==================== design 1
### Routed metal, one color a layer, design 1

(2 px per um)
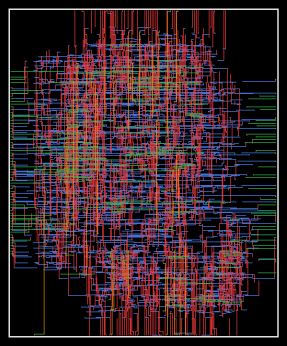

`src/rtl/lsu_align_ctrl.sv`:
```
// Load/store alignment controller: splits word-straddling accesses into two aligned
// word accesses, merges stores by read-modify-write and assembles/extends loads.
module lsu_align_ctrl #(
  parameter int DATA_WIDTH = 32,
  parameter int ADDR_WIDTH = 32
) (
  input  logic                  clk,
  input  logic                  reset,
  input  logic                  req_valid,
  output logic                  req_ready,
  input  logic                  req_we,
  input  logic [2:0]            req_funct3,
  input  logic [ADDR_WIDTH-1:0] req_addr,
  input  logic [DATA_WIDTH-1:0] req_wdata,
  output logic                  rsp_valid,
  output logic                  rsp_err,
  output logic [DATA_WIDTH-1:0] rsp_rdata,
  output logic                  mem_wr_en,
  output logic [2:0]            mem_funct3,
  output logic [ADDR_WIDTH-1:0] mem_addr,
  output logic [DATA_WIDTH-1:0] mem_wr_data,
  input  logic [DATA_WIDTH-1:0] mem_rd_data
);

  typedef enum logic [1:0] {IDLE, ACC0, ACC1, RESP} state_t;

  state_t                  state_reg, state_next;
  logic                    we_reg;
  logic [2:0]              funct3_reg;
  logic [ADDR_WIDTH-1:0]   addr_reg;
  logic [DATA_WIDTH-1:0]   wdata_reg;
  logic [DATA_WIDTH-1:0]   w0_reg;
  logic [DATA_WIDTH-1:0]   rdata_reg;
  logic                    err_reg;

  logic [2:0]              size;
  logic [1:0]              off;
  logic                    split;
  logic [7:0]              bmask_base;
  logic [7:0]              bmask;
  logic [2*DATA_WIDTH-1:0] sdata;
  logic [DATA_WIDTH-1:0]   hi_word;
  logic [DATA_WIDTH-1:0]   lo_word;
  logic [DATA_WIDTH-1:0]   raw;
  logic [DATA_WIDTH-1:0]   load_data;
  logic [DATA_WIDTH-1:0]   merged;
  logic [ADDR_WIDTH-1:0]   word_addr;
  logic                    req_illegal;

  assign req_illegal = (req_funct3 == 3'b011) || (req_funct3[2:1] == 2'b11);
  assign off         = addr_reg[1:0];
  assign word_addr   = {addr_reg[ADDR_WIDTH-1:2], 2'b00};

  always_comb begin
    size       = 3'd4;
    bmask_base = 8'h0F;
    case (funct3_reg[1:0])
      2'b00:   begin size = 3'd1; bmask_base = 8'h01; end
      2'b01:   begin size = 3'd2; bmask_base = 8'h03; end
      default: begin size = 3'd4; bmask_base = 8'h0F; end
    endcase
  end

  assign split = ({2'b00, off} + {1'b0, size}) > 4'd4;
  assign bmask = bmask_base << off;
  assign sdata = {{DATA_WIDTH{1'b0}}, wdata_reg} << {off, 3'b000};

  // The second word only exists in ACC1; a non-split load assembles from ACC0 alone.
  assign hi_word = (state_reg == ACC1) ? mem_rd_data : '0;
  assign lo_word = (state_reg == ACC1) ? w0_reg : mem_rd_data;
  assign raw     = DATA_WIDTH'({hi_word, lo_word} >> {off, 3'b000});

  always_comb begin
    load_data = raw;
    case (funct3_reg)
      3'b000:  load_data = {{(DATA_WIDTH-8){raw[7]}}, raw[7:0]};
      3'b001:  load_data = {{(DATA_WIDTH-16){raw[15]}}, raw[15:0]};
      3'b100:  load_data = {{(DATA_WIDTH-8){1'b0}}, raw[7:0]};
      3'b101:  load_data = {{(DATA_WIDTH-16){1'b0}}, raw[15:0]};
      default: load_data = raw;
    endcase
  end

  genvar gi;
  generate
    for (gi = 0; gi < 4; gi++) begin : g_lane
      assign merged[8*gi +: 8] = (state_reg == ACC1)
          ? (bmask[4+gi] ? sdata[DATA_WIDTH+8*gi +: 8] : mem_rd_data[8*gi +: 8])
          : (bmask[gi]   ? sdata[8*gi +: 8]            : mem_rd_data[8*gi +: 8]);
    end
  endgenerate

  assign mem_funct3 = 3'b010;
  assign rsp_rdata  = reset ? '0 : rdata_reg;
  assign rsp_err    = reset ? 1'b0 : err_reg;

  always_comb begin
    state_next  = state_reg;
    req_ready   = 1'b0;
    rsp_valid   = 1'b0;
    mem_wr_en   = 1'b0;
    mem_addr    = '0;
    mem_wr_data = '0;
    case (state_reg)
      IDLE: begin
        req_ready = 1'b1;
        if (req_valid) state_next = req_illegal ? RESP : ACC0;
      end
      ACC0: begin
        mem_addr    = word_addr;
        mem_wr_en   = we_reg;
        mem_wr_data = we_reg ? merged : '0;
        state_next  = split ? ACC1 : RESP;
      end
      ACC1: begin
        mem_addr    = word_addr + ADDR_WIDTH'(4);
        mem_wr_en   = we_reg;
        mem_wr_data = we_reg ? merged : '0;
        state_next  = RESP;
      end
      RESP: begin
        rsp_valid  = 1'b1;
        state_next = IDLE;
      end
      default: state_next = IDLE;
    endcase
    // Outputs are forced quiet while reset is held, even mid-access.
    if (reset) begin
      req_ready   = 1'b0;
      rsp_valid   = 1'b0;
      mem_wr_en   = 1'b0;
      mem_addr    = '0;
      mem_wr_data = '0;
    end
  end

  always_ff @(posedge clk) begin
    if (reset) begin
      state_reg  <= IDLE;
      we_reg     <= 1'b0;
      funct3_reg <= '0;
      addr_reg   <= '0;
      wdata_reg  <= '0;
      w0_reg     <= '0;
      rdata_reg  <= '0;
      err_reg    <= 1'b0;
    end else begin
      state_reg <= state_next;
      case (state_reg)
        IDLE: begin
          if (req_valid) begin
            we_reg     <= req_we;
            funct3_reg <= req_funct3;
            addr_reg   <= req_addr;
            wdata_reg  <= req_wdata;
            if (req_illegal) begin
              err_reg   <= 1'b1;
              rdata_reg <= '0;
            end
          end
        end
        ACC0: begin
          w0_reg <= mem_rd_data;
          if (!split) begin
            err_reg   <= 1'b0;
            rdata_reg <= we_reg ? '0 : load_data;
          end
        end
        ACC1: begin
          err_reg   <= 1'b0;
          rdata_reg <= we_reg ? '0 : load_data;
        end
        default: ;
      endcase
    end
  end

endmodule

```
`config.mk`:
```
export PLATFORM = sky130hd
export DESIGN_NAME = lsu_align_ctrl
export DESIGN_NICKNAME = d
export VERILOG_FILES = /design/src/rtl/lsu_align_ctrl.sv
export SDC_FILE = /design/constraint.sdc
export NUM_CORES = 1
export LEC_CHECK = 0
export CAP_MARGIN = 20
export CORE_ASPECT_RATIO = 1.25
export CORE_MARGIN = 8
export CORE_UTILIZATION = 50
export CTS_BUF_LIST = sky130_fd_sc_hd__clkbuf_16
export CTS_CLUSTER_SIZE = 14
export DETAILED_ROUTE_END_ITERATION = 7
export PLACE_DENSITY = 0.8
export SYNTH_ARGS = -nofsm -noshare
export SYNTH_HDL_FRONTEND = slang
export SYNTH_SLANG_ARGS = --single-unit
```
`constraint.sdc`:
```
create_clock -name clk -period 4.23 [get_ports clk]
set_input_delay 0.423 -clock clk [delete_from_list [all_inputs] [get_ports clk]]
set_output_delay 0.423 -clock clk [all_outputs]
set_load 0.02 [all_outputs]
```
==================== design 2
**src/rtl/execute_muldiv_sequencer_pkg.sv**
```systemverilog
// Shared types for the iterative RV32M multiply/divide sequencer.
// Optional build macro MULDIV_FAST_PATH_EN is consumed by execute_muldiv_sequencer.
package execute_muldiv_sequencer_pkg;

  localparam int unsigned XLEN_DEF = 32;
  localparam int unsigned RD_W     = 5;

  typedef enum logic [2:0] {
    OP_MUL    = 3'b000,
    OP_MULH   = 3'b001,
    OP_MULHSU = 3'b010,
    OP_MULHU  = 3'b011,
    OP_DIV    = 3'b100,
    OP_DIVU   = 3'b101,
    OP_REM    = 3'b110,
    OP_REMU   = 3'b111
  } muldiv_op_t;

  typedef enum logic [1:0] {
    IDLE = 2'd0,
    CALC = 2'd1,
    DONE = 2'd2
  } muldiv_state_t;

  typedef struct packed {
    logic reg_write;
    logic mem_read;
    logic mem_write;
    logic branch;
    logic alu_src;
    logic mul_div;
  } control_type;

  function automatic logic op_signed_a(input muldiv_op_t op);
    return (op == OP_MULH) || (op == OP_MULHSU) || (op == OP_DIV) || (op == OP_REM);
  endfunction

  function automatic logic op_signed_b(input muldiv_op_t op);
    return (op == OP_MULH) || (op == OP_DIV) || (op == OP_REM);
  endfunction

  function automatic logic op_is_div(input muldiv_op_t op);
    return (op == OP_DIV) || (op == OP_DIVU) || (op == OP_REM) || (op == OP_REMU);
  endfunction

  function automatic logic op_is_rem(input muldiv_op_t op);
    return (op == OP_REM) || (op == OP_REMU);
  endfunction

endpackage

```
**src/rtl/execute_muldiv_sequencer_if.sv**
```systemverilog
// Execute-stage handshake between the pipeline and the multiply/divide sequencer.
interface execute_muldiv_sequencer_if #(parameter int unsigned XLEN = 32);
  import execute_muldiv_sequencer_pkg::*;

  logic             start;
  muldiv_op_t       op;
  logic [XLEN-1:0]  operand_a;
  logic [XLEN-1:0]  operand_b;
  logic [RD_W-1:0]  rd_in;
  logic             flush;
  logic             stall;
  logic             busy;
  logic             result_valid;
  logic [XLEN-1:0]  result;
  logic [RD_W-1:0]  rd_out;

  modport master (
    output start, op, operand_a, operand_b, rd_in, flush,
    input  stall, busy, result_valid, result, rd_out
  );

  modport slave (
    input  start, op, operand_a, operand_b, rd_in, flush,
    output stall, busy, result_valid, result, rd_out
  );
endinterface

```
**src/rtl/execute_muldiv_sequencer_iter_core.sv**
```systemverilog
// One radix-2 step per cycle: shift-add multiply or restoring divide on magnitudes.
module execute_muldiv_sequencer_iter_core #(
  parameter int unsigned XLEN = 32
) (
  input  logic            clk,
  input  logic            rst,
  input  logic            load,
  input  logic            step,
  input  logic            is_div,
  input  logic [XLEN-1:0] a_mag,
  input  logic [XLEN-1:0] b_mag,
  output logic [XLEN-1:0] hi_nxt,
  output logic [XLEN-1:0] lo_nxt
);

  logic [XLEN-1:0] hi;
  logic [XLEN-1:0] lo;
  logic [XLEN-1:0] opnd;
  logic [XLEN:0]   sum;
  logic [XLEN:0]   shifted;
  logic [XLEN:0]   trial;

  // hi:lo is the running product (mul) or partial remainder:quotient (div)
  always_comb begin
    sum     = {1'b0, hi} + {1'b0, opnd & {XLEN{lo[0]}}};
    shifted = {hi, lo[XLEN-1]};
    trial   = shifted - {1'b0, opnd};
    hi_nxt  = sum[XLEN:1];
    lo_nxt  = {sum[0], lo[XLEN-1:1]};
    if (is_div) begin
      if (!trial[XLEN]) begin
        hi_nxt = trial[XLEN-1:0];
        lo_nxt = {lo[XLEN-2:0], 1'b1};
      end else begin
        hi_nxt = shifted[XLEN-1:0];
        lo_nxt = {lo[XLEN-2:0], 1'b0};
      end
    end
  end

  always_ff @(posedge clk or negedge rst) begin
    if (!rst) begin
      hi   <= '0;
      lo   <= '0;
      opnd <= '0;
    end else if (load) begin
      hi   <= '0;
      lo   <= a_mag;
      opnd <= b_mag;
    end else if (step) begin
      hi   <= hi_nxt;
      lo   <= lo_nxt;
    end
  end

endmodule

```
**src/rtl/execute_muldiv_sequencer.sv**
```systemverilog
// Iterative RV32M multiply/divide sequencer that stalls EX until its result is ready.
// Build macro MULDIV_FAST_PATH_EN: special-case operands skip the iteration loop.
module execute_muldiv_sequencer
  import execute_muldiv_sequencer_pkg::*;
#(
  parameter int unsigned XLEN = XLEN_DEF
) (
  input  logic                 clk,
  input  logic                 rst,
  execute_muldiv_sequencer_if.slave bus
);

  localparam int unsigned CNT_W = $clog2(XLEN);

  muldiv_state_t     state;
  muldiv_state_t     state_nxt;
  logic [CNT_W-1:0]  count;
  muldiv_op_t        op_q;
  logic              neg_q;
  logic              spec_q;
  logic              accept;
  logic              fast;
  logic              a_neg;
  logic              b_neg;
  logic [XLEN-1:0]   a_mag;
  logic [XLEN-1:0]   b_mag;
  logic              special;
  logic [XLEN-1:0]   special_val;
  logic [XLEN-1:0]   hi_nxt;
  logic [XLEN-1:0]   lo_nxt;
  logic [2*XLEN-1:0] prod;
  logic [XLEN-1:0]   post_val;

  assign accept = (state == IDLE) && bus.start && !bus.flush;
  assign a_neg  = op_signed_a(bus.op) && bus.operand_a[XLEN-1];
  assign b_neg  = op_signed_b(bus.op) && bus.operand_b[XLEN-1];
  assign a_mag  = a_neg ? -bus.operand_a : bus.operand_a;
  assign b_mag  = b_neg ? -bus.operand_b : bus.operand_b;

  // Zero operands, divide by zero and signed overflow have fixed answers
  always_comb begin
    special     = 1'b0;
    special_val = '0;
    case (bus.op)
      OP_DIV, OP_DIVU: begin
        if (bus.operand_b == '0) begin
          special     = 1'b1;
          special_val = '1;
        end else if (bus.op == OP_DIV && bus.operand_a == {1'b1, {(XLEN-1){1'b0}}} && (&bus.operand_b)) begin
          special     = 1'b1;
          special_val = bus.operand_a;
        end
      end
      OP_REM, OP_REMU: begin
        if (bus.operand_b == '0) begin
          special     = 1'b1;
          special_val = bus.operand_a;
        end else if (bus.op == OP_REM && bus.operand_a == {1'b1, {(XLEN-1){1'b0}}} && (&bus.operand_b)) begin
          special     = 1'b1;
        end
      end
      default: special = (bus.operand_a == '0) || (bus.operand_b == '0);
    endcase
  end

`ifdef MULDIV_FAST_PATH_EN
  assign fast = special;
`else
  assign fast = 1'b0;
`endif

  execute_muldiv_sequencer_iter_core #(.XLEN(XLEN)) u_core (
    .clk    (clk),
    .rst    (rst),
    .load   (accept),
    .step   (state == CALC),
    .is_div (op_is_div(op_q)),
    .a_mag  (a_mag),
    .b_mag  (b_mag),
    .hi_nxt (hi_nxt),
    .lo_nxt (lo_nxt)
  );

  // Sign fix-up and half/quotient/remainder select on the final step's output
  always_comb begin
    prod = {hi_nxt, lo_nxt};
    if (neg_q) prod = -prod;
    case (op_q)
      OP_MUL:                     post_val = prod[XLEN-1:0];
      OP_MULH, OP_MULHSU, OP_MULHU: post_val = prod[2*XLEN-1:XLEN];
      OP_DIV, OP_DIVU:            post_val = neg_q ? -lo_nxt : lo_nxt;
      default:                    post_val = neg_q ? -hi_nxt : hi_nxt;
    endcase
  end

  always_ff @(posedge clk or negedge rst) begin
    if (!rst) state <= IDLE;
    else      state <= state_nxt;
  end

  always_comb begin
    state_nxt = state;
    case (state)
      IDLE:    if (accept) state_nxt = fast ? DONE : CALC;
      CALC:    if (bus.flush) state_nxt = IDLE;
               else if (count == '0) state_nxt = DONE;
      DONE:    state_nxt = IDLE;
      default: state_nxt = IDLE;
    endcase
  end

  always_comb begin
    bus.stall        = 1'b0;
    bus.busy         = 1'b0;
    bus.result_valid = 1'b0;
    case (state)
      IDLE: bus.stall = bus.start && !bus.flush;
      CALC: begin
        bus.stall = 1'b1;
        bus.busy  = 1'b1;
      end
      DONE: begin
        bus.busy         = 1'b1;
        bus.result_valid = !bus.flush;
      end
      default: ;
    endcase
  end

  // Special answers are loaded at accept and kept; iterated answers land on the last step
  always_ff @(posedge clk or negedge rst) begin
    if (!rst) begin
      count      <= '0;
      op_q       <= OP_MUL;
      neg_q      <= 1'b0;
      spec_q     <= 1'b0;
      bus.result <= '0;
      bus.rd_out <= '0;
    end else if (accept) begin
      count      <= CNT_W'(XLEN - 1);
      op_q       <= bus.op;
      neg_q      <= op_is_rem(bus.op) ? a_neg : (a_neg ^ b_neg);
      spec_q     <= special;
      bus.result <= special_val;
      bus.rd_out <= bus.rd_in;
    end else if (state == CALC && !bus.flush) begin
      if (count == '0) begin
        if (!spec_q) bus.result <= post_val;
      end else begin
        count <= count - CNT_W'(1);
      end
    end
  end

endmodule

```
**src/flat_wrapper.sv**
```systemverilog
// flat-port wrapper written by rule: the top's interface ports become plain ports
module execute_muldiv_sequencer_flat import execute_muldiv_sequencer_pkg::*;
#(
  parameter int unsigned XLEN = XLEN_DEF
)
  (clk, rst, bus_start, bus_op, bus_operand_a, bus_operand_b, bus_rd_in, bus_flush, bus_stall, bus_busy, bus_result_valid, bus_result, bus_rd_out);
  execute_muldiv_sequencer_if #(.XLEN(XLEN)) bus_i ();
  input  logic clk;
  input  logic rst;
  input wire logic [$bits(bus_i.start)-1:0] bus_start;
  input wire logic [$bits(bus_i.op)-1:0] bus_op;
  input wire logic [$bits(bus_i.operand_a)-1:0] bus_operand_a;
  input wire logic [$bits(bus_i.operand_b)-1:0] bus_operand_b;
  input wire logic [$bits(bus_i.rd_in)-1:0] bus_rd_in;
  input wire logic [$bits(bus_i.flush)-1:0] bus_flush;
  output wire logic [$bits(bus_i.stall)-1:0] bus_stall;
  output wire logic [$bits(bus_i.busy)-1:0] bus_busy;
  output wire logic [$bits(bus_i.result_valid)-1:0] bus_result_valid;
  output wire logic [$bits(bus_i.result)-1:0] bus_result;
  output wire logic [$bits(bus_i.rd_out)-1:0] bus_rd_out;
  assign bus_i.start = bus_start;
  assign bus_i.op = bus_op;
  assign bus_i.operand_a = bus_operand_a;
  assign bus_i.operand_b = bus_operand_b;
  assign bus_i.rd_in = bus_rd_in;
  assign bus_i.flush = bus_flush;
  assign bus_stall = bus_i.stall;
  assign bus_busy = bus_i.busy;
  assign bus_result_valid = bus_i.result_valid;
  assign bus_result = bus_i.result;
  assign bus_rd_out = bus_i.rd_out;
  execute_muldiv_sequencer #(.XLEN(XLEN)) u_core (.clk(clk), .rst(rst), .bus(bus_i));
endmodule
```
**config.mk**
```make
export PLATFORM = sky130hd
export DESIGN_NAME = execute_muldiv_sequencer_flat
export DESIGN_NICKNAME = d
export VERILOG_FILES = /design/src/rtl/execute_muldiv_sequencer_pkg.sv /design/src/rtl/execute_muldiv_sequencer_if.sv /design/src/rtl/execute_muldiv_sequencer_iter_core.sv /design/src/rtl/execute_muldiv_sequencer.sv /design/src/flat_wrapper.sv
export SDC_FILE = /design/constraint.sdc
export NUM_CORES = 1
export LEC_CHECK = 0
export CAP_MARGIN = 25
export CORE_MARGIN = 5
export CORE_UTILIZATION = 50
export CTS_CLUSTER_SIZE = 20
export DETAILED_ROUTE_END_ITERATION = 8
export PLACE_DENSITY = 0.7
export SYNTH_ARGS = -nofsm -noshare
export SYNTH_HDL_FRONTEND = slang
export SYNTH_SLANG_ARGS = --single-unit
export TNS_END_PERCENT = 30
```
**constraint.sdc**
```tcl
create_clock -name clk -period 18.04 [get_ports clk]
set_clock_uncertainty 0.1 [all_clocks]
set_input_delay 2.706 -clock clk [delete_from_list [all_inputs] [get_ports clk]]
set_output_delay 2.706 -clock clk [all_outputs]
set_load 0.01 [all_outputs]
```
==================== design 3
File: config.mk
export PLATFORM = sky130hd
export DESIGN_NAME = hps_pitch_tracker
export DESIGN_NICKNAME = d
export VERILOG_FILES = /design/src/rtl/hps_pkg.sv /design/src/rtl/pitch_hysteresis.sv /design/src/rtl/hps_pitch_tracker.sv
export SDC_FILE = /design/constraint.sdc
export NUM_CORES = 1
export LEC_CHECK = 0
export CAP_MARGIN = 20
export CORE_MARGIN = 2
export CORE_UTILIZATION = 40
export DETAILED_ROUTE_END_ITERATION = 12
export PLACE_DENSITY_LB_ADDON = 0.08
export SKIP_CTS_REPAIR_TIMING = 1
export SLEW_MARGIN = 30
export SYNTH_ARGS = -nofsm -noshare
export SYNTH_HDL_FRONTEND = slang
export SYNTH_SLANG_ARGS = --single-unit
File: constraint.sdc
create_clock -name clk -period 3.1 [get_ports clk]
set_clock_uncertainty 0.2 [all_clocks]
set_input_delay 0.31 -clock clk [delete_from_list [all_inputs] [get_ports clk]]
set_output_delay 0.31 -clock clk [all_outputs]
set_load 0.05 [all_outputs]
File: src/rtl/hps_pkg.sv
// Shared constants and types for the harmonic-product-spectrum stage and its pitch tracker.
// The upstream HPS stage uses the same bin count, offset and product width.
package hps_pkg;

    localparam int HPS_NUM_BINS      = 32;
    localparam int HPS_BIN_OFFSET    = 2;
    localparam int HPS_PRODUCT_WIDTH = 48;
    localparam int HPS_BEAT_WIDTH    = $clog2(HPS_NUM_BINS);

    typedef struct packed {
        logic       voiced;
        logic [8:0] reserved;
        logic [5:0] bin;
    } pitch_word_t;

    typedef enum logic [1:0] {
        ST_COLLECT,
        ST_DECIDE,
        ST_OUTPUT
    } tracker_state_t;

    // A 7-bit frame value is {voiced, bin}. It becomes the 16-bit pitch word.
    function automatic pitch_word_t encode_pitch(input logic [6:0] value);
        pitch_word_t word;
        word.voiced   = value[6];
        word.reserved = '0;
        word.bin      = value[5:0];
        return word;
    endfunction

endpackage

File: src/rtl/pitch_hysteresis.sv
// Frame-count hysteresis on the 7-bit {voiced, bin} frame value.
// The reported value changes only after STABLE_FRAMES consecutive agreeing frames.
module pitch_hysteresis #(
    parameter int STABLE_FRAMES = 3
) (
    input  logic       clk,
    input  logic       reset,
    input  logic       i_update,
    input  logic [6:0] i_frame,
    output logic [6:0] o_current_next
);

    localparam logic [4:0] LP_STABLE = 5'(STABLE_FRAMES);

    logic [6:0] r_current;
    logic [6:0] r_candidate;
    logic [3:0] r_count;

    logic [6:0] w_candidate_next;
    logic [3:0] w_count_next;
    logic [4:0] w_count_inc;

    assign w_count_inc = {1'b0, r_count} + 5'd1;

    // NOTE: every output of this block is given a default first, so no path leaves one unassigned and no latch is inferred.
    always_comb begin
        o_current_next   = r_current;
        w_candidate_next = r_candidate;
        w_count_next     = r_count;
        if (i_update) begin
            if (i_frame == r_current) begin
                w_count_next = '0;
            end else if (i_frame == r_candidate) begin
                if (w_count_inc >= LP_STABLE) begin
                    o_current_next = i_frame;
                    w_count_next   = '0;
                end else begin
                    w_count_next = w_count_inc[3:0];
                end
            end else begin
                w_candidate_next = i_frame;
                if (STABLE_FRAMES == 1) begin
                    o_current_next = i_frame;
                    w_count_next   = '0;
                end else begin
                    w_count_next = 4'd1;
                end
            end
        end
    end

    // NOTE: state registers use non-blocking assignments so every register samples pre-edge values.
    always_ff @(posedge clk) begin
        if (reset) begin
            r_current   <= '0;
            r_candidate <= '0;
            r_count     <= '0;
        end else begin
            r_current   <= o_current_next;
            r_candidate <= w_candidate_next;
            r_count     <= w_count_next;
        end
    end

endmodule

File: src/rtl/hps_pitch_tracker.sv
// Finds the argmax bin of each 32-beat HPS frame, applies the voicing threshold and hysteresis,
// and emits one pitch word per frame.
module hps_pitch_tracker
    import hps_pkg::*;
#(
    parameter logic [HPS_PRODUCT_WIDTH-1:0] THRESHOLD     = 48'h0000_0001_0000,
    parameter int                           STABLE_FRAMES = 3
) (
    input  logic                         clk,
    input  logic                         reset,
    input  logic                         i_hps_valid,
    output logic                         o_hps_ready,
    input  logic [HPS_PRODUCT_WIDTH-1:0] i_hps_data,
    output logic                         o_pitch_valid,
    input  logic                         i_pitch_ready,
    output logic [15:0]                  o_pitch_data
);

    tracker_state_t r_state;
    tracker_state_t w_state_next;

    logic [HPS_BEAT_WIDTH-1:0]    r_beat;
    logic [HPS_BEAT_WIDTH-1:0]    r_idx;
    logic [HPS_PRODUCT_WIDTH-1:0] r_max;
    pitch_word_t                  r_pitch;

    logic       w_accept;
    logic       w_decide;
    logic [5:0] w_bin;
    logic [6:0] w_frame;
    logic [6:0] w_current_next;

    assign w_accept = i_hps_valid && o_hps_ready;
    assign w_bin    = 6'(r_idx) + 6'(HPS_BIN_OFFSET);
    assign w_frame  = (r_max >= THRESHOLD) ? {1'b1, w_bin} : 7'd0;

    always_comb begin
        w_state_next  = r_state;
        o_hps_ready   = 1'b0;
        o_pitch_valid = 1'b0;
        w_decide      = 1'b0;
        case (r_state)
            ST_COLLECT: begin
                o_hps_ready = 1'b1;
                if (i_hps_valid && r_beat == HPS_BEAT_WIDTH'(HPS_NUM_BINS - 1)) begin
                    w_state_next = ST_DECIDE;
                end
            end
            ST_DECIDE: begin
                w_decide     = 1'b1;
                w_state_next = ST_OUTPUT;
            end
            ST_OUTPUT: begin
                o_pitch_valid = 1'b1;
                if (i_pitch_ready) begin
                    w_state_next = ST_COLLECT;
                end
            end
            default: w_state_next = ST_COLLECT;
        endcase
    end

    // Beat 0 loads unconditionally; later beats win only when strictly greater, so ties keep the lowest bin.
    always_ff @(posedge clk) begin
        if (reset) begin
            r_state <= ST_COLLECT;
            r_beat  <= '0;
            r_idx   <= '0;
            r_max   <= '0;
            r_pitch <= '0;
        end else begin
            r_state <= w_state_next;
            if (w_accept) begin
                r_beat <= r_beat + 1'b1;
                if (r_beat == '0 || i_hps_data > r_max) begin
                    r_max <= i_hps_data;
                    r_idx <= r_beat;
                end
            end
            if (w_decide) begin
                r_pitch <= encode_pitch(w_current_next);
            end
        end
    end

    pitch_hysteresis #(
        .STABLE_FRAMES(STABLE_FRAMES)
    ) u_hysteresis (
        .clk           (clk),
        .reset         (reset),
        .i_update      (w_decide),
        .i_frame       (w_frame),
        .o_current_next(w_current_next)
    );

    assign o_pitch_data = r_pitch;

endmodule


==> gallery <==
Routing congestion map.
panel A
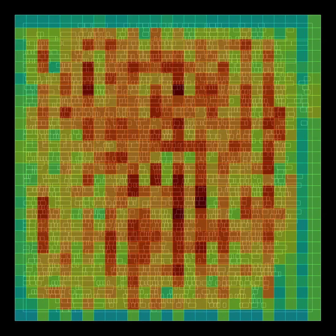
panel B
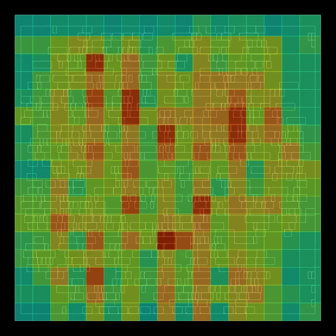
panel C
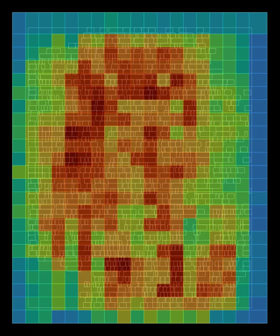
panel A: design 2
panel B: design 3
panel C: design 1

### A small window of the routed layout, design 1

Window x 90 to 110, y 31 to 51 um. Cells in gray, sequential cells in the stronger gray; small squares are vias.
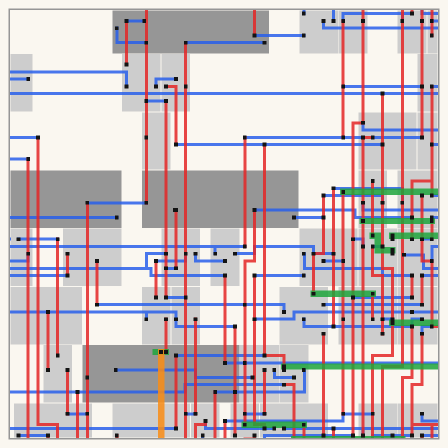
color	layer
green	met3
orange	met4
red	met2
blue	met1
sequential cells in the window	4
cells with their middle in the window	37
netlist names of flops here include	`addr_reg` (4)
most frequent	nand2_1 (12), a21oi_1 (5), dfxtp_1 (4)

About 'Routed metal, one color a layer' of design 1:
color	layer	wire length
orange	met4	1350 um
red	met2	12900 um
blue	met1	11700 um
green	met3	2490 um

==> results.toml, design 1 <==
# implementation run metrics
[sta]
period_used_share = 0.940
setup_ws_ns = 0.254

[outcome]
status = "finished clean"

[final_layout]
nNonClkBuffers = 222
largest_cell_class = "multi-input combinational cells"
layout.area.comb_sq_um = 5480
final.fill_count = 1489
logic_gate_count = 850

[job]
maxCapViolCount = 0

[power_and_ir_drop]
p_seq_frac = 0.352
power_switching_w = 0.00146

[grt]
grt_max_degree = 72

[worst_setup_path]
r2r_end = "rdata_reg[21]"
crit_arrival_ns = 3.55
crit_start = "state_reg[0]"
crit_path_cell_trace = "inv_1 -> ha_1 -> nand2b_1 -> nor2_1 -> o21ai_0 -> o31ai_1 -> clkdlybuf4s50_1"

[die]
fp_util = 0.502
die_x_um = 134

[yosys]
yosys_area_sq_um = 8650
seq_area_frac_synth = 0.312
==> design 1: power by group through the flow <==
| stage | Combinational [W] | Clock (W) | Sequential, W |
|---|---|---|---|
| finish | 0.00132 | 0.00154 | 0.00155 |
| global placement | 0.00128 | 0 | 0.00157 |
| global route | 0.00143 | 0.00161 | 0.00157 |
| CTS | 0.00131 | 0.00155 | 0.00155 |
| floorplan | 0.000933 | 0 | 0.00151 |
| detailed placement | 0.00130 | 0 | 0.00157 |
==> design 1: metal layers <==
metal  global-route usage  part of all wire
met5                    0                 0
met3               0.0658             0.087
met1                0.310              0.41
met4                0.138             0.047
met2                0.400              0.45
==> design 1: worst max-delay path: cells and delay by family, from the launching register on <==
family | cells | cell delay (ns)
AOI/OAI and AO/OA | 2 | 0.35
adders and majority gates | 1 | 0.39
buffers and inverters | 2 | 0.78
DFF | 1 | 0.38
and+or+nand+nor | 2 | 1.21
==> design 1: kinds of logic after synthesis <==
| group | after synthesis |
|---|---|
| AND-OR/OR-AND | 290 |
| XOR/XNOR | 1 |
| adder cells (fa/ha/maj) | 10 |
| buffers and inverters | 116 |
| flip-flops | 135 |
| multiplexers | 145 |
| other | 2 |
| AND/OR/NAND/NOR | 399 |
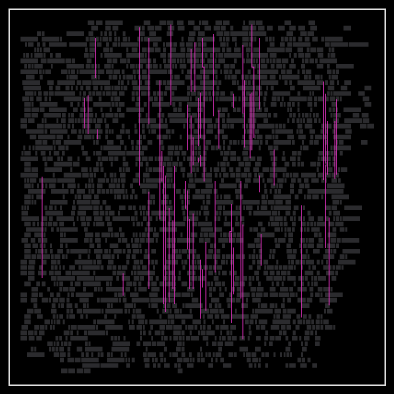
*Signal wires on met4, design 2*
(2 px per um)
share of all routed wire	3.6%
nets with wire on the layer	54

==> results.toml, design 2 <==
# implementation run metrics
[worst_hold_path]
holdPathEnd = "u_core.bus.rd_out[3]"
min_from = "u_core.bus.rd_out[3]"

[grt]
met2_usage = 0.474

[final_layout]
nNetsFinal = 2311
antenna_cells = 1

[routing]
ant_nets = 0

[power_and_ir_drop]
switching_share = 0.563

[worst_setup_path]
ff2ff_setup_slack_ns = 10.69
r2r-start = "u_core.u_core.lo[31]"
crit_fanout = 7
r2r_cells = 24

[die]
io_pins = 116

[placement]
dp_hpwl_um = 43000

[yosys]
syn_nets = 2271
logic_family = "AND-OR/OR-AND gates"
edf_count = 0

[sta]
min_period_ns = 7.35

[outcome]
status = "finished clean"
[design 2: registers in the layout (all words and copies together), names as in the netlist]
name / flops
u_core.bus.result: 32
u_core.op_q: 3
u_core.u_core.hi: 32
u_core.bus.rd_out: 5
u_core.spec_q: 1
u_core.state: 2
u_core.count: 5
u_core.u_core.opnd: 32
u_core.u_core.lo: 32
u_core.neg_q: 1
[design 2: worst max path at each step]
stage | end | slack, ns | cells after the start
floorplan | bus_stall | 11.46 | 6
global placement | u_core.bus.result[29] | 10.69 | 13
detailed placement | u_core.bus.result[29] | 10.53 | 13
CTS | u_core.bus.result[18] | 10.87 | 24
global route | u_core.bus.result[26] | 10.17 | 24
finish | u_core.bus.result[26] | 10.69 | 24
[design 2: power by group through the flow]
stage / Clock (W) / Combinational [W] / Sequential, W
after global placement: 0 / 0.00291 / 0.000656
after global routing: 0.000394 / 0.00329 / 0.000679
after CTS: 0.000379 / 0.00296 / 0.000655
after floorplan: 0 / 0.00217 / 0.000574
final: 0.000378 / 0.00303 / 0.000668
after detailed placement: 0 / 0.00295 / 0.000660
[design 2: layer usage]
metal	vias up	routed length, um
li1	7874	-
met5	-	0
met4	0	2020
met1	7997	24300
met2	934	24600
met3	127	5880
### Register map, names as in the netlist, design 3

(4 px per um) Other sequential cells in the stronger gray, the rest of the logic in the fainter gray.
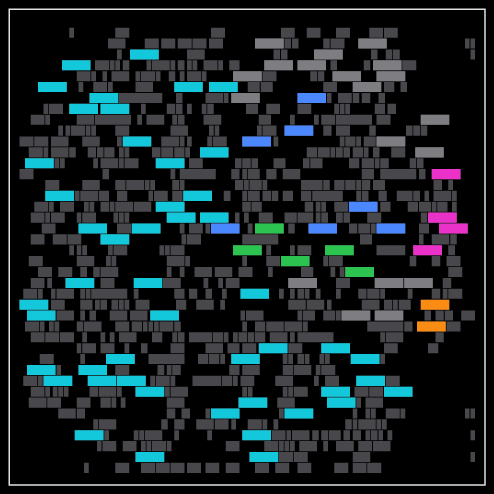
color	signal	placed flops
green	`r_idx`	5
magenta	`u_hysteresis.r_count`	4
blue	`u_hysteresis.r_candidate`	7
cyan	`r_max`	48
orange	`r_state`	2
not colored	19
Seq/total area: 0.269
Power Sequential: 0.00119 W

==> results.toml, design 3 <==
# implementation run metrics
[worst_setup_path]
crit_fanout = 14
crit_slowest_cell = "nor4_2"
r2r-start = "r_max[40]"

[power_and_ir_drop]
p_clk_frac = 0.382
p_leak_nw = 2.60
p_seq_frac = 0.430

[sta]
period_used_share = 0.936
min_period_ns = 2.90

[yosys]
edf_count = 0

[outcome]
status = "finished clean"

[routing]
drtIter0Drc = 173

[grt]
busiest_layer = "met2"

[final_layout]
flop_area_sq_um = 1700
synthToLayoutAreaGrowth_pct = 20.6

[placement]
placed_area_sq_um = 6040
[design 3: worst max-delay path by stage]
| stage | end | slack [ns] | depth (start not counted) |
|---|---|---|---|
| 5_1_grt | u_hysteresis.r_current[5] | 0.01 | 8 |
| 3_3_place_gp | r_max[24] | -0.03 | 13 |
| 3_5_place_dp | r_max[11] | -0.06 | 10 |
| 2_1_floorplan | r_idx[0] | 0.37 | 8 |
| 6_report | u_hysteresis.r_current[3] | 0.20 | 8 |
| 4_1_cts | u_hysteresis.r_current[5] | 0.14 | 8 |
[design 3: stage by stage]
stage               total power (W)  utilization
floorplan                   0.00156            -
global placement            0.00173        0.475
detailed placement          0.00174        0.475
CTS                         0.00282        0.497
global route                0.00293        0.498
finish                      0.00277        0.498
[design 3: cells by family after synthesis]
logic type,Yosys count,synth area share
AND-OR/OR-AND,95,0.116
flip-flops,85,0.324
adder cells (fa/ha/maj),54,0.129
other,1,0.000714
AND/OR/NAND/NOR,230,0.215
XOR/XNOR,6,0.0100
buffers and inverters,95,0.0789
multiplexers,66,0.126
[design 3: worst register-to-register path: cells and delay by family, from the launching register on]
family,cells,cell delay [ns]
AND-OR/OR-AND,3,0.71
flip-flops,1,0.33
AND/OR/NAND/NOR,5,1.56

==================== design 4
### Routed metal, one color a layer, design 4

(2 px per um)
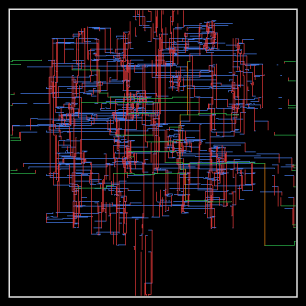

$ cat config.mk
export PLATFORM = sky130hd
export DESIGN_NAME = demux_fifo_router
export DESIGN_NICKNAME = d
export VERILOG_FILES = /design/src/rtl/demux_fifo_router.sv
export SDC_FILE = /design/constraint.sdc
export NUM_CORES = 1
export LEC_CHECK = 0
export CORE_UTILIZATION = 25
export CTS_CLUSTER_DIAMETER = 80
export DETAILED_ROUTE_END_ITERATION = 8
export PLACE_DENSITY_LB_ADDON = 0.25
export SETUP_SLACK_MARGIN = 0.3
export SYNTH_ARGS = -nofsm -noshare
export SYNTH_HDL_FRONTEND = slang
export SYNTH_SLANG_ARGS = --single-unit
$ cat constraint.sdc
create_clock -name clk -period 6.37 [get_ports clk]
set_input_delay 0.637 -clock clk [delete_from_list [all_inputs] [get_ports clk]]
set_output_delay 0.637 -clock clk [all_outputs]
set_load 0.01 [all_outputs]
$ cat src/rtl/demux_fifo_router.sv
// Receive side of the 4-lane link: routes each accepted word into a per-lane FIFO.
// Each lane is drained independently through a registered output word.
module demux_fifo_router #(
    parameter int DATA_BITS  = 4,
    parameter int FIFO_DEPTH = 4
) (
    input  logic                 clk,
    input  logic                 reset,
    input  logic                 enb,
    input  logic [DATA_BITS-1:0] entrada_dmux,
    input  logic [1:0]           selector_dmux,
    input  logic                 valid_in,
    output logic                 ready_out,
    input  logic [3:0]           pop,
    output logic [DATA_BITS-1:0] salida0_dmux,
    output logic [DATA_BITS-1:0] salida1_dmux,
    output logic [DATA_BITS-1:0] salida2_dmux,
    output logic [DATA_BITS-1:0] salida3_dmux,
    output logic [3:0]           empty,
    output logic [3:0]           full,
    output logic                 drop_err
);

    localparam int PTR_W = $clog2(FIFO_DEPTH);
    localparam int CNT_W = PTR_W + 1;

    logic [DATA_BITS-1:0] r_mem  [4][FIFO_DEPTH];
    logic [PTR_W-1:0]     r_wptr [4];
    logic [PTR_W-1:0]     r_rptr [4];
    logic [CNT_W-1:0]     r_cnt  [4];
    logic [DATA_BITS-1:0] r_out  [4];
    logic                 r_drop;

    logic                 w_ready;
    logic [3:0]           w_push;
    logic [3:0]           w_pop;

    always_comb begin
        for (int i = 0; i < 4; i++) begin
            empty[i] = (r_cnt[i] == '0);
            full[i]  = (r_cnt[i] == CNT_W'(FIFO_DEPTH));
        end
    end

    // Readiness looks only at registered occupancy, so a same-cycle pop never frees a slot.
    assign w_ready   = enb & ~full[selector_dmux];
    assign ready_out = w_ready;

    always_comb begin
        w_push = '0;
        if (valid_in && w_ready) begin
            w_push[selector_dmux] = 1'b1;
        end
        w_pop = {4{enb}} & pop & ~empty;
    end

    always_ff @(posedge clk) begin
        if (!reset) begin
            for (int i = 0; i < 4; i++) begin
                if (w_push[i]) begin
                    r_mem[i][r_wptr[i]] <= entrada_dmux;
                end
            end
        end
    end

    always_ff @(posedge clk) begin
        if (reset) begin
            for (int i = 0; i < 4; i++) begin
                r_wptr[i] <= '0;
                r_rptr[i] <= '0;
                r_cnt[i]  <= '0;
                r_out[i]  <= '0;
            end
            r_drop <= 1'b0;
        end else if (enb) begin
            r_drop <= valid_in & ~w_ready;
            for (int i = 0; i < 4; i++) begin
                if (w_push[i]) begin
                    r_wptr[i] <= r_wptr[i] + PTR_W'(1);
                end
                if (w_pop[i]) begin
                    r_rptr[i] <= r_rptr[i] + PTR_W'(1);
                    r_out[i]  <= r_mem[i][r_rptr[i]];
                end
                if (w_push[i] && !w_pop[i]) begin
                    r_cnt[i] <= r_cnt[i] + CNT_W'(1);
                end else if (!w_push[i] && w_pop[i]) begin
                    r_cnt[i] <= r_cnt[i] - CNT_W'(1);
                end
            end
        end else begin
            r_drop <= 1'b0;
        end
    end

    assign salida0_dmux = r_out[0];
    assign salida1_dmux = r_out[1];
    assign salida2_dmux = r_out[2];
    assign salida3_dmux = r_out[3];
    assign drop_err     = r_drop;

endmodule

==================== design 5
==> src/rtl/counter_sequencer.sv <==
// counter_sequencer
//   Control sequencer for a BCD lap counter. It conditions the start
//   pushbutton, runs a prescaler that paces the external count datapath,
//   counts completed laps and drives the status LEDs.
//
// Ports
//   clk            system clock, all logic on the rising edge
//   rst            synchronous reset, active low
//   start          raw pushbutton level (asynchronous, high = pressed)
//   set_0, set_1   modulus select: 00->10, 01->24, 10->60, 11->99
//   set_2          rate select: 1 = PERIOD_FAST, 0 = PERIOD_SLOW
//   recount        count direction: 1 = down, 0 = up
//   term_cnt       datapath is at the end value for the current direction
//   tick           one-cycle count enable to the datapath (registered)
//   load           datapath preset load (registered)
//   dir            registered copy of recount
//   preset_shi/ge  BCD preset digits (tens / ones)
//   lap            completed laps, 0..LAPS
//   done           high while in DONE
//   status_led_r/g status LEDs (RUN = red, IDLE/PAUSE = green, DONE = off)
module counter_sequencer #(
    parameter int PERIOD_FAST = 1500000,
    parameter int PERIOD_SLOW = 6000000,
    parameter int DEBOUNCE    = 240000,
    parameter int LAPS        = 8
) (
    input  logic       clk,
    input  logic       rst,
    input  logic       start,
    input  logic       set_0,
    input  logic       set_1,
    input  logic       set_2,
    input  logic       recount,
    input  logic       term_cnt,
    output logic       tick,
    output logic       load,
    output logic       dir,
    output logic [3:0] preset_shi,
    output logic [3:0] preset_ge,
    output logic [3:0] lap,
    output logic       done,
    output logic       status_led_r,
    output logic       status_led_g
);

    localparam int          DW       = (DEBOUNCE > 1) ? $clog2(DEBOUNCE) : 1;
    localparam logic [DW-1:0] DEB_LAST = DW'(DEBOUNCE - 1);
    localparam logic [23:0] FAST_M1  = 24'(PERIOD_FAST - 1);
    localparam logic [23:0] SLOW_M1  = 24'(PERIOD_SLOW - 1);
    localparam logic [3:0]  LAPS_V   = 4'(LAPS);

    typedef enum logic [1:0] {
        IDLE  = 2'd0,
        RUN   = 2'd1,
        PAUSE = 2'd2,
        DONE  = 2'd3
    } state_t;

    state_t state_q, state_d;

    // ------------------------------------------------------------------
    // start conditioning: 2-FF synchronizer, then a debouncer that flips
    // its output only after DEBOUNCE consecutive samples that disagree
    // with it. press_q pulses for one cycle on each debounced rising edge.
    // ------------------------------------------------------------------
    logic          sync_0, sync_1;
    logic          deb_q;
    logic [DW-1:0] deb_cnt;
    logic          press_q;

    always_ff @(posedge clk) begin
        if (!rst) begin
            sync_0  <= 1'b0;
            sync_1  <= 1'b0;
            deb_q   <= 1'b0;
            deb_cnt <= '0;
            press_q <= 1'b0;
        end else begin
            sync_0  <= start;
            sync_1  <= sync_0;
            press_q <= 1'b0;
            if (sync_1 == deb_q) begin
                deb_cnt <= '0;
            end else if (deb_cnt == DEB_LAST) begin
                deb_q   <= sync_1;
                deb_cnt <= '0;
                press_q <= sync_1;
            end else begin
                deb_cnt <= deb_cnt + 1'b1;
            end
        end
    end

    // ------------------------------------------------------------------
    // Configuration registers. They load every cycle, reset included, so
    // after reset they already mirror the switches and no change event
    // fires spuriously.
    // ------------------------------------------------------------------
    logic [1:0] sel_q;
    logic       dir_q;
    logic       rate_q;
    logic       cfg_change;

    always_ff @(posedge clk) begin
        sel_q  <= {set_0, set_1};
        dir_q  <= recount;
        rate_q <= set_2;
    end

    assign cfg_change = ({set_0, set_1, recount} != {sel_q, dir_q});
    assign dir        = dir_q;

    // Preset digits follow the registered configuration.
    logic [3:0] mod_tens, mod_ones;

    always_comb begin
        mod_tens = 4'd1;
        mod_ones = 4'd0;
        case (sel_q)
            2'b00:   begin mod_tens = 4'd1; mod_ones = 4'd0; end
            2'b01:   begin mod_tens = 4'd2; mod_ones = 4'd4; end
            2'b10:   begin mod_tens = 4'd6; mod_ones = 4'd0; end
            default: begin mod_tens = 4'd9; mod_ones = 4'd9; end
        endcase
        if (dir_q) begin
            preset_shi = mod_tens;
            preset_ge  = mod_ones;
        end else begin
            preset_shi = 4'd0;
            preset_ge  = 4'd1;
        end
    end

    // ------------------------------------------------------------------
    // Sequencer
    // ------------------------------------------------------------------
    logic [23:0] presc_q, presc_d;
    logic [3:0]  lap_q, lap_d;
    logic [3:0]  lap_inc;
    logic [23:0] period_m1;
    logic        expiry;
    logic        tick_d, load_d;

    assign period_m1 = rate_q ? FAST_M1 : SLOW_M1;
    // >= rather than == so a switch to the shorter period while the
    // prescaler is already past it still expires on the next cycle.
    assign expiry    = (presc_q >= period_m1);
    assign lap_inc   = lap_q + 4'd1;

    always_ff @(posedge clk) begin
        if (!rst) begin
            state_q <= IDLE;
            presc_q <= '0;
            lap_q   <= '0;
            tick    <= 1'b0;
            load    <= 1'b1;
        end else begin
            state_q <= state_d;
            presc_q <= presc_d;
            lap_q   <= lap_d;
            tick    <= tick_d;
            load    <= load_d;
        end
    end

    always_comb begin
        state_d = state_q;
        presc_d = presc_q;
        lap_d   = lap_q;
        tick_d  = 1'b0;
        load_d  = 1'b0;

        case (state_q)
            IDLE: begin
                presc_d = '0;
                lap_d   = '0;
                load_d  = 1'b1;
                if (press_q) begin
                    state_d = RUN;
                    load_d  = 1'b0;
                end
            end
            RUN: begin
                // A press wins over an expiry in the same cycle; the
                // prescaler is left untouched so the period resumes later.
                if (press_q) begin
                    state_d = PAUSE;
                end else if (expiry) begin
                    presc_d = '0;
                    if (term_cnt) begin
                        load_d = 1'b1;
                        lap_d  = lap_inc;
                        if (lap_inc == LAPS_V) begin
                            state_d = DONE;
                        end
                    end else begin
                        tick_d = 1'b1;
                    end
                end else begin
                    presc_d = presc_q + 24'd1;
                end
            end
            PAUSE: begin
                if (press_q) begin
                    state_d = RUN;
                end
            end
            DONE: begin
                if (press_q) begin
                    state_d = IDLE;
                    lap_d   = '0;
                    load_d  = 1'b1;
                end
            end
            default: begin
                state_d = IDLE;
                presc_d = '0;
                lap_d   = '0;
                load_d  = 1'b1;
            end
        endcase

        // A configuration change abandons any progress.
        if ((state_q != IDLE) && cfg_change) begin
            state_d = IDLE;
            presc_d = '0;
            lap_d   = '0;
            tick_d  = 1'b0;
            load_d  = 1'b1;
        end
    end

    assign lap  = lap_q;
    assign done = (state_q == DONE);

    always_comb begin
        status_led_r = 1'b0;
        status_led_g = 1'b0;
        case (state_q)
            RUN:         begin status_led_r = 1'b1; status_led_g = 1'b0; end
            IDLE, PAUSE: begin status_led_r = 1'b0; status_led_g = 1'b1; end
            default:     begin status_led_r = 1'b0; status_led_g = 1'b0; end
        endcase
    end

endmodule
==> config.mk <==
export PLATFORM = sky130hd
export DESIGN_NAME = counter_sequencer
export DESIGN_NICKNAME = d
export VERILOG_FILES = /design/src/rtl/counter_sequencer.sv
export SDC_FILE = /design/constraint.sdc
export NUM_CORES = 1
export LEC_CHECK = 0
export ABC_AREA = 1
export CAP_MARGIN = 15
export CORE_MARGIN = 5
export CORE_UTILIZATION = 60
export CTS_BUF_LIST = sky130_fd_sc_hd__clkbuf_4
export CTS_CLUSTER_SIZE = 16
export DETAILED_ROUTE_END_ITERATION = 16
export PLACE_DENSITY = 0.85
export SYNTH_ARGS = -nofsm -noshare
export SYNTH_HDL_FRONTEND = slang
export SYNTH_SLANG_ARGS = --single-unit
==> constraint.sdc <==
create_clock -name clk -period 2.3 [get_ports clk]
set_input_delay 0.23 -clock clk [delete_from_list [all_inputs] [get_ports clk]]
set_output_delay 0.23 -clock clk [all_outputs]
set_load 0.05 [all_outputs]
==================== design 6
`config.mk`:
```
export PLATFORM = sky130hd
export DESIGN_NAME = seq_pattern_detector
export DESIGN_NICKNAME = d
export VERILOG_FILES = /design/src/rtl/seq_pattern_detector.sv
export SDC_FILE = /design/constraint.sdc
export NUM_CORES = 1
export LEC_CHECK = 0
export CORE_ASPECT_RATIO = 1.25
export CORE_MARGIN = 4
export CORE_UTILIZATION = 32
export CTS_CLUSTER_SIZE = 16
export DETAILED_ROUTE_END_ITERATION = 6
export PLACE_DENSITY_LB_ADDON = 0.3
export SETUP_SLACK_MARGIN = 0.2
export SYNTH_ARGS = -nofsm -noshare
export SYNTH_HDL_FRONTEND = slang
export SYNTH_SLANG_ARGS = --single-unit
```
`constraint.sdc`:
```
create_clock -name clk -period 4.3 [get_ports clk]
set_input_delay 0.645 -clock clk [delete_from_list [all_inputs] [get_ports clk]]
set_output_delay 0.645 -clock clk [all_outputs]
set_load 0.05 [all_outputs]
```
`src/rtl/seq_pattern_detector.sv`:
```
// Serial bit-pattern detector with per-bit don't-care mask, overlap/non-overlap
// modes, registered match pulse, held match level and a saturating match counter.
module seq_pattern_detector #(
    parameter int PAT_W = 3,
    parameter int CNT_W = 8
) (
    input  logic                         clk,
    input  logic                         rst_n,
    input  logic                         sample_en,
    input  logic                         din,
    input  logic [PAT_W-1:0]             pattern,
    input  logic [PAT_W-1:0]             mask,
    input  logic                         overlap,
    input  logic                         load,
    input  logic                         count_clr,
    output logic                         match,
    output logic                         match_level,
    output logic [CNT_W-1:0]             match_count,
    output logic [$clog2(PAT_W+1)-1:0]   fill
);

    localparam int FILL_W = $clog2(PAT_W + 1);
    localparam logic [FILL_W-1:0] FILL_FULL = FILL_W'(PAT_W);
    localparam logic [CNT_W-1:0]  CNT_MAX   = '1;

    logic [PAT_W-1:0]  pat_q,   pat_d;
    logic [PAT_W-1:0]  mask_q,  mask_d;
    logic              ovl_q,   ovl_d;
    logic [PAT_W-1:0]  hist_q,  hist_d;
    logic [FILL_W-1:0] fill_q,  fill_d;
    logic              match_q, match_d;
    logic              level_q, level_d;
    logic [CNT_W-1:0]  cnt_q,   cnt_d;

    logic              accept;
    logic              hit;
    logic [PAT_W-1:0]  hist_sh;
    logic [FILL_W-1:0] fill_sh;

    // The oldest history bit is shifted out before every compare, so it is never read.
    logic unused_oldest_bit;
    assign unused_oldest_bit = hist_q[PAT_W-1];

    always_comb begin
        accept  = sample_en & ~load;
        hist_sh = {hist_q[PAT_W-2:0], din};
        fill_sh = (fill_q == FILL_FULL) ? FILL_FULL : fill_q + 1'b1;
        hit     = accept && (fill_sh == FILL_FULL) &&
                  (((~(hist_sh ^ pat_q)) & mask_q) == mask_q);

        pat_d   = pat_q;
        mask_d  = mask_q;
        ovl_d   = ovl_q;
        hist_d  = hist_q;
        fill_d  = fill_q;
        match_d = 1'b0;
        level_d = level_q;
        cnt_d   = cnt_q;

        if (load) begin
            pat_d   = pattern;
            mask_d  = mask;
            ovl_d   = overlap;
            hist_d  = '0;
            fill_d  = '0;
            level_d = 1'b0;
        end else if (accept) begin
            // Non-overlap mode restarts collection after a match.
            if (hit && !ovl_q) begin
                hist_d = '0;
                fill_d = '0;
            end else begin
                hist_d = hist_sh;
                fill_d = fill_sh;
            end
            match_d = hit;
            level_d = hit;
        end

        if (count_clr) begin
            cnt_d = '0;
        end else if (hit && (cnt_q != CNT_MAX)) begin
            cnt_d = cnt_q + 1'b1;
        end
    end

    always_ff @(posedge clk or negedge rst_n) begin
        if (!rst_n) begin
            pat_q   <= '1;
            mask_q  <= '1;
            ovl_q   <= 1'b1;
            hist_q  <= '0;
            fill_q  <= '0;
            match_q <= 1'b0;
            level_q <= 1'b0;
            cnt_q   <= '0;
        end else begin
            pat_q   <= pat_d;
            mask_q  <= mask_d;
            ovl_q   <= ovl_d;
            hist_q  <= hist_d;
            fill_q  <= fill_d;
            match_q <= match_d;
            level_q <= level_d;
            cnt_q   <= cnt_d;
        end
    end

    assign match       = match_q;
    assign match_level = level_q;
    assign match_count = cnt_q;
    assign fill        = fill_q;

endmodule

```
==================== design 7
### config.mk
export PLATFORM = sky130hd
export DESIGN_NAME = dadda_mac
export DESIGN_NICKNAME = d
export VERILOG_FILES = /design/src/rtl/dadda_mac.sv
export SDC_FILE = /design/constraint.sdc
export NUM_CORES = 1
export LEC_CHECK = 0
export CORE_MARGIN = 4
export CORE_UTILIZATION = 51
export CTS_CLUSTER_DIAMETER = 30
export DETAILED_ROUTE_END_ITERATION = 7
export HOLD_SLACK_MARGIN = 0.15
export PLACE_DENSITY = 0.75
export RECOVER_POWER = 50
export SETUP_SLACK_MARGIN = 0.2
export SYNTH_ARGS = -nofsm -noshare
export SYNTH_HDL_FRONTEND = slang
export SYNTH_HIERARCHICAL = 1
export SYNTH_SLANG_ARGS = --single-unit
export TNS_END_PERCENT = 100
### constraint.sdc
create_clock -name clk -period 1.7 [get_ports clk]
set_clock_uncertainty 0.1 [all_clocks]
set_input_delay 0.17 -clock clk [delete_from_list [all_inputs] [get_ports clk]]
set_output_delay 0.17 -clock clk [all_outputs]
set_load 0.005 [all_outputs]
### src/rtl/dadda_mac.sv
// dadda_mac: streaming unsigned dot-product engine.
// Each accepted 4-bit operand pair is multiplied by a 4x4 Dadda multiplier.
// The product is registered and then summed into an accumulator. After LEN
// pairs the result is presented on acc with a valid/ready handshake.

// dadda_mul4: 4x4 unsigned Dadda multiplier, purely combinational.
// Column heights 1,2,3,4,3,2,1 reduce to 3 (stage 1) and then to 2 (stage 2).
// A ripple carry-propagate add forms the final 8-bit product.
module dadda_mul4 (
  input  logic [3:0] i_a,
  input  logic [3:0] i_b,
  output logic [7:0] o_p
);

  // w_pp[i][j] = a[j] & b[i], weight i+j
  logic [3:0] w_pp [4];

  logic w_s1, w_c1, w_s2, w_c2;
  logic w_s3, w_c3, w_s4, w_c4, w_s5, w_c5, w_s6, w_c6;
  logic [6:0] w_row_x;
  logic [6:0] w_row_y;

  // partial-product AND array
  always_comb begin
    for (int unsigned i = 0; i < 4; i++) begin
      for (int unsigned j = 0; j < 4; j++) begin
        w_pp[i][j] = i_a[j] & i_b[i];
      end
    end
  end

  // stage 1 (target height 3): half adders in columns 3 and 4
  assign w_s1 = w_pp[0][3] ^ w_pp[1][2];
  assign w_c1 = w_pp[0][3] & w_pp[1][2];
  assign w_s2 = w_pp[1][3] ^ w_pp[2][2];
  assign w_c2 = w_pp[1][3] & w_pp[2][2];

  // stage 2 (target height 2): HA in column 2, full adders in columns 3..5
  assign w_s3 = w_pp[0][2] ^ w_pp[1][1];
  assign w_c3 = w_pp[0][2] & w_pp[1][1];

  assign w_s4 = w_s1 ^ w_pp[2][1] ^ w_pp[3][0];
  assign w_c4 = (w_s1 & w_pp[2][1]) | (w_s1 & w_pp[3][0]) | (w_pp[2][1] & w_pp[3][0]);

  assign w_s5 = w_s2 ^ w_pp[3][1] ^ w_c1;
  assign w_c5 = (w_s2 & w_pp[3][1]) | (w_s2 & w_c1) | (w_pp[3][1] & w_c1);

  assign w_s6 = w_pp[2][3] ^ w_pp[3][2] ^ w_c2;
  assign w_c6 = (w_pp[2][3] & w_pp[3][2]) | (w_pp[2][3] & w_c2) | (w_pp[3][2] & w_c2);

  // two remaining rows, bit k has weight k
  assign w_row_x = {w_pp[3][3], w_s6, w_s5, w_s4, w_s3, w_pp[0][1], w_pp[0][0]};
  assign w_row_y = {w_c6, w_c5, w_c4, w_c3, w_pp[0][2] & 1'b0 | w_pp[2][0], w_pp[1][0], 1'b0};

  // final carry-propagate addition
  assign o_p = {1'b0, w_row_x} + {1'b0, w_row_y};

endmodule

module dadda_mac #(
  parameter int LEN   = 4,
  parameter int ACC_W = 12
) (
  input  logic             clk,
  input  logic             rst,
  input  logic             in_valid,
  output logic             in_ready,
  input  logic [3:0]       a,
  input  logic [3:0]       b,
  output logic             out_valid,
  input  logic             out_ready,
  output logic [ACC_W-1:0] acc
);

  typedef enum logic [1:0] {
    ST_IDLE,
    ST_RUN,
    ST_DRAIN,
    ST_HOLD
  } state_t;

  localparam logic [4:0] LEN_C = 5'(LEN);

  state_t           r_state;
  state_t           w_state_nxt;
  logic [7:0]       w_op;
  logic             w_accept;
  logic             w_handshake;
  logic             w_last;
  logic [7:0]       r_p;
  logic             r_pv;
  logic [4:0]       r_cnt;
  logic [ACC_W-1:0] r_acc;

  dadda_mul4 u_mul (
    .i_a (a),
    .i_b (b),
    .o_p (w_op)
  );

  assign w_accept    = in_valid && in_ready;
  assign w_handshake = out_valid && out_ready;
  assign w_last      = w_accept && ((r_cnt + 5'd1) == LEN_C);
  assign acc         = r_acc;

  // state register
  always_ff @(posedge clk or posedge rst) begin
    if (rst) begin
      r_state <= ST_IDLE;
    end else begin
      r_state <= w_state_nxt;
    end
  end

  // next-state and handshake outputs
  always_comb begin
    w_state_nxt = r_state;
    in_ready    = 1'b0;
    out_valid   = 1'b0;
    unique case (r_state)
      ST_IDLE: begin
        in_ready = 1'b1;
        if (w_last)        w_state_nxt = ST_DRAIN;
        else if (w_accept) w_state_nxt = ST_RUN;
      end
      ST_RUN: begin
        in_ready = 1'b1;
        if (w_last) w_state_nxt = ST_DRAIN;
      end
      ST_DRAIN: begin
        w_state_nxt = ST_HOLD;
      end
      ST_HOLD: begin
        out_valid = 1'b1;
        if (out_ready) w_state_nxt = ST_IDLE;
      end
      default: w_state_nxt = ST_IDLE;
    endcase
  end

  // product pipeline register; accumulation of the previous product
  // happens on the same edge that captures a new one
  always_ff @(posedge clk or posedge rst) begin
    if (rst) begin
      r_p  <= '0;
      r_pv <= 1'b0;
    end else begin
      if (w_accept) r_p <= w_op;
      r_pv <= w_accept;
    end
  end

  // accepted-pair counter and accumulator, cleared by the result handshake
  always_ff @(posedge clk or posedge rst) begin
    if (rst) begin
      r_cnt <= '0;
      r_acc <= '0;
    end else if (w_handshake) begin
      r_cnt <= '0;
      r_acc <= '0;
    end else begin
      if (w_accept) r_cnt <= r_cnt + 5'd1;
      if (r_pv)     r_acc <= r_acc + ACC_W'(r_p);
    end
  end

endmodule

==================== design 8
**config.mk**
```make
export PLATFORM = sky130hd
export DESIGN_NAME = fpa_result_collector
export DESIGN_NICKNAME = d
export VERILOG_FILES = /design/src/rtl/fpa_result_collector.sv
export SDC_FILE = /design/constraint.sdc
export NUM_CORES = 1
export LEC_CHECK = 0
export CORE_MARGIN = 10
export CORE_UTILIZATION = 60
export DETAILED_ROUTE_END_ITERATION = 8
export GPL_TIMING_DRIVEN = 0
export PLACE_DENSITY = 0.89
export SYNTH_ARGS = -nofsm -noshare
export SYNTH_HDL_FRONTEND = slang
export SYNTH_SLANG_ARGS = --single-unit
```
**constraint.sdc**
```tcl
create_clock -name clk -period 12.2 [get_ports clk]
set_input_delay 1.22 -clock clk [delete_from_list [all_inputs] [get_ports clk]]
set_output_delay 1.22 -clock clk [all_outputs]
set_load 0.01 [all_outputs]
```
**src/rtl/fpa_result_collector.sv**
```systemverilog
// fpa_result_collector: show-ahead FIFO that captures pipelined FP adder results for a valid/ready consumer
// Ports: clk, rst (async, active-high); in_result/in_ready from the adder (no stall, one word per strobe);
//   out_data/out_valid/out_ready to the consumer; clear zeroes overflow and result_count;
//   level/full/empty report fill; overflow is sticky on a dropped result; result_count counts accepted pushes.
//   Defining FPA_CLASSIFY_EN adds out_class (zero/subnormal/inf/NaN of the head word) and sticky nan_seen.
module fpa_result_collector #(
  parameter int WIDTH = 64,
  parameter int DEPTH = 8,
  parameter int CNT_W = 16
) (
  input  logic                   clk,
  input  logic                   rst,
  input  logic [WIDTH-1:0]       in_result,
  input  logic                   in_ready,
  output logic [WIDTH-1:0]       out_data,
  output logic                   out_valid,
  input  logic                   out_ready,
  input  logic                   clear,
  output logic [$clog2(DEPTH):0] level,
  output logic                   full,
  output logic                   empty,
  output logic                   overflow,
  output logic [CNT_W-1:0]       result_count
`ifdef FPA_CLASSIFY_EN
  ,
  output logic [3:0]             out_class,
  output logic                   nan_seen
`endif
);
  localparam int AW = $clog2(DEPTH);
`ifdef FPA_CLASSIFY_EN
  localparam int SW = WIDTH + 4;
`else
  localparam int SW = WIDTH;
`endif
  logic [SW-1:0] mem [DEPTH];
  logic [AW-1:0] wr_ptr, rd_ptr;
  logic [SW-1:0] wr_word;
  logic pop, push, drop;
  assign empty     = level == '0;
  assign full      = level == (AW+1)'(DEPTH);
  assign out_valid = !empty;
  assign pop       = out_valid & out_ready;
  // a pop on the same edge frees a slot, so a full FIFO still accepts the word
  assign push      = in_ready & (!full | pop);
  assign drop      = in_ready & full & !pop;
`ifdef FPA_CLASSIFY_EN
  logic [10:0] in_exp;
  logic [51:0] in_mant;
  logic [3:0]  in_class;
  assign in_exp    = in_result[62:52];
  assign in_mant   = in_result[51:0];
  assign in_class  = {&in_exp & |in_mant, &in_exp & ~|in_mant, ~|in_exp & |in_mant, ~|in_exp & ~|in_mant};
  assign wr_word   = {in_class, in_result};
  assign out_class = empty ? '0 : mem[rd_ptr][WIDTH+:4];
  always_ff @(posedge clk or posedge rst)
    if (rst) nan_seen <= 1'b0;
    else nan_seen <= (push & in_class[3]) | (nan_seen & !clear);
`else
  assign wr_word   = in_result;
`endif
  // stale entries stay in memory after reset; the empty gate hides them
  assign out_data = empty ? '0 : mem[rd_ptr][WIDTH-1:0];
  always_ff @(posedge clk)
    if (push) mem[wr_ptr] <= wr_word;
  always_ff @(posedge clk or posedge rst)
    if (rst) begin
      wr_ptr       <= '0;
      rd_ptr       <= '0;
      level        <= '0;
      overflow     <= 1'b0;
      result_count <= '0;
    end else begin
      wr_ptr       <= wr_ptr + AW'(push);
      rd_ptr       <= rd_ptr + AW'(pop);
      level        <= level + (AW+1)'(push) - (AW+1)'(pop);
      overflow     <= drop | (overflow & !clear);
      result_count <= (clear ? '0 : result_count) + CNT_W'(push);
    end
endmodule

```

==> screenshots <==
Clock distribution.
(a)
(1.5 px per um)
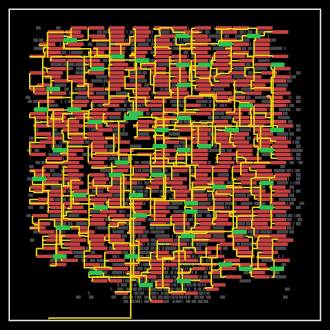
(b)
(3 px per um)
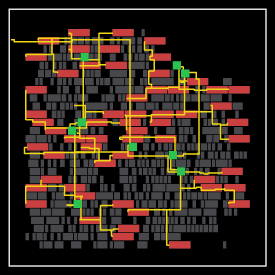
(c)
(2 px per um)
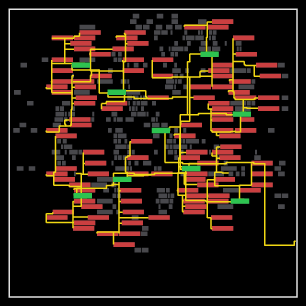
(d)
(4 px per um)
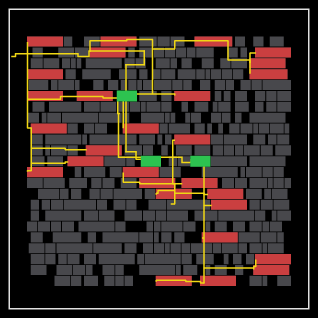
(e)
(4 px per um)
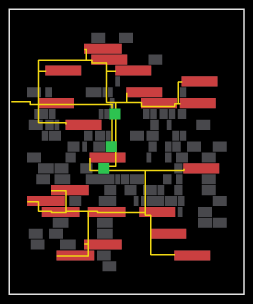
| from | picture |
|---|---|
| design 8 | (a) |
| design 5 | (b) |
| design 7 | (d) |
| design 6 | (e) |
| design 4 | (c) |
The one with the smallest die is (e).

Key to (e):
[red] flip-flops | count: 21
[yellow] clock wires | length: 260 um
[green] cells driving clock nets | count: 3
routed clock nets	4

### Routed metal, one color a layer, design 6

(6 px per um)
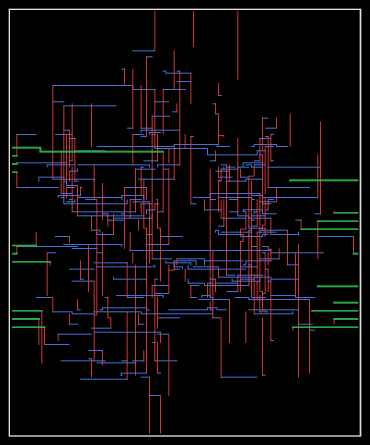
color	layer	wire length
red	met2	1010 um
blue	met1	850 um
green	met3	117 um
All-Layer GR Usage: 0.101
WL/cell: 13.2 um
final WL: 1970 um
via count: 749

==> results.toml, design 6 <==
# implementation run metrics
[outcome]
status = "finished clean"

[routing]
highest_layer = "met3"
vias_per_cell = 5.03

[sta]
hold_viol_final = 0
min_period_ns = 2.30

[power_and_ir_drop]
seq_cell_power_w = 0.000219

[yosys]
netlist_top_cells_count = "14 x dfrtp_1, 7 x dfstp_2, 7 x mux2_2"
ys_sh_xor = 0.0433

[placement]
dp_hpwl_um = 1460

[die]
chipArea_sq_um = 4130
coreArea_sq_um = 3000

[clock_network]
cts_hold_buf = 0
h-tree-depth = 1
post-cts-setup-buffers = 0
cts_resized = 0

[worst_hold_path]
worstHoldPathCells = 2
worst_hold_path_type = "reg -> reg"

[worst_setup_path]
r2r-start = "pat_q[1]"
r2r_end = "match_count[4]"
crit_fanout = 16
## design 6: area by class of cell
cell class,count,area [sq um],area share
sequential,21,534,0.413
clock buffer,4,26.3,0.0203
inverter,4,15.0,0.0116
tap,36,45.0,0.0348
timing repair buffer,24,240,0.186
multi-input combinational,60,433,0.335
## design 6: state kept, by name, summed over array words and instances, names as in the netlist
signal	cells
pat_q	3
match_count	8
match_level	1
ovl_q	1
match	1
hist_q	2
fill	2
mask_q	3
## design 6: worst register-to-register path: cells and delay by family, from the launching register on
kind,cells,cell delay (ns)
simple gates,2,0.64
compound gates,2,0.44
xor+xnor,1,0.09
flops,1,0.56
## design 6: stage by stage
step	hold slack [ns]	setup WS, ns
2_1_floorplan	0.349	2.41
3_3_place_gp	0.474	1.74
3_5_place_dp	0.488	1.68
4_1_cts	0.516	1.99
5_1_grt	0.543	1.86
6_report	0.504	2.00
## design 6: per-layer routing
metal | vias up | global-route usage
met5 | - | 0
met3 | 0 | 0.0201
met2 | 20 | 0.178
met1 | 366 | 0.124
li1 | 363 | -
met4 | 0 | 0.0232
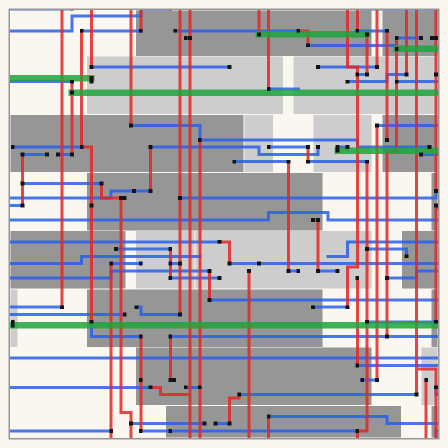
*A small window of the routed layout, design 8*
Window x 145 to 165, y 42 to 62 um. Cells in gray, sequential cells in the stronger gray; small squares are vias.
color	layer
blue	met1
red	met2
green	met3
sequential cells in the window	6
netlist names of flops here include	`mem` (6)
most frequent	edfxtp_1 (6), mux4_2 (2), buf_4 (2)
cells with their middle in the window	12

### Routed metal, one color a layer, design 8

(2 px per um)
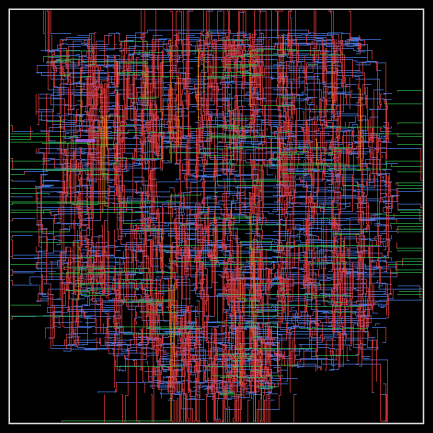
color	layer	wire length
green	met3	3840 um
red	met2	25.6 mm
orange	met4	1380 um
purple	met5	8.30 um
blue	met1	17700 um
final WL: 48500 um
via count: 10734
WL/cell: 28.3 um
All-Layer GR Usage: 0.230

==> results.toml, design 8 <==
# implementation run metrics
[outcome]
status = "finished clean"

[yosys]
fa_ha_area_frac = 0.00876
seq_area_frac_synth = 0.770
yosys_area_sq_um = 20900
ys_sh_xor = 0.00336
synth.avg_cell_area_sq_um = 21.8
syn_nets = 1040

[die]
io_pins = 157
die_x_um = 206
coreArea_sq_um = 34500

[worst_setup_path]
r2r-start = "level[2]"
ff2ff_setup_slack_ns = 9.03
crit_arrival_ns = 3.56
worstSetupEndpoint = "out_data[50]"
cp_top_family = "buffers and inverters"
crit_fanout = 10

[sta]
tns_ns = 0
slew_headroom = 0.216
period_used_share = 0.391
whs_ns = 0.535
hold_viol_final = 0
fin_skew_ns = 0.0200

[power_and_ir_drop]
p_leak_nw = 8.55
comb_power_share = 0.355
power_clock_w = 0.00157
p_int_w = 0.00431
p_seq_frac = 0.390

[final_layout]
largest_cell_class = "flip-flops and latches"
synthToLayoutAreaGrowth_pct = 21.4
layout.area.comb_sq_um = 4550
stdcell_area_sq_um = 25300
inverters = 14
nClkBuffers = 65

[routing]
ant_nets = 0
drt-met1-wl_um = 17700
firstDrtPassIters = 7

[clock_network]
path_clk_slew_ns = 0.06
cts_made_buffers = 51

[placement]
port_buffers = 155

[grt]
met3_usage = 0.0367
grt_max_degree = 28

[job]
warning_count = 28
-- design 8: cell usage after synthesis --
cell,n,share of area
nor3_1,5,0.0012
nor2b_1,10,0.0030
or4_1,2,0.00072
nand2_1,7,0.0013
nor4_1,6,0.0018
buf_2,19,0.0046
ha_1,13,0.0078
buf_1,1,0.00018
buf_4,11,0.0040
or3b_2,1,0.00042
nor2_1,77,0.014
dfrtp_1,27,0.032
xnor2_1,3,0.0013
o211ai_1,1,0.00036
fa_1,1,0.00096
o21ai_0,2,0.00048
edfxtp_1,512,0.74
o22ai_1,1,0.00030
o21ai_1,1,0.00024
mux4_2,128,0.14
nand4_1,4,0.0012
buf_6,2,0.0011
nand3_1,4,0.00096
a21oi_1,5,0.0012
clkbuf_1,12,0.0022
nand3b_1,1,0.00036
or3_1,2,0.00060
inv_1,14,0.0025
nand4b_1,3,0.0013
a21o_1,1,0.00036
mux2i_1,64,0.031
xor2_1,5,0.0021
mux2_2,6,0.0032
nand2b_1,4,0.0012
o31ai_1,2,0.00072
-- design 8: registers in the layout, indices dropped and copies added, names as in the netlist --
signal / count
wr_ptr: 3
result_count: 16
overflow: 1
level: 4
rd_ptr: 3
mem: 512
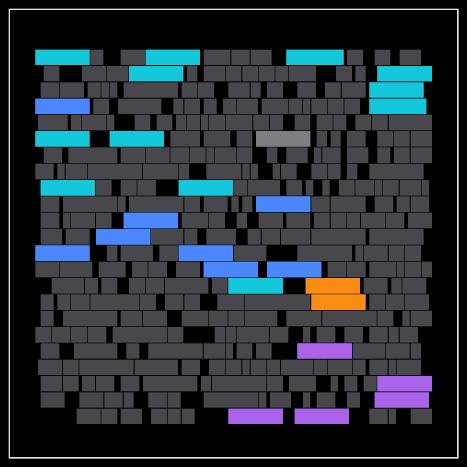
*Register map, names as in the netlist, design 7*
(6 px per um) Other sequential cells in the stronger gray, the rest of the logic in the fainter gray.
color	signal	placed flops
cyan	`acc`	12
purple	`r_cnt`	5
orange	`r_state`	2
blue	`r_p`	8
not colored	1

==> results.toml, design 7 <==
# implementation run metrics
[outcome]
status = "finished with violations"
violations = "negative setup slack"

[worst_hold_path]
holdPathEnd = "r_p[0]"
worstHoldPathCells = 4

[grt]
antenna_found_initial = 0
grt_use_total = 0.245
grt_pass1_vias = 2239

[sta]
finalMaxSlewViolations = 0
min_period_ns = 2.12
setup_ws_ns = -0.416
setup_viol = 19
period_used_share = 1.24
hold_viol_final = 0
fmax_ghz = 0.473

[worst_setup_path]
ff2ff_setup_slack_ns = -0.26
path_common_cell = "ha_4"
r2r_end = "acc[8]"
crit_start = "b[0]"
cp_top_family = "adder cells"
critPathRequiredTime_ns = 1.82

[yosys]
numSynthFlops = 28
syn_area_sq_um = 2260
mux_share = 0.0482
netlist.area_leader.share = 0.310

[clock_network]
post-cts-setup-buffers = 19
h-tree-depth = 1
cts_hold_buf = 0

[final_layout]
final_cells = 371
synthToLayoutAreaGrowth_pct = 57.6
utilization = 0.859

[power_and_ir_drop]
switching_share = 0.410
p_clk_frac = 0.085
ir_worst_vdd_v = 0.00111
power_clock_w = 0.000537
comb_power_share = 0.710

[job]
warning_count = 33

[placement]
gp_congestion = 0.809
dp_hpwl_um = 3990
dp_slack_ns = -1.09

[routing]
route.detailed.drc = 0
wl_per_cell_um = 17.6
==> design 7: placed cells by master, fill, tap and decap left out, drive strengths merged, types with 5 or more instances in the layout <==
cell,netlist,routed
clkdlybuf4s50,0,5
o211ai,6,6
nor4b,5,5
o21ai,15,15
o21a,6,7
inv,13,13
nand3,8,8
dlygate4sd2,0,7
a21oi,6,6
dfrtp,28,28
buf,5,67
mux2,7,7
a211oi,7,7
ha,23,23
fa,5,5
and2,19,19
nor2,11,11
nand2,8,8
==> design 7: cell type report <==
cell class	instances	area, sq um	share of cell area
Clock inverter	1	30.0	0.00844
Sequential cell	28	703	0.198
Multi-Input combinational cell	189	1880	0.529
Tap cell	50	62.6	0.0176
Clock buffer	3	41.3	0.0116
Inverter	13	51.3	0.0144
Timing Repair Buffer	87	787	0.221
==> design 7: routing by layer <==
metal	track usage	part of all wire	up-vias
met4	0.0632	0.012	0
met2	0.432	0.51	58
met3	0.0324	0.040	12
li1	-	-	1047
met1	0.315	0.44	1079
met5	0	0	-
==> design 7: kinds of logic after synthesis <==
group	Yosys count
fa+ha+maj	28
simple gates	82
compound gates	60
mux	10
buf+inv	20
flops	28
xor+xnor	8
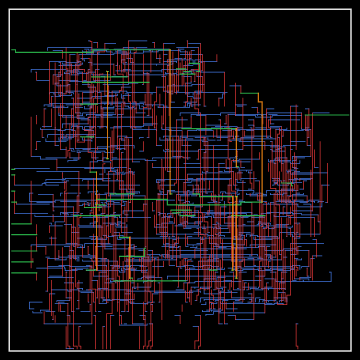
*Routed metal, one color a layer, design 5*
(4 px per um)
color	layer	wire length
red	met2	3540 um
blue	met1	3120 um
orange	met4	169 um
green	met3	285 um
WL/cell: 12.6 um
via count: 3017
All-Layer GR Usage: 0.206
final WL: 7110 um

==> results.toml, design 5 <==
# implementation run metrics
[outcome]
status = "finished clean"

[grt]
busiest_layer = "met2"
met3_usage = 0.0456

[job]
warning_count = 31

[clock_network]
clk_latency_ns = 0.39
cts_buffer_depth = 2
path_clk_slew_ns = 0.10
post-cts-setup-buffers = 0
cts_made_buffers = 9

[final_layout]
drive_gt1_frac = 0.110
flop-count = 58
logic_gate_count = 328
flop_area_sq_um = 1160
inverters = 67

[power_and_ir_drop]
p_int_w = 0.00126
p_clk_frac = 0.345
power_clock_w = 0.000588
powerDensity_nw_per_um2 = 455
p_leak_nw = 1.57

[yosys]
synth.avg_cell_area_sq_um = 7.34
netlist.area_leader.share = 0.343
edf_count = 0
ys_types = 41
logic_family = "simple AND/OR/NAND/NOR gates"
fa_ha_area_frac = 0.0666
aoi_share = 0.0699
ys_sh_xor = 0.0492
synth_cells = 461

[sta]
slew_headroom = 0.625
worst_slew_pin_slew_ns = 0.560
rsz0062_at_grt = "false"
fin_skew_ns = 0.00885
min_period_ns = 2.23
tns_ns = 0

[worst_setup_path]
crit_fanout = 5

[die]
well_tap_count = 72

[routing]
drtIter0Drc = 155
ant_nets = 0
## design 5: registers in the layout (all words and copies together) (netlist names)
register,count
presc_q,24
deb_cnt,18
lap,4
sel_q,2
state_q,2
deb_q,1
dir,1
load,1
press_q,1
rate_q,1
sync_0,1
sync_1,1
tick,1
## design 5: path summary, 6_finish.rpt
check	end	slack (ns)	cells past startpoint
max	preset_ge[0]	0.07	3
min	rate_q	0.32	1
max reg2reg	presc_q[20]	0.29	11
min reg2reg	sync_1	0.42	2
## design 5: stage by stage
step	power, W	hold slack (ns)	setup WS, ns	cells	cell area, sq um
3_5_place_dp	0.00114	0.398	0.180	550	3640
2_1_floorplan	0.00111	0.258	0.531	461	3380
4_1_cts	0.00170	0.320	0.0567	564	3740
3_3_place_gp	0.00114	0.399	0.279	550	3640
6_report	0.00170	0.324	0.0745	564	3740
5_1_grt	0.00176	0.307	0.00786	564	3740
## design 5: layer usage
layer	vias to the layer above	wire, um
met5	-	0
met4	0	168
met3	17	284
met2	71	3540
met1	1396	3120
li1	1533	-
## design 5: critical path: stages (launching register included)
cell,delay (ns)
dfxtp_1,0.38
ha_1,0.23
or2_2,0.29
clkdlybuf4s50_1,0.71
### Register map, names as in the netlist, design 4

(3 px per um) Other sequential cells in the stronger gray, the rest of the logic in the fainter gray.
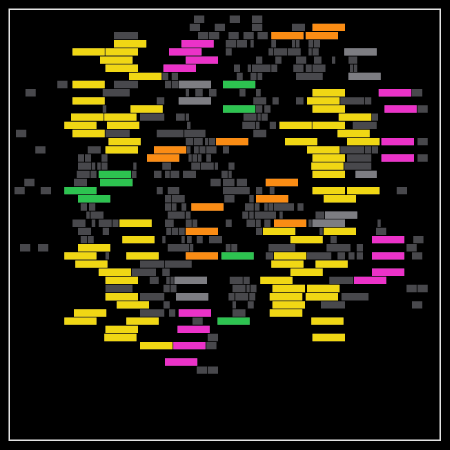
color	signal	placed flops
green	`r_wptr`	8
yellow	`r_mem`	64
orange	`r_cnt`	12
magenta	`r_out`	16
not colored	9

## Picture notes: 'Routed metal, one color a layer' of design 4
color	layer	wire length
orange	met4	122 um
red	met2	4450 um
green	met3	472 um
blue	met1	4360 um

==> results.toml, design 4 <==
# implementation run metrics
[worst_setup_path]
ff2ff_setup_slack_ns = 3.96
crit_path_cell_trace = "clkdlybuf4s50_1 -> and2b_1 -> nand3_1 -> or2_2 -> fa_1 -> xnor2_1 -> or3_1 -> a21oi_1"
r2r_end = "r_cnt[2][2]"
path_buffers = 1
crit_slowest_cell = "clkdlybuf4s50_1"

[final_layout]
lay_top_count = "edfxtp_1"
antenna_cells = 0
layout_top_cells = "108 x edfxtp_1, 39 x clkdlybuf4s50_1, 27 x and2_1"

[job]
warning_count = 40

[sta]
worst_slew_pin_slew_ns = 0.772
min_period_ns = 3.51

[clock_network]
cts.sinks = 109
h-tree-depth = 3
cts_hold_buf = 0

[routing]
firstDrtPassIters = 4

[placement]
placed_area_sq_um = 5640

[yosys]
logic_family = "simple AND/OR/NAND/NOR gates"

[die]
die_x_um = 143
well_tap_count = 265

[grt]
grt_max_degree = 22

[outcome]
status = "finished clean"
==> design 4: report_power, final <==
part,internal [W],switching (W),total [W]
clock network,0.000265,0.000251,0.000517
logic,0.0000690,0.0000722,0.000141
registers,0.000813,0.0000209,0.000834
total,0.00115,0.000344,0.00149
==> design 4: synth_stat cells, drive strengths merged (2+ instances only) <==
cell	count	area share
a21oi	3	0.0030
and2	27	0.034
and3	5	0.0063
buf	6	0.0083
clkbuf	5	0.0038
edfxtp	108	0.65
fa	3	0.012
ha	19	0.048
inv	20	0.015
mux2i	4	0.0080
mux4	16	0.072
nand2	5	0.0048
nand2b	11	0.014
nand3	8	0.011
nor2	13	0.0098
nor2b	10	0.013
nor3	11	0.012
nor3b	3	0.0088
nor4	5	0.0088
o211ai	2	0.0040
o21ai	3	0.0030
o21bai	2	0.0030
o31a	2	0.0035
or2	3	0.0038
or3	4	0.0050
xnor2	8	0.016
==> design 4: metal layers <==
metal / vias up / share of wire / global-route usage
li1: 1243 / - / -
met4: 0 / 0.013 / 0.0407
met1: 1283 / 0.46 / 0.126
met3: 13 / 0.050 / 0.0362
met2: 47 / 0.47 / 0.159
met5: - / 0 / 0

==================== design 9
### A small window of the routed layout, design 9

Window x 91 to 111, y 11 to 31 um. Cells in gray, sequential cells in the stronger gray; small squares are vias.
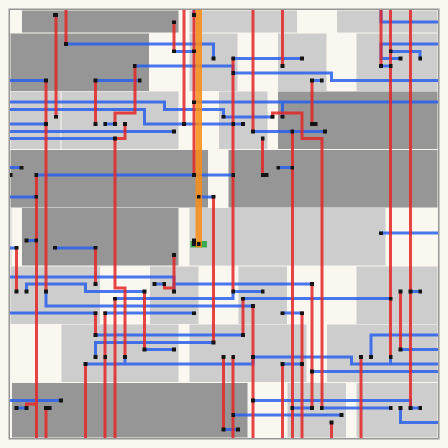

## src/rtl/fetch_unit.sv

```systemverilog
`default_nettype none
// ============================================================================
// Module      : fetch_unit
// Description : Instruction fetch front end. Issues word-aligned addresses to
//               a registered-read instruction memory, catches the returning
//               words in a 2-entry {pc, instr} FIFO and presents the head to
//               decode with a valid/ready handshake. A redirect flushes all
//               buffered and in-flight work and restarts fetch at the target.
// Revision    : 1.0 - initial release
// ============================================================================
module fetch_unit #(
  parameter logic [9:0] RESET_PC = 10'h000
) (
  input  logic        clk,
  input  logic        rst,
  output logic [9:0]  imem_pc,
  input  logic [31:0] imem_instr,
  input  logic        redirect_valid,
  input  logic [9:0]  redirect_pc,
  output logic        id_valid,
  input  logic        id_ready,
  output logic [9:0]  id_pc,
  output logic [31:0] id_instr
);

  // Fetch pointer and the single outstanding memory request.
  logic [9:0]  r_fetch_pc;
  logic        r_inflight;
  logic [9:0]  r_inflight_pc;

  // Two-entry FIFO, entry 0 is always the head.
  logic [9:0]  r_fifo_pc    [2];
  logic [31:0] r_fifo_instr [2];
  logic [1:0]  r_count;

  logic        w_pop;
  logic        w_push;
  logic        w_issue;
  logic [1:0]  w_count_after_pop;
  logic [1:0]  w_occupancy;
  logic [9:0]  w_redirect_aligned;

  assign w_redirect_aligned = {redirect_pc[9:2], 2'b00};
  assign imem_pc            = redirect_valid ? w_redirect_aligned : r_fetch_pc;

  // Decode only sees the FIFO head; a redirect cycle never transfers, and
  // reset masks whatever the buffers still hold on the first reset cycle.
  assign id_valid = (r_count != 2'd0) && !redirect_valid && !rst;
  assign id_pc    = rst ? 10'd0 : r_fifo_pc[0];
  assign id_instr = rst ? 32'd0 : r_fifo_instr[0];

  assign w_pop             = id_valid && id_ready;
  assign w_count_after_pop = r_count - {1'b0, w_pop};
  // Buffered plus outstanding work; at most 3, so 2 bits suffice.
  assign w_occupancy       = w_count_after_pop + {1'b0, r_inflight};

  // A new request is only sent when its response is guaranteed a FIFO slot.
  // A redirect always issues because the flush frees every slot.
  assign w_issue = !rst && (redirect_valid || (w_occupancy <= 2'd1));

  // A response arriving during a redirect belongs to the abandoned stream.
  assign w_push  = r_inflight && !redirect_valid;

  // Fetch pointer and outstanding-request tracking.
  always_ff @(posedge clk) begin
    if (rst) begin
      r_fetch_pc    <= RESET_PC;
      r_inflight    <= 1'b0;
      r_inflight_pc <= 10'd0;
    end else if (w_issue) begin
      r_inflight    <= 1'b1;
      r_inflight_pc <= imem_pc;
      r_fetch_pc    <= imem_pc + 10'd4;
    end else begin
      r_inflight    <= 1'b0;
    end
  end

  // FIFO storage: shift on pop, then write the returning word behind the
  // surviving entries so order is preserved on simultaneous push and pop.
  always_ff @(posedge clk) begin
    if (rst) begin
      for (int i = 0; i < 2; i++) begin
        r_fifo_pc[i]    <= 10'd0;
        r_fifo_instr[i] <= 32'd0;
      end
      r_count <= 2'd0;
    end else if (redirect_valid) begin
      r_count <= 2'd0;
    end else begin
      if (w_pop) begin
        r_fifo_pc[0]    <= r_fifo_pc[1];
        r_fifo_instr[0] <= r_fifo_instr[1];
      end
      if (w_push) begin
        r_fifo_pc[w_count_after_pop[0]]    <= r_inflight_pc;
        r_fifo_instr[w_count_after_pop[0]] <= imem_instr;
      end
      r_count <= w_count_after_pop + {1'b0, w_push};
    end
  end

endmodule
`default_nettype wire
```

## config.mk

```make
export PLATFORM = sky130hd
export DESIGN_NAME = fetch_unit
export DESIGN_NICKNAME = d
export VERILOG_FILES = /design/src/rtl/fetch_unit.sv
export SDC_FILE = /design/constraint.sdc
export NUM_CORES = 1
export LEC_CHECK = 0
export CAP_MARGIN = 10
export CORE_AREA = 2 2 133 83
export CTS_CLUSTER_DIAMETER = 40
export DETAILED_ROUTE_END_ITERATION = 7
export DIE_AREA = 0 0 135 85
export HOLD_SLACK_MARGIN = 0.1
export PLACE_DENSITY = 0.79
export SYNTH_ARGS = -nofsm -noshare
export SYNTH_HDL_FRONTEND = slang
export SYNTH_SLANG_ARGS = --single-unit
```

## constraint.sdc

```tcl
create_clock -name clk -period 5.42 [get_ports clk]
set_input_delay 1.084 -clock clk [delete_from_list [all_inputs] [get_ports clk]]
set_output_delay 1.084 -clock clk [all_outputs]
set_load 0.1 [all_outputs]
```

==================== design 10
<file path="config.mk">
export PLATFORM = sky130hd
export DESIGN_NAME = stream_mux_nx1
export DESIGN_NICKNAME = d
export VERILOG_FILES = /design/src/rtl/stream_mux_pkg.sv /design/src/rtl/stream_mux_nx1_rr_arbiter.sv /design/src/rtl/stream_mux_nx1.sv
export SDC_FILE = /design/constraint.sdc
export NUM_CORES = 1
export LEC_CHECK = 0
export CELL_PAD_IN_SITES_DETAIL_PLACEMENT = 0
export CELL_PAD_IN_SITES_GLOBAL_PLACEMENT = 1
export CORE_ASPECT_RATIO = 0.75
export CORE_MARGIN = 10
export CORE_UTILIZATION = 27
export DETAILED_ROUTE_END_ITERATION = 7
export PLACE_DENSITY = 0.77
export SYNTH_ARGS = -nofsm -noshare
export SYNTH_HDL_FRONTEND = slang
export SYNTH_HIERARCHICAL = 1
export SYNTH_SLANG_ARGS = --single-unit
export TNS_END_PERCENT = 20
</file>
<file path="constraint.sdc">
create_clock -name i_CLK -period 3.1 [get_ports i_CLK]
set_clock_uncertainty 0.05 [all_clocks]
set_input_delay 0.62 -clock i_CLK [delete_from_list [all_inputs] [get_ports i_CLK]]
set_output_delay 0.62 -clock i_CLK [all_outputs]
set_load 0.005 [all_outputs]
</file>
<file path="src/rtl/stream_mux_pkg.sv">
// Shared types and helpers for the N-to-1 stream multiplexer.
package stream_mux_pkg;

    typedef enum logic {
        ST_IDLE   = 1'b0,
        ST_LOCKED = 1'b1
    } state_t;

    localparam int MODE_SEL = 0;
    localparam int MODE_RR  = 1;

    // Distance (1..n) from the round-robin pointer to channel j, wrapping at n.
    function automatic int rr_dist(input int j, input int ptr, input int n);
        int v_d;
        v_d = j - ptr;
        if (v_d <= 0) v_d = v_d + n;
        return v_d;
    endfunction

endpackage

</file>
<file path="src/rtl/stream_mux_nx1_rr_arbiter.sv">
// Combinational round-robin pick: first requesting channel after i_PTR, wrapping.
// Zero latency; no state, so backpressure is handled entirely by the parent.
module rr_arbiter
    import stream_mux_pkg::*;
#(
    parameter int p_CHANNELS = 4,
    parameter int p_SEL_W    = $clog2(p_CHANNELS)
) (
    input  logic [p_CHANNELS-1:0] i_REQ,
    input  logic [p_SEL_W-1:0]    i_PTR,
    output logic [p_SEL_W-1:0]    o_GNT,
    output logic                  o_GNT_VLD
);

    always_comb begin
        int w_best;
        int w_dist;
        o_GNT     = '0;
        o_GNT_VLD = 1'b0;
        w_best    = p_CHANNELS + 1;
        w_dist    = 0;
        for (int j = 0; j < p_CHANNELS; j++) begin
            w_dist = rr_dist(j, int'(i_PTR), p_CHANNELS);
            if (i_REQ[j] && (w_dist < w_best)) begin
                w_best    = w_dist;
                o_GNT     = p_SEL_W'(j);
                o_GNT_VLD = 1'b1;
            end
        end
    end

endmodule

</file>
<file path="src/rtl/stream_mux_nx1.sv">
// N-to-1 valid/ready stream mux with packet locking, select-steered or round-robin.
// One-cycle registered output; o_READY drops combinationally when the full output is stalled.
module stream_mux_nx1
    import stream_mux_pkg::*;
#(
    parameter int p_WIDTH    = 8,
    parameter int p_CHANNELS = 4,
    parameter int p_MODE     = MODE_SEL,
    parameter int p_SEL_W    = $clog2(p_CHANNELS)
) (
    input  logic                          i_CLK,
    input  logic                          i_RST,
    input  logic [p_SEL_W-1:0]            i_SEL,
    input  logic [p_CHANNELS-1:0]         i_VALID,
    input  logic [p_CHANNELS*p_WIDTH-1:0] i_DATA,
    input  logic [p_CHANNELS-1:0]         i_LAST,
    output logic [p_CHANNELS-1:0]         o_READY,
    output logic                          o_VALID,
    output logic [p_WIDTH-1:0]            o_DATA,
    output logic                          o_LAST,
    output logic [p_SEL_W-1:0]            o_CH,
    input  logic                          i_READY,
    output logic                          o_BUSY
);

    state_t             r_state;
    state_t             w_state_nxt;
    logic [p_SEL_W-1:0] r_lock_ch;
    logic [p_SEL_W-1:0] w_lock_nxt;
    logic [p_SEL_W-1:0] w_cand;
    logic               w_cand_vld;
    logic [p_SEL_W-1:0] w_gnt_ch;
    logic               w_gnt_vld;
    logic               w_can_load;
    logic               w_rdy_any;
    logic               w_sel_valid;
    logic [p_WIDTH-1:0] w_sel_data;
    logic               w_sel_last;
    logic               w_in_xfer;

    generate
        if (p_MODE == MODE_RR) begin : g_rr
            logic [p_SEL_W-1:0] r_rr_ptr;
            logic [p_SEL_W-1:0] w_unused_sel;

            assign w_unused_sel = i_SEL;

            rr_arbiter #(
                .p_CHANNELS (p_CHANNELS),
                .p_SEL_W    (p_SEL_W)
            ) u_arb (
                .i_REQ     (i_VALID),
                .i_PTR     (r_rr_ptr),
                .o_GNT     (w_cand),
                .o_GNT_VLD (w_cand_vld)
            );

            // Pointer moves only on last beats so arbitration happens at packet boundaries.
            always_ff @(posedge i_CLK or posedge i_RST) begin
                if (i_RST) begin
                    r_rr_ptr <= p_SEL_W'(p_CHANNELS - 1);
                end else if (w_in_xfer && w_sel_last) begin
                    r_rr_ptr <= w_gnt_ch;
                end
            end
        end else begin : g_sel
            // Out-of-range selects match no channel and so never produce a candidate.
            always_comb begin
                w_cand     = i_SEL;
                w_cand_vld = 1'b0;
                for (int k = 0; k < p_CHANNELS; k++) begin
                    if (i_SEL == p_SEL_W'(k)) begin
                        w_cand_vld = i_VALID[k];
                    end
                end
            end
        end
    endgenerate

    assign w_gnt_ch   = (r_state == ST_LOCKED) ? r_lock_ch : w_cand;
    assign w_gnt_vld  = (r_state == ST_LOCKED) || w_cand_vld;
    assign w_can_load = !o_VALID || i_READY;
    assign w_rdy_any  = !i_RST && w_gnt_vld && w_can_load;
    assign w_in_xfer  = w_rdy_any && w_sel_valid;

    always_comb begin
        w_sel_valid = 1'b0;
        w_sel_data  = '0;
        w_sel_last  = 1'b0;
        for (int k = 0; k < p_CHANNELS; k++) begin
            if (w_gnt_ch == p_SEL_W'(k)) begin
                w_sel_valid = i_VALID[k];
                w_sel_data  = i_DATA[k*p_WIDTH +: p_WIDTH];
                w_sel_last  = i_LAST[k];
            end
        end
    end

    always_comb begin
        o_READY = '0;
        for (int k = 0; k < p_CHANNELS; k++) begin
            if (w_rdy_any && (w_gnt_ch == p_SEL_W'(k))) begin
                o_READY[k] = 1'b1;
            end
        end
    end

    always_comb begin
        w_state_nxt = r_state;
        w_lock_nxt  = r_lock_ch;
        case (r_state)
            ST_IDLE: begin
                if (w_in_xfer && !w_sel_last) begin
                    w_state_nxt = ST_LOCKED;
                    w_lock_nxt  = w_cand;
                end
            end
            ST_LOCKED: begin
                if (w_in_xfer && w_sel_last) begin
                    w_state_nxt = ST_IDLE;
                end
            end
            default: begin
                w_state_nxt = ST_IDLE;
            end
        endcase
    end

    always_ff @(posedge i_CLK or posedge i_RST) begin
        if (i_RST) begin
            r_state   <= ST_IDLE;
            r_lock_ch <= '0;
        end else begin
            r_state   <= w_state_nxt;
            r_lock_ch <= w_lock_nxt;
        end
    end

    // A load takes priority over a drain so a stalled-free pipeline moves one beat per cycle.
    always_ff @(posedge i_CLK or posedge i_RST) begin
        if (i_RST) begin
            o_VALID <= 1'b0;
            o_DATA  <= '0;
            o_LAST  <= 1'b0;
            o_CH    <= '0;
        end else if (w_in_xfer) begin
            o_VALID <= 1'b1;
            o_DATA  <= w_sel_data;
            o_LAST  <= w_sel_last;
            o_CH    <= w_gnt_ch;
        end else if (o_VALID && i_READY) begin
            o_VALID <= 1'b0;
        end
    end

    assign o_BUSY = (r_state == ST_LOCKED);

endmodule

</file>
==================== design 11
**src/rtl/led_seq_ctrl_if.sv**
```systemverilog
`default_nettype none
// ============================================================================
//  Module   : led_seq_ctrl_if
//  Brief    : Host configuration handshake bundle for the LED sequencer.
//  Revision : 1.0 - initial release
// ============================================================================
interface led_seq_ctrl_if;
    logic        cfg_valid;
    logic        cfg_ready;
    logic [1:0]  cfg_mode;
    logic [31:0] cfg_step;
    logic [7:0]  cfg_loops;

    modport master (
        output cfg_valid,
        output cfg_mode,
        output cfg_step,
        output cfg_loops,
        input  cfg_ready
    );

    modport slave (
        input  cfg_valid,
        input  cfg_mode,
        input  cfg_step,
        input  cfg_loops,
        output cfg_ready
    );
endinterface
`default_nettype wire

```
**src/rtl/led_seq_ctrl.sv**
```systemverilog
`default_nettype none
// ============================================================================
//  Module   : led_seq_ctrl
//  Brief    : Configurable 4-LED pattern sequencer with period timer, loop
//             count, start/stop/pause control. LEDs are active-low.
//  Revision : 1.0 - initial release
// ============================================================================
module led_seq_ctrl #(
    parameter logic [31:0] STEP_DEFAULT = 32'd50_000_000
) (
    input  wire logic       clk,
    input  wire logic       rst_n,
    led_seq_ctrl_if.slave   cfg,
    input  wire logic       start,
    input  wire logic       stop,
    input  wire logic       pause,
    output logic [3:0]      led,
    output logic            busy,
    output logic            step_pulse,
    output logic            done
);

    localparam logic [1:0] c_IDLE  = 2'd0;
    localparam logic [1:0] c_RUN   = 2'd1;
    localparam logic [1:0] c_PAUSE = 2'd2;
    localparam logic [3:0] c_LED_OFF = 4'b1111;

    logic [1:0]  state_q,      state_d;
    logic [1:0]  mode_q,       mode_d;
    logic [31:0] step_q,       step_d;
    logic [7:0]  loops_q,      loops_d;
    logic [31:0] timer_q,      timer_d;
    logic [1:0]  phase_q,      phase_d;
    logic [7:0]  loop_cnt_q,   loop_cnt_d;
    logic [3:0]  led_q,        led_d;
    logic        busy_q,       busy_d;
    logic        step_pulse_q, step_pulse_d;
    logic        done_q,       done_d;
    logic        cfg_ready_q,  cfg_ready_d;

    logic        w_cfg_acc;
    logic [1:0]  w_mode_eff;
    logic [1:0]  w_phase_nxt;
    logic        w_phase_end;
    logic        w_last_pass;

    function automatic logic [3:0] pattern(input logic [1:0] mode, input logic [1:0] phase);
        logic [3:0] p;
        p = c_LED_OFF;
        case (mode)
            2'd0: case (phase)
                2'd0: p = 4'b1110;
                2'd1: p = 4'b1101;
                2'd2: p = 4'b1011;
                default: p = 4'b0111;
            endcase
            2'd1: case (phase)
                2'd0: p = 4'b0111;
                2'd1: p = 4'b1011;
                2'd2: p = 4'b1101;
                default: p = 4'b1110;
            endcase
            2'd2: case (phase)
                2'd0: p = 4'b1110;
                2'd1: p = 4'b1100;
                2'd2: p = 4'b1000;
                default: p = 4'b0000;
            endcase
            default: p = phase[0] ? 4'b1111 : 4'b0000;
        endcase
        return p;
    endfunction

    // cfg_ready_q is high exactly in IDLE, so it doubles as the accept gate
    assign w_cfg_acc   = cfg.cfg_valid & cfg_ready_q;
    assign w_mode_eff  = w_cfg_acc ? cfg.cfg_mode : mode_q;
    assign w_phase_nxt = phase_q + 2'd1;
    assign w_phase_end = (timer_q == (step_q - 32'd1));
    assign w_last_pass = (loop_cnt_q == (loops_q - 8'd1));

    always_comb begin
        state_d      = state_q;
        mode_d       = mode_q;
        step_d       = step_q;
        loops_d      = loops_q;
        timer_d      = timer_q;
        phase_d      = phase_q;
        loop_cnt_d   = loop_cnt_q;
        led_d        = led_q;
        step_pulse_d = 1'b0;
        done_d       = 1'b0;

        case (state_q)
            c_IDLE: begin
                led_d = c_LED_OFF;
                if (w_cfg_acc) begin
                    mode_d  = cfg.cfg_mode;
                    step_d  = (cfg.cfg_step == 32'd0) ? STEP_DEFAULT : cfg.cfg_step;
                    loops_d = cfg.cfg_loops;
                end
                if (start && !stop) begin
                    state_d    = c_RUN;
                    timer_d    = 32'd0;
                    phase_d    = 2'd0;
                    loop_cnt_d = 8'd0;
                    led_d      = pattern(w_mode_eff, 2'd0);
                end
            end
            c_RUN, c_PAUSE: begin
                if (stop) begin
                    state_d = c_IDLE;
                    led_d   = c_LED_OFF;
                end else if (pause) begin
                    state_d = c_PAUSE;
                end else begin
                    // The release edge already counts, so a pause of N cycles stretches a phase by exactly N
                    state_d = c_RUN;
                    if (w_phase_end) begin
                        timer_d      = 32'd0;
                        phase_d      = w_phase_nxt;
                        led_d        = pattern(mode_q, w_phase_nxt);
                        step_pulse_d = 1'b1;
                        if ((phase_q == 2'd3) && (loops_q != 8'd0)) begin
                            if (w_last_pass) begin
                                state_d = c_IDLE;
                                led_d   = c_LED_OFF;
                                done_d  = 1'b1;
                            end else begin
                                loop_cnt_d = loop_cnt_q + 8'd1;
                            end
                        end
                    end else begin
                        timer_d = timer_q + 32'd1;
                    end
                end
            end
            default: begin
                state_d = c_IDLE;
                led_d   = c_LED_OFF;
            end
        endcase

        busy_d      = (state_d != c_IDLE);
        cfg_ready_d = (state_d == c_IDLE);
    end

    always_ff @(posedge clk or negedge rst_n) begin
        if (!rst_n) begin
            state_q      <= c_IDLE;
            mode_q       <= 2'd0;
            step_q       <= STEP_DEFAULT;
            loops_q      <= 8'd0;
            timer_q      <= 32'd0;
            phase_q      <= 2'd0;
            loop_cnt_q   <= 8'd0;
            led_q        <= c_LED_OFF;
            busy_q       <= 1'b0;
            step_pulse_q <= 1'b0;
            done_q       <= 1'b0;
            cfg_ready_q  <= 1'b1;
        end else begin
            state_q      <= state_d;
            mode_q       <= mode_d;
            step_q       <= step_d;
            loops_q      <= loops_d;
            timer_q      <= timer_d;
            phase_q      <= phase_d;
            loop_cnt_q   <= loop_cnt_d;
            led_q        <= led_d;
            busy_q       <= busy_d;
            step_pulse_q <= step_pulse_d;
            done_q       <= done_d;
            cfg_ready_q  <= cfg_ready_d;
        end
    end

    assign led           = led_q;
    assign busy          = busy_q;
    assign step_pulse    = step_pulse_q;
    assign done          = done_q;
    assign cfg.cfg_ready = cfg_ready_q;

endmodule
`default_nettype wire

```
**src/flat_wrapper.sv**
```systemverilog
// flat-port wrapper written by rule: the top's interface ports become plain ports
module led_seq_ctrl_flat 
#(
    parameter logic [31:0] STEP_DEFAULT = 32'd50_000_000
)
  (clk, rst_n, start, stop, pause, led, busy, step_pulse, done, cfg_cfg_valid, cfg_cfg_mode, cfg_cfg_step, cfg_cfg_loops, cfg_cfg_ready);
  led_seq_ctrl_if cfg_i ();
  input  wire logic clk;
  input  wire logic rst_n;
  input  wire logic start;
  input  wire logic stop;
  input  wire logic pause;
  output logic [3:0] led;
  output logic busy;
  output logic step_pulse;
  output logic done;
  input wire logic [$bits(cfg_i.cfg_valid)-1:0] cfg_cfg_valid;
  input wire logic [$bits(cfg_i.cfg_mode)-1:0] cfg_cfg_mode;
  input wire logic [$bits(cfg_i.cfg_step)-1:0] cfg_cfg_step;
  input wire logic [$bits(cfg_i.cfg_loops)-1:0] cfg_cfg_loops;
  output wire logic [$bits(cfg_i.cfg_ready)-1:0] cfg_cfg_ready;
  assign cfg_i.cfg_valid = cfg_cfg_valid;
  assign cfg_i.cfg_mode = cfg_cfg_mode;
  assign cfg_i.cfg_step = cfg_cfg_step;
  assign cfg_i.cfg_loops = cfg_cfg_loops;
  assign cfg_cfg_ready = cfg_i.cfg_ready;
  led_seq_ctrl #(.STEP_DEFAULT(STEP_DEFAULT)) u_core (.clk(clk), .rst_n(rst_n), .cfg(cfg_i), .start(start), .stop(stop), .pause(pause), .led(led), .busy(busy), .step_pulse(step_pulse), .done(done));
endmodule
```
**config.mk**
```make
export PLATFORM = sky130hd
export DESIGN_NAME = led_seq_ctrl_flat
export DESIGN_NICKNAME = d
export VERILOG_FILES = /design/src/rtl/led_seq_ctrl_if.sv /design/src/rtl/led_seq_ctrl.sv /design/src/flat_wrapper.sv
export SDC_FILE = /design/constraint.sdc
export NUM_CORES = 1
export LEC_CHECK = 0
export CAP_MARGIN = 20
export CORE_MARGIN = 4
export CORE_UTILIZATION = 53
export DETAILED_ROUTE_END_ITERATION = 7
export HOLD_SLACK_MARGIN = 0.02
export PLACE_DENSITY = 0.77
export SLEW_MARGIN = 20
export SYNTH_ARGS = -nofsm -noshare
export SYNTH_HDL_FRONTEND = slang
export SYNTH_SLANG_ARGS = --single-unit
```
**constraint.sdc**
```tcl
create_clock -name clk -period 3.5 [get_ports clk]
set_input_delay 0.7 -clock clk [delete_from_list [all_inputs] [get_ports clk]]
set_output_delay 0.7 -clock clk [all_outputs]
set_load 0.05 [all_outputs]
```
==================== design 12
`src/rtl/sm_conv_pkg.sv`:
```
// Shared constants, lane type and id-width helper for the sign-magnitude conversion scheduler.
package sm_conv_pkg;

  localparam int SM_W = 9;

  typedef logic [SM_W-1:0] sm_lane_t;

  function automatic int id_width(input int n);
    return (n <= 1) ? 1 : $clog2(n);
  endfunction

endpackage

```
`src/rtl/sm_lane_conv.sv`:
```
// Combinational conversion of one 9-bit sign-magnitude lane to 9-bit two's complement.
// Optional macro SM_CONV_NEGZERO_FIX_EN maps negative zero (0x100) to 0x000.
module sm_lane_conv
  import sm_conv_pkg::*;
(
  input  logic [SM_W-1:0] i_lane,
  output logic [SM_W-1:0] o_lane
);

  logic [7:0] w_mag_neg;

  always_comb begin
    w_mag_neg = 8'(~i_lane[7:0] + 8'd1);
    o_lane    = i_lane[8] ? {1'b1, w_mag_neg} : i_lane;
`ifdef SM_CONV_NEGZERO_FIX_EN
    if (i_lane == 9'h100) begin
      o_lane = '0;
    end
`endif
  end

endmodule

```
`src/rtl/sm_conv_sched.sv`:
```
// Round-robin arbiter feeding a two-stage sign-magnitude to two's-complement pipeline.
// Optional macro SM_CONV_NEGZERO_FIX_EN (in sm_lane_conv) outputs negative zero as 0x000.
module sm_conv_sched
  import sm_conv_pkg::*;
#(
  parameter int  NUM_REQ = 4,
  parameter int  LANES   = 8,
  localparam int IdW     = id_width(NUM_REQ),
  localparam int DW      = LANES * SM_W
) (
  input  logic                  clk,
  input  logic                  rst,
  input  logic [NUM_REQ-1:0]    req_valid,
  input  logic [NUM_REQ*DW-1:0] req_data,
  output logic [NUM_REQ-1:0]    req_ready,
  output logic                  out_valid,
  output logic [DW-1:0]         out_data,
  output logic [IdW-1:0]        out_id,
  input  logic                  out_ready,
  output logic [31:0]           beat_cnt,
  output logic                  busy
);

  logic           r_s1_valid;
  logic [DW-1:0]  r_s1_data;
  logic [IdW-1:0] r_s1_id;
  logic           r_out_valid;
  logic [DW-1:0]  r_out_data;
  logic [IdW-1:0] r_out_id;
  logic [IdW-1:0] r_rr_ptr;
  logic [31:0]    r_beat_cnt;

  logic           w_s2_adv;
  logic           w_s1_adv;
  logic           w_gnt_any;
  logic [IdW-1:0] w_gnt_id;
  logic           w_accept;
  logic [DW-1:0]  w_gnt_data;
  logic [DW-1:0]  w_conv;

  function automatic logic [IdW-1:0] rr_wrap(input logic [IdW-1:0] base, input int offs);
    return IdW'((int'(base) + offs) % NUM_REQ);
  endfunction

  assign w_s2_adv = !r_out_valid || out_ready;
  assign w_s1_adv = !r_s1_valid || w_s2_adv;

  // First valid requester at or after the round-robin pointer wins.
  always_comb begin
    w_gnt_any = 1'b0;
    w_gnt_id  = '0;
    for (int i = 0; i < NUM_REQ; i++) begin
      if (!w_gnt_any && req_valid[rr_wrap(r_rr_ptr, i)]) begin
        w_gnt_any = 1'b1;
        w_gnt_id  = rr_wrap(r_rr_ptr, i);
      end
    end
  end

  // Reset gating keeps req_ready low for the whole time rst is held.
  assign w_accept   = w_gnt_any && w_s1_adv && !rst;
  assign req_ready  = w_accept ? (NUM_REQ'(1) << w_gnt_id) : '0;
  assign w_gnt_data = req_data[w_gnt_id*DW +: DW];

  for (genvar l = 0; l < LANES; l++) begin : g_lane
    sm_lane_conv u_lane_conv (
      .i_lane (r_s1_data[l*SM_W +: SM_W]),
      .o_lane (w_conv[l*SM_W +: SM_W])
    );
  end

  always_ff @(posedge clk or posedge rst) begin
    if (rst) begin
      r_s1_valid  <= 1'b0;
      r_s1_data   <= '0;
      r_s1_id     <= '0;
      r_out_valid <= 1'b0;
      r_out_data  <= '0;
      r_out_id    <= '0;
      r_rr_ptr    <= '0;
      r_beat_cnt  <= '0;
    end else begin
      if (w_s2_adv) begin
        r_out_valid <= r_s1_valid;
        if (r_s1_valid) begin
          r_out_data <= w_conv;
          r_out_id   <= r_s1_id;
        end
      end
      if (w_s1_adv) begin
        r_s1_valid <= w_accept;
        if (w_accept) begin
          r_s1_data <= w_gnt_data;
          r_s1_id   <= w_gnt_id;
        end
      end
      if (w_accept) begin
        r_rr_ptr <= rr_wrap(w_gnt_id, 1);
      end
      if (r_out_valid && out_ready) begin
        r_beat_cnt <= r_beat_cnt + 32'd1;
      end
    end
  end

  assign out_valid = r_out_valid;
  assign out_data  = r_out_data;
  assign out_id    = r_out_id;
  assign beat_cnt  = r_beat_cnt;
  assign busy      = r_s1_valid | r_out_valid;

endmodule

```
`config.mk`:
```
export PLATFORM = sky130hd
export DESIGN_NAME = sm_conv_sched
export DESIGN_NICKNAME = d
export VERILOG_FILES = /design/src/rtl/sm_conv_pkg.sv /design/src/rtl/sm_lane_conv.sv /design/src/rtl/sm_conv_sched.sv
export SDC_FILE = /design/constraint.sdc
export NUM_CORES = 1
export LEC_CHECK = 0
export CORE_MARGIN = 3
export CORE_UTILIZATION = 41
export DETAILED_ROUTE_END_ITERATION = 10
export GPL_TIMING_DRIVEN = 1
export PLACE_DENSITY = 0.78
export RECOVER_POWER = 50
export SLEW_MARGIN = 20
export SYNTH_ARGS = -nofsm -noshare
export SYNTH_HDL_FRONTEND = slang
export SYNTH_HIERARCHICAL = 1
export SYNTH_SLANG_ARGS = --single-unit
```
`constraint.sdc`:
```
create_clock -name clk -period 7.02 [get_ports clk]
set_input_delay 1.755 -clock clk [delete_from_list [all_inputs] [get_ports clk]]
set_output_delay 1.755 -clock clk [all_outputs]
set_load 0.005 [all_outputs]
```
### Clock distribution, design 9

(2 px per um)
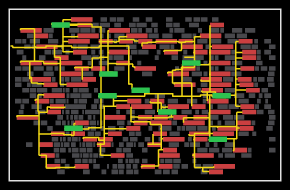
[yellow] clock wires | length: 1180 um
[green] cells driving clock nets | count: 9
[red] flip-flops | count: 105
flops lie	all over the die
routed clock nets	10

### Signal wires on met4, design 9

(3 px per um)
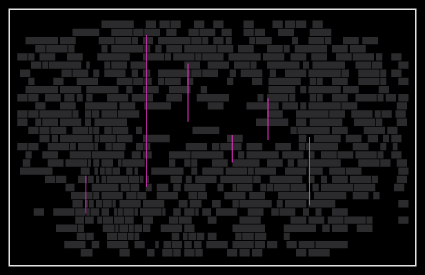
longest straight run	50.3 um
share of all routed wire	1.2%
via count: 3167
final WL: 10700 um

Notes on 'A small window of the routed layout' of design 9 above:
color	layer
blue	met1
green	met3
red	met2
orange	met4
sequential cells in the window	6
most frequent	mux2_4 (8), edfxtp_1 (5), and2_1 (3)
cells with their middle in the window	21
netlist names of flops here include	`r_fifo_pc` (5), `r_fifo_instr` (1)

==> results.toml, design 9 <==
# implementation run metrics
[worst_setup_path]
cp_top_family = "buffers and inverters"
max_stage_delay_ns = 1.19
worstSetupEndpoint = "id_instr[24]"
crit_arrival_ns = 3.06
crit_path_cell_trace = "buf_2 -> nor2b_1 -> clkdlybuf4s50_1"
critPathRequiredTime_ns = 4.34

[final_layout]
flop_area_sq_um = 2520
lay_top_count = "clkdlybuf4s50_1"
final.fill_count = 809
final_cells = 614
largest_register_ffs = 64

[job]
warning_count = 28
maxCapViolCount = 0

[grt]
grt_use_total = 0.194
busiest_layer = "met2"
grt_pass1_wl_um = 17300
grt_pass1_vias = 3324
met2_usage = 0.311
antenna_found_initial = 0
globalRouteOverflowTotal = 0
grt_use_met1 = 0.264

[clock_network]
cts.sinks = 105
cts_tree = "done"
cts_root_buffer = "clkbuf_16"

[power_and_ir_drop]
powerComb_w = 0.000308
p_seq_frac = 0.464
ir_worst_vdd_v = 0.000187
p_int_w = 0.00140
power_switching_w = 0.000487

[yosys]
area_leaders = "dfxtp_1 25%, edfxtp_1 25%, mux2_4 24%, and2_1 5.6%, nor2b_1 5.2%"
syn_nets = 426
synth.avg_cell_area_sq_um = 13.4
netlist.area_leader.share = 0.249

[routing]
vias_per_cell = 5.16
firstDrtPassIters = 4

[sta]
finalMaxSlewViolations = 0
fin_skew_ns = 0.00567
rsz0062_at_grt = "false"

[outcome]
status = "finished clean"

[die]
fp_util = 0.491
die_x_um = 135

[worst_hold_path]
worst_hold_path_type = "reg -> reg"
holdPathEnd = "r_fetch_pc[8]"

[placement]
port_buffers = 96
gp_congestion = 0.784
dp_hpwl_um = 7160
design 9: cell usage after synthesis (2+ instances only):
cell	count
and2b_1	4
mux2_2	7
buf_8	4
a32o_1	2
buf_2	2
mux2_4	80
clkbuf_1	11
nand4_1	2
xor2_1	2
dfxtp_1	63
nand3_1	2
ha_1	2
mux2i_1	5
nand3b_1	2
a21oi_1	4
edfxtp_1	42
buf_6	6
and2_1	45
o21ai_0	3
inv_1	8
nor2b_1	42
nor2_1	4
a22o_1	14
nand2_1	6
a31oi_1	2
xnor2_1	3
design 9: cells by family after synthesis:
logic type,count (synthesis),synth area share
AOI/OAI and AO/OA,29,0.0440
xor gates and xnor gates,5,0.00865
adders and majority gates,2,0.00494
buffers and inverters,31,0.0413
DFF,105,0.498
muxes,92,0.263
and+or+nand+nor,114,0.140
design 9: metal layers:
metal	vias up	wire [um]
li1	1506	-
met1	1556	5130
met2	91	4910
met3	14	488
met4	0	126
met5	-	0
design 9: cell type report:
type	instances	area share
well taps	139	0.0273
repair buffers	104	0.155
multi-input cells	242	0.367
clock inverters	4	0.0120
inverters	8	0.00471
clock buffers	12	0.0386
flip-flops and latches	105	0.395
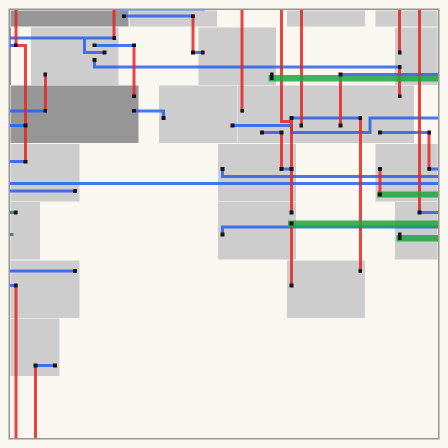
*A small window of the routed layout, design 10*
Window x 57 to 77, y 8 to 28 um. Cells in gray, sequential cells in the stronger gray; small squares are vias.
color	layer
red	met2
blue	met1
green	met3
sequential cells in the window	1
cells with their middle in the window	15
most frequent	clkdlybuf4s50_1 (11)
netlist names of flops here include	`o_DATA` (1)

==> results.toml, design 10 <==
# implementation run metrics
[worst_setup_path]
ff2ff_setup_slack_ns = 0.67
r2r_end = "r_lock_ch[0]"
max_stage_delay_ns = 0.49
crit_type = "in -> out"

[grt]
globalRouteOverflowTotal = 0

[yosys]
ys_cells = 64
syn_area_sq_um = 963
edf_count = 0
aoi_share = 0.0455
simple_gate_area_frac = 0.0494

[power_and_ir_drop]
p_int_w = 0.000944
ir_worst_vdd_v = 0.000363
p_seq_frac = 0.266

[routing]
route.detailed.drc = 0
wl_um = 3170

[sta]
setup_viol = 0
fmax_ghz = 0.336
finalMaxSlewViolations = 0

[die]
die_x_um = 89.0
coreArea_sq_um = 3360

[final_layout]
nNetsFinal = 184
stdcell_area_sq_um = 1760
antenna_cells = 0

[outcome]
status = "finished clean"

[placement]
placed_area_sq_um = 1700

[clock_network]
cts_tree = "done"
cts_buffer_depth = 2

[job]
warning_count = 26
-- design 10: metrics by stage --
stage          setup TNS, ns  setup WS, ns
6_report                   0         0.124
5_1_grt                    0        0.0189
4_1_cts                    0        0.0145
3_5_place_dp          -0.311       -0.0930
3_3_place_gp          -0.225       -0.0674
2_1_floorplan              0         0.714
-- design 10: worst min path at each step --
stage	from	to	slack, ns	cells after the start
after floorplan	r_lock_ch[1]	r_lock_ch[1]	0.45	1
after global routing	o_DATA[2]	o_DATA[2]	0.48	1
final	o_DATA[5]	o_DATA[5]	0.45	1
after CTS	o_DATA[5]	o_DATA[5]	0.46	1
after global placement	o_DATA[3]	o_DATA[3]	0.44	1
after detailed placement	o_DATA[5]	o_DATA[5]	0.44	1
-- design 10: cell type report --
type	count	area share
flip-flops and latches	15	0.213
well taps	40	0.0284
repair buffers	74	0.411
clock buffers	3	0.0235
multi-input cells	44	0.319
clock inverters	1	0.00284
inverters	1	0.00213
-- design 10: registers in the layout, summed over array words and instances, names as in the netlist --
signal	flops
o_BUSY	1
o_CH	2
o_VALID	1
o_LAST	1
o_DATA	8
r_lock_ch	2
### Routed metal, one color a layer, design 12

(2 px per um)
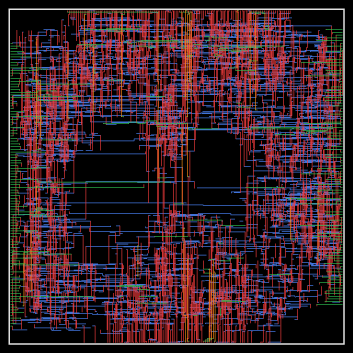
color	layer	wire length
green	met3	2340 um
blue	met1	14600 um
red	met2	18400 um
orange	met4	1070 um
final WL: 36400 um
All-Layer GR Usage: 0.255
WL/cell: 21.3 um

==> results.toml, design 12 <==
# implementation run metrics
[routing]
route.detailed.drc = 0
drtIter0Drc = 522
num_vias = 9942
firstDrtPassIters = 7
drt-met1-wl_um = 14600

[yosys]
synth_cells = 1027
numSynthFlops = 184
fa_ha_area_frac = 0.0107
netlist.area_leader.share = 0.436
logic_family = "AND-OR/OR-AND gates"
seq_area_frac_synth = 0.436
synthArstFlopShare = 1.00

[worst_hold_path]
worstHoldPathCells = 1
min_from = "beat_cnt[31]"

[final_layout]
final.fill_count = 2205
layout.area.comb_sq_um = 5310
antenna_cells = 3
signal_buffer_area_fraction = 0.273
layout_top_cells = "324 x clkdlybuf4s50_1, 184 x dfrtp_1, 86 x o21ai_0"
drive_gt1_frac = 0.117
flop-count = 184
lay_top_count = "clkdlybuf4s50_1"
nNonClkBuffers = 418
final_cells = 1709
flop_area_sq_um = 4600
nClkBuffers = 17

[grt]
busiest_layer = "met2"
grt_pass1_vias = 9982
met2_usage = 0.441
antenna_found_initial = 3
grt_pass1_wl_um = 56800
grt_use_met1 = 0.315
globalRouteOverflowTotal = 0

[clock_network]
cts.sinks = 184
cts_tree = "done"
cts_root_buffer = "clkbuf_16"

[die]
io_pins = 407
well_tap_count = 330
fp_util = 0.419

[job]
maxCapViolCount = 1
warning_count = 28

[outcome]
status = "finished with violations"
violations = "max-capacitance violations, max-slew violations"

[power_and_ir_drop]
ir_worst_vdd_v = 0.000153
power_switching_w = 0.00164
power_clock_w = 0.000985
p_leak_nw = 5.98
seq_cell_power_w = 0.00172
power.group.top = "combinational logic"

[sta]
slew_headroom = -0.926
fin_skew_ns = 0.0187
finalMaxSlewViolations = 134
whs_ns = 0.471
rsz0062_at_grt = "false"
period_used_share = 0.861

[worst_setup_path]
ff2ff_setup_slack_ns = 4.48
path_buffers = 2
crit_slowest_cell = "dlygate4sd3_1"
r2r_end = "r_s1_data[54]"
r2r_cells = 6

[placement]
port_buffers = 406
## design 12: sequential cells by signal, indices dropped and copies added, names as in the netlist
name,cells
r_s1_valid,1
out_valid,1
out_data,72
r_s1_data,72
r_s1_id,2
r_rr_ptr,2
beat_cnt,32
out_id,2
## design 12: synthesized netlist by cell type, types with 2 or more instances
master,count
nor2b_1,3
buf_6,4
dfrtp_1,184
inv_1,33
o21ai_0,86
buf_4,28
buf_2,25
xnor2_1,62
or2_2,3
a21oi_1,77
or4_4,8
o22a_1,72
nor4_4,2
o31ai_2,8
mux2_2,75
o41ai_1,8
clkbuf_1,38
nand2b_1,2
nor3_1,7
nor4_1,3
ha_1,9
nand4_1,7
xor2_1,17
nand2_1,34
o31a_2,8
nand3_1,81
clkbuf_2,6
a221o_1,72
nor2_1,12
or2_1,8
or3_1,4
o21ai_1,18
and3_1,5
and2_1,3
## design 12: kinds of logic (layout without fill, tap and decap cells)
kind of cell,after synthesis,count (layout)
simple gates,187,187
compound gates,358,358
buf+inv,134,483
other cells,0,3
mux,76,76
flops,184,184
xor+xnor,79,79
fa+ha+maj,9,9
### Clock distribution, design 11

(2 px per um)
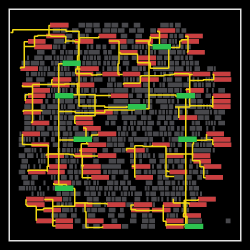
[red] flip-flops | count: 94
[yellow] clock wires | length: 1250 um
[green] cells driving clock nets | count: 9
flops lie	all over the die
routed clock nets	10
Clock power frac: 0.175
Power Clock: 0.00110 W
clock skew: 0.00618 ns
Worst-Skew Late Latency: 0.36 ns

### Routing congestion map, design 11

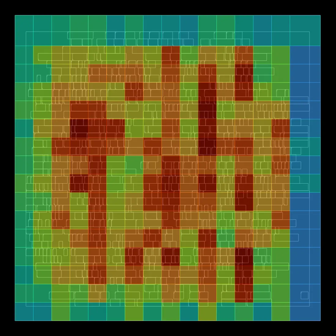
GR peak layer: met2
All-Layer GR Usage: 0.256
final core occ: 0.694

==> results.toml, design 11 <==
# implementation run metrics
[yosys]
ys_sh_xor = 0.0982
ys_types = 70
synth.yosys.warnings = 0
syn_area_sq_um = 6070
yosys_area_sq_um = 6070
syn_nets = 764
synthArstFlopShare = 1.00
edf_count = 0
logic_family = "simple AND/OR/NAND/NOR gates"
seq_area_frac_synth = 0.391
netlist.area_leader.share = 0.318

[job]
warning_count = 33

[clock_network]
h-tree-depth = 3
cts_made_buffers = 9
cts_tree = "done"
post-cts-setup-buffers = 0
cts.sinks = 94

[outcome]
status = "finished with violations"
violations = "negative setup slack"

[final_layout]
drive_gt1_frac = 0.177
reg.largest.list = "u_core.step_q x32, u_core.timer_q x32"
synthToLayoutAreaGrowth_pct = 26.2
layout_top_cells = "114 x nand2_1, 74 x dfrtp_1, 65 x nor2_1"
lay_top_count = "nand2_1"

[grt]
grt_max_degree = 53
globalRouteOverflowTotal = 0
antenna_found_initial = 0
grt_use_met1 = 0.330

[power_and_ir_drop]
p_int_w = 0.00356
power_w = 0.00630
switching_share = 0.435
power.group.top = "combinational logic"
p_seq_frac = 0.313
ir_worst_vdd_v = 0.000522
power_switching_w = 0.00274
seq_cell_power_w = 0.00197
comb_power_share = 0.512

[sta]
fmax_ghz = 0.282
finalMaxSlewViolations = 0
period_used_share = 1.01
setup_ws_ns = -0.0469
worst_slew_pin_slew_ns = 0.648
setup_viol = 3

[worst_setup_path]
crit_arrival_ns = 3.79
crit_path_cell_trace = "or4_4 -> or4_4 -> a2111oi_4 -> o22ai_1 -> a2111o_1 -> nor4_4 -> nand3_1 -> and3_4 -> a211o_1"
worst_setup_path_end_kind = "flip-flop"
r2r_cells = 9
max_stage_delay_ns = 0.57

[routing]
firstDrtPassIters = 5
dr_wl_met2_um = 8480
wl_per_cell_um = 18.5

[die]
num_rows = 38
die_x_um = 115
## design 11: cell type report
| cell class | instances | area [sq um] |
|---|---|---|
| clock inverters | 5 | 81.3 |
| multi-input cells | 564 | 3740 |
| fillers | 844 | 3380 |
| repair buffers | 98 | 955 |
| flip-flops and latches | 94 | 2380 |
| inverters | 19 | 71.3 |
| well taps | 140 | 175 |
| clock buffers | 11 | 253 |
## design 11: critical path, delay by kind of cell (launching register included)
family / cells / cell delay [ns]
simple gates: 5 / 1.82
compound gates: 4 / 1.21
flops: 1 / 0.39
## design 11: stage by stage
| step | hold slack [ns] | utilization | setup TNS, ns | instance area (sq um) | std cells |
|---|---|---|---|---|---|
| floorplan | 0.404 | - | 0 | 6070 | 704 |
| global route | 0.389 | 0.694 | -3.06 | 7650 | 931 |
| global placement | 0.480 | 0.630 | 0 | 6950 | 908 |
| CTS | 0.367 | 0.663 | 0 | 7310 | 924 |
| detailed placement | 0.495 | 0.630 | -0.0444 | 6950 | 908 |
| finish | 0.342 | 0.694 | -0.0911 | 7650 | 931 |


==> screenshots <==
A small window of the routed layout.
Plate I
Window x 46 to 66, y 9 to 29 um. Cells in gray, sequential cells in the stronger gray; small squares are vias.
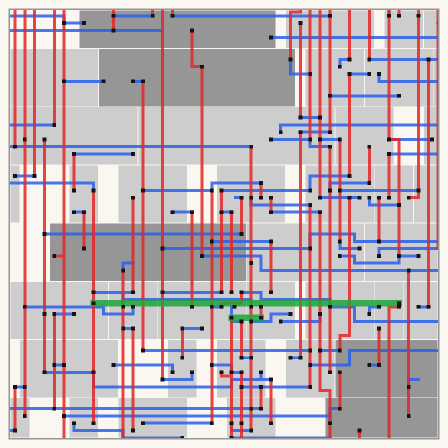
Plate II
Window x 130 to 150, y 37 to 57 um. Cells in gray, sequential cells in the stronger gray; small squares are vias.
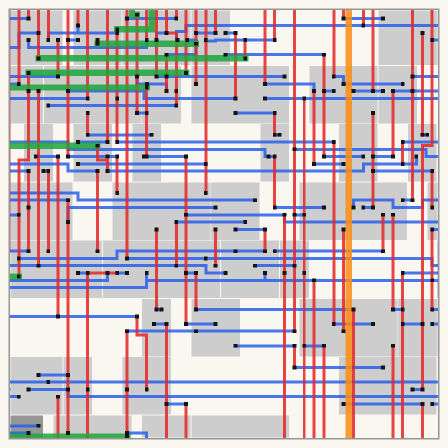
Plate III
Window x 34 to 54, y 8 to 28 um. Cells in gray, sequential cells in the stronger gray; small squares are vias.
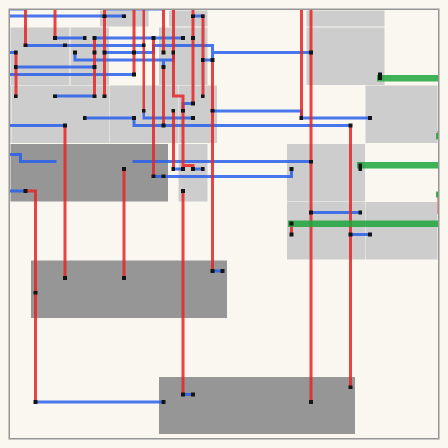
Plate IV
Window x 54 to 74, y 11 to 31 um. Cells in gray, sequential cells in the stronger gray; small squares are vias.
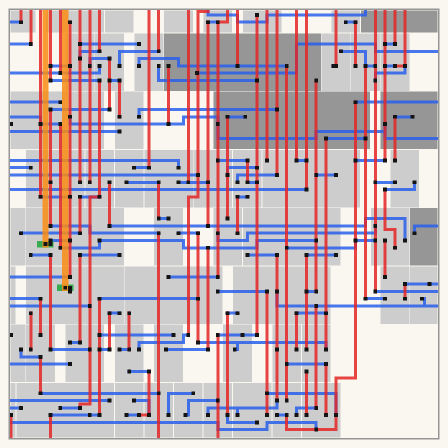
Plate V
Window x 76 to 96, y 19 to 39 um. Cells in gray, sequential cells in the stronger gray; small squares are vias.
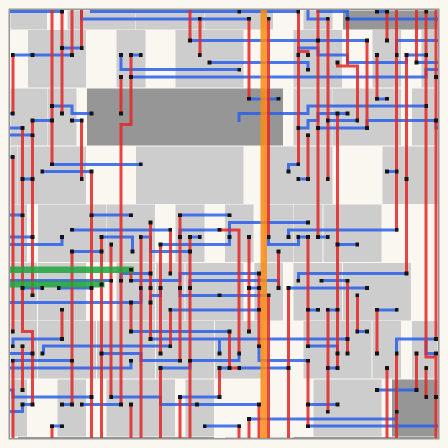
Plate VI
Window x 79 to 99, y 20 to 40 um. Cells in gray, sequential cells in the stronger gray; small squares are vias.
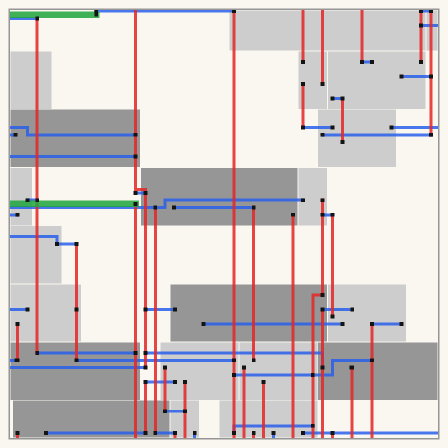
design 2: Plate II
design 5: Plate IV
design 11: Plate V
design 6: Plate III
design 3: Plate VI
design 7: Plate I

Key to Plate II:
color	layer
red	met2
orange	met4
blue	met1
green	met3
most frequent	ha_1 (7), inv_1 (5), and2_1 (4)
cells with their middle in the window	33
sequential cells in the window	0


## Gallery

Clock distribution.
picture 1
(2 px per um)
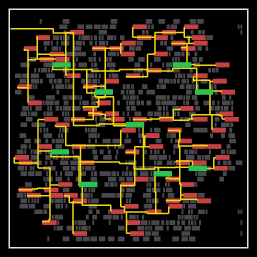
picture 2
(1.5 px per um)
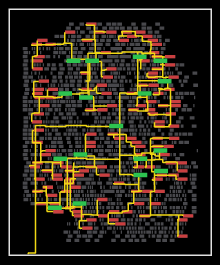
picture 3
(1.5 px per um)
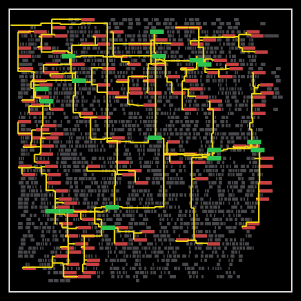
picture 4
(3 px per um)
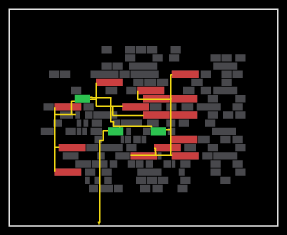
picture 5
(1.5 px per um)
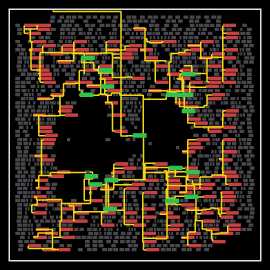
picture 5: design 12
picture 2: design 1
picture 3: design 2
picture 1: design 3
picture 4: design 10
The one with the smallest die is picture 4.
The one with the largest die is picture 3.

Key to picture 2:
[green] cells driving clock nets | count: 17
[yellow] clock wires | length: 1760 um
[red] flip-flops | count: 135
routed clock nets	18

No activity file was given, so power comes from the tool's default toggle rates.
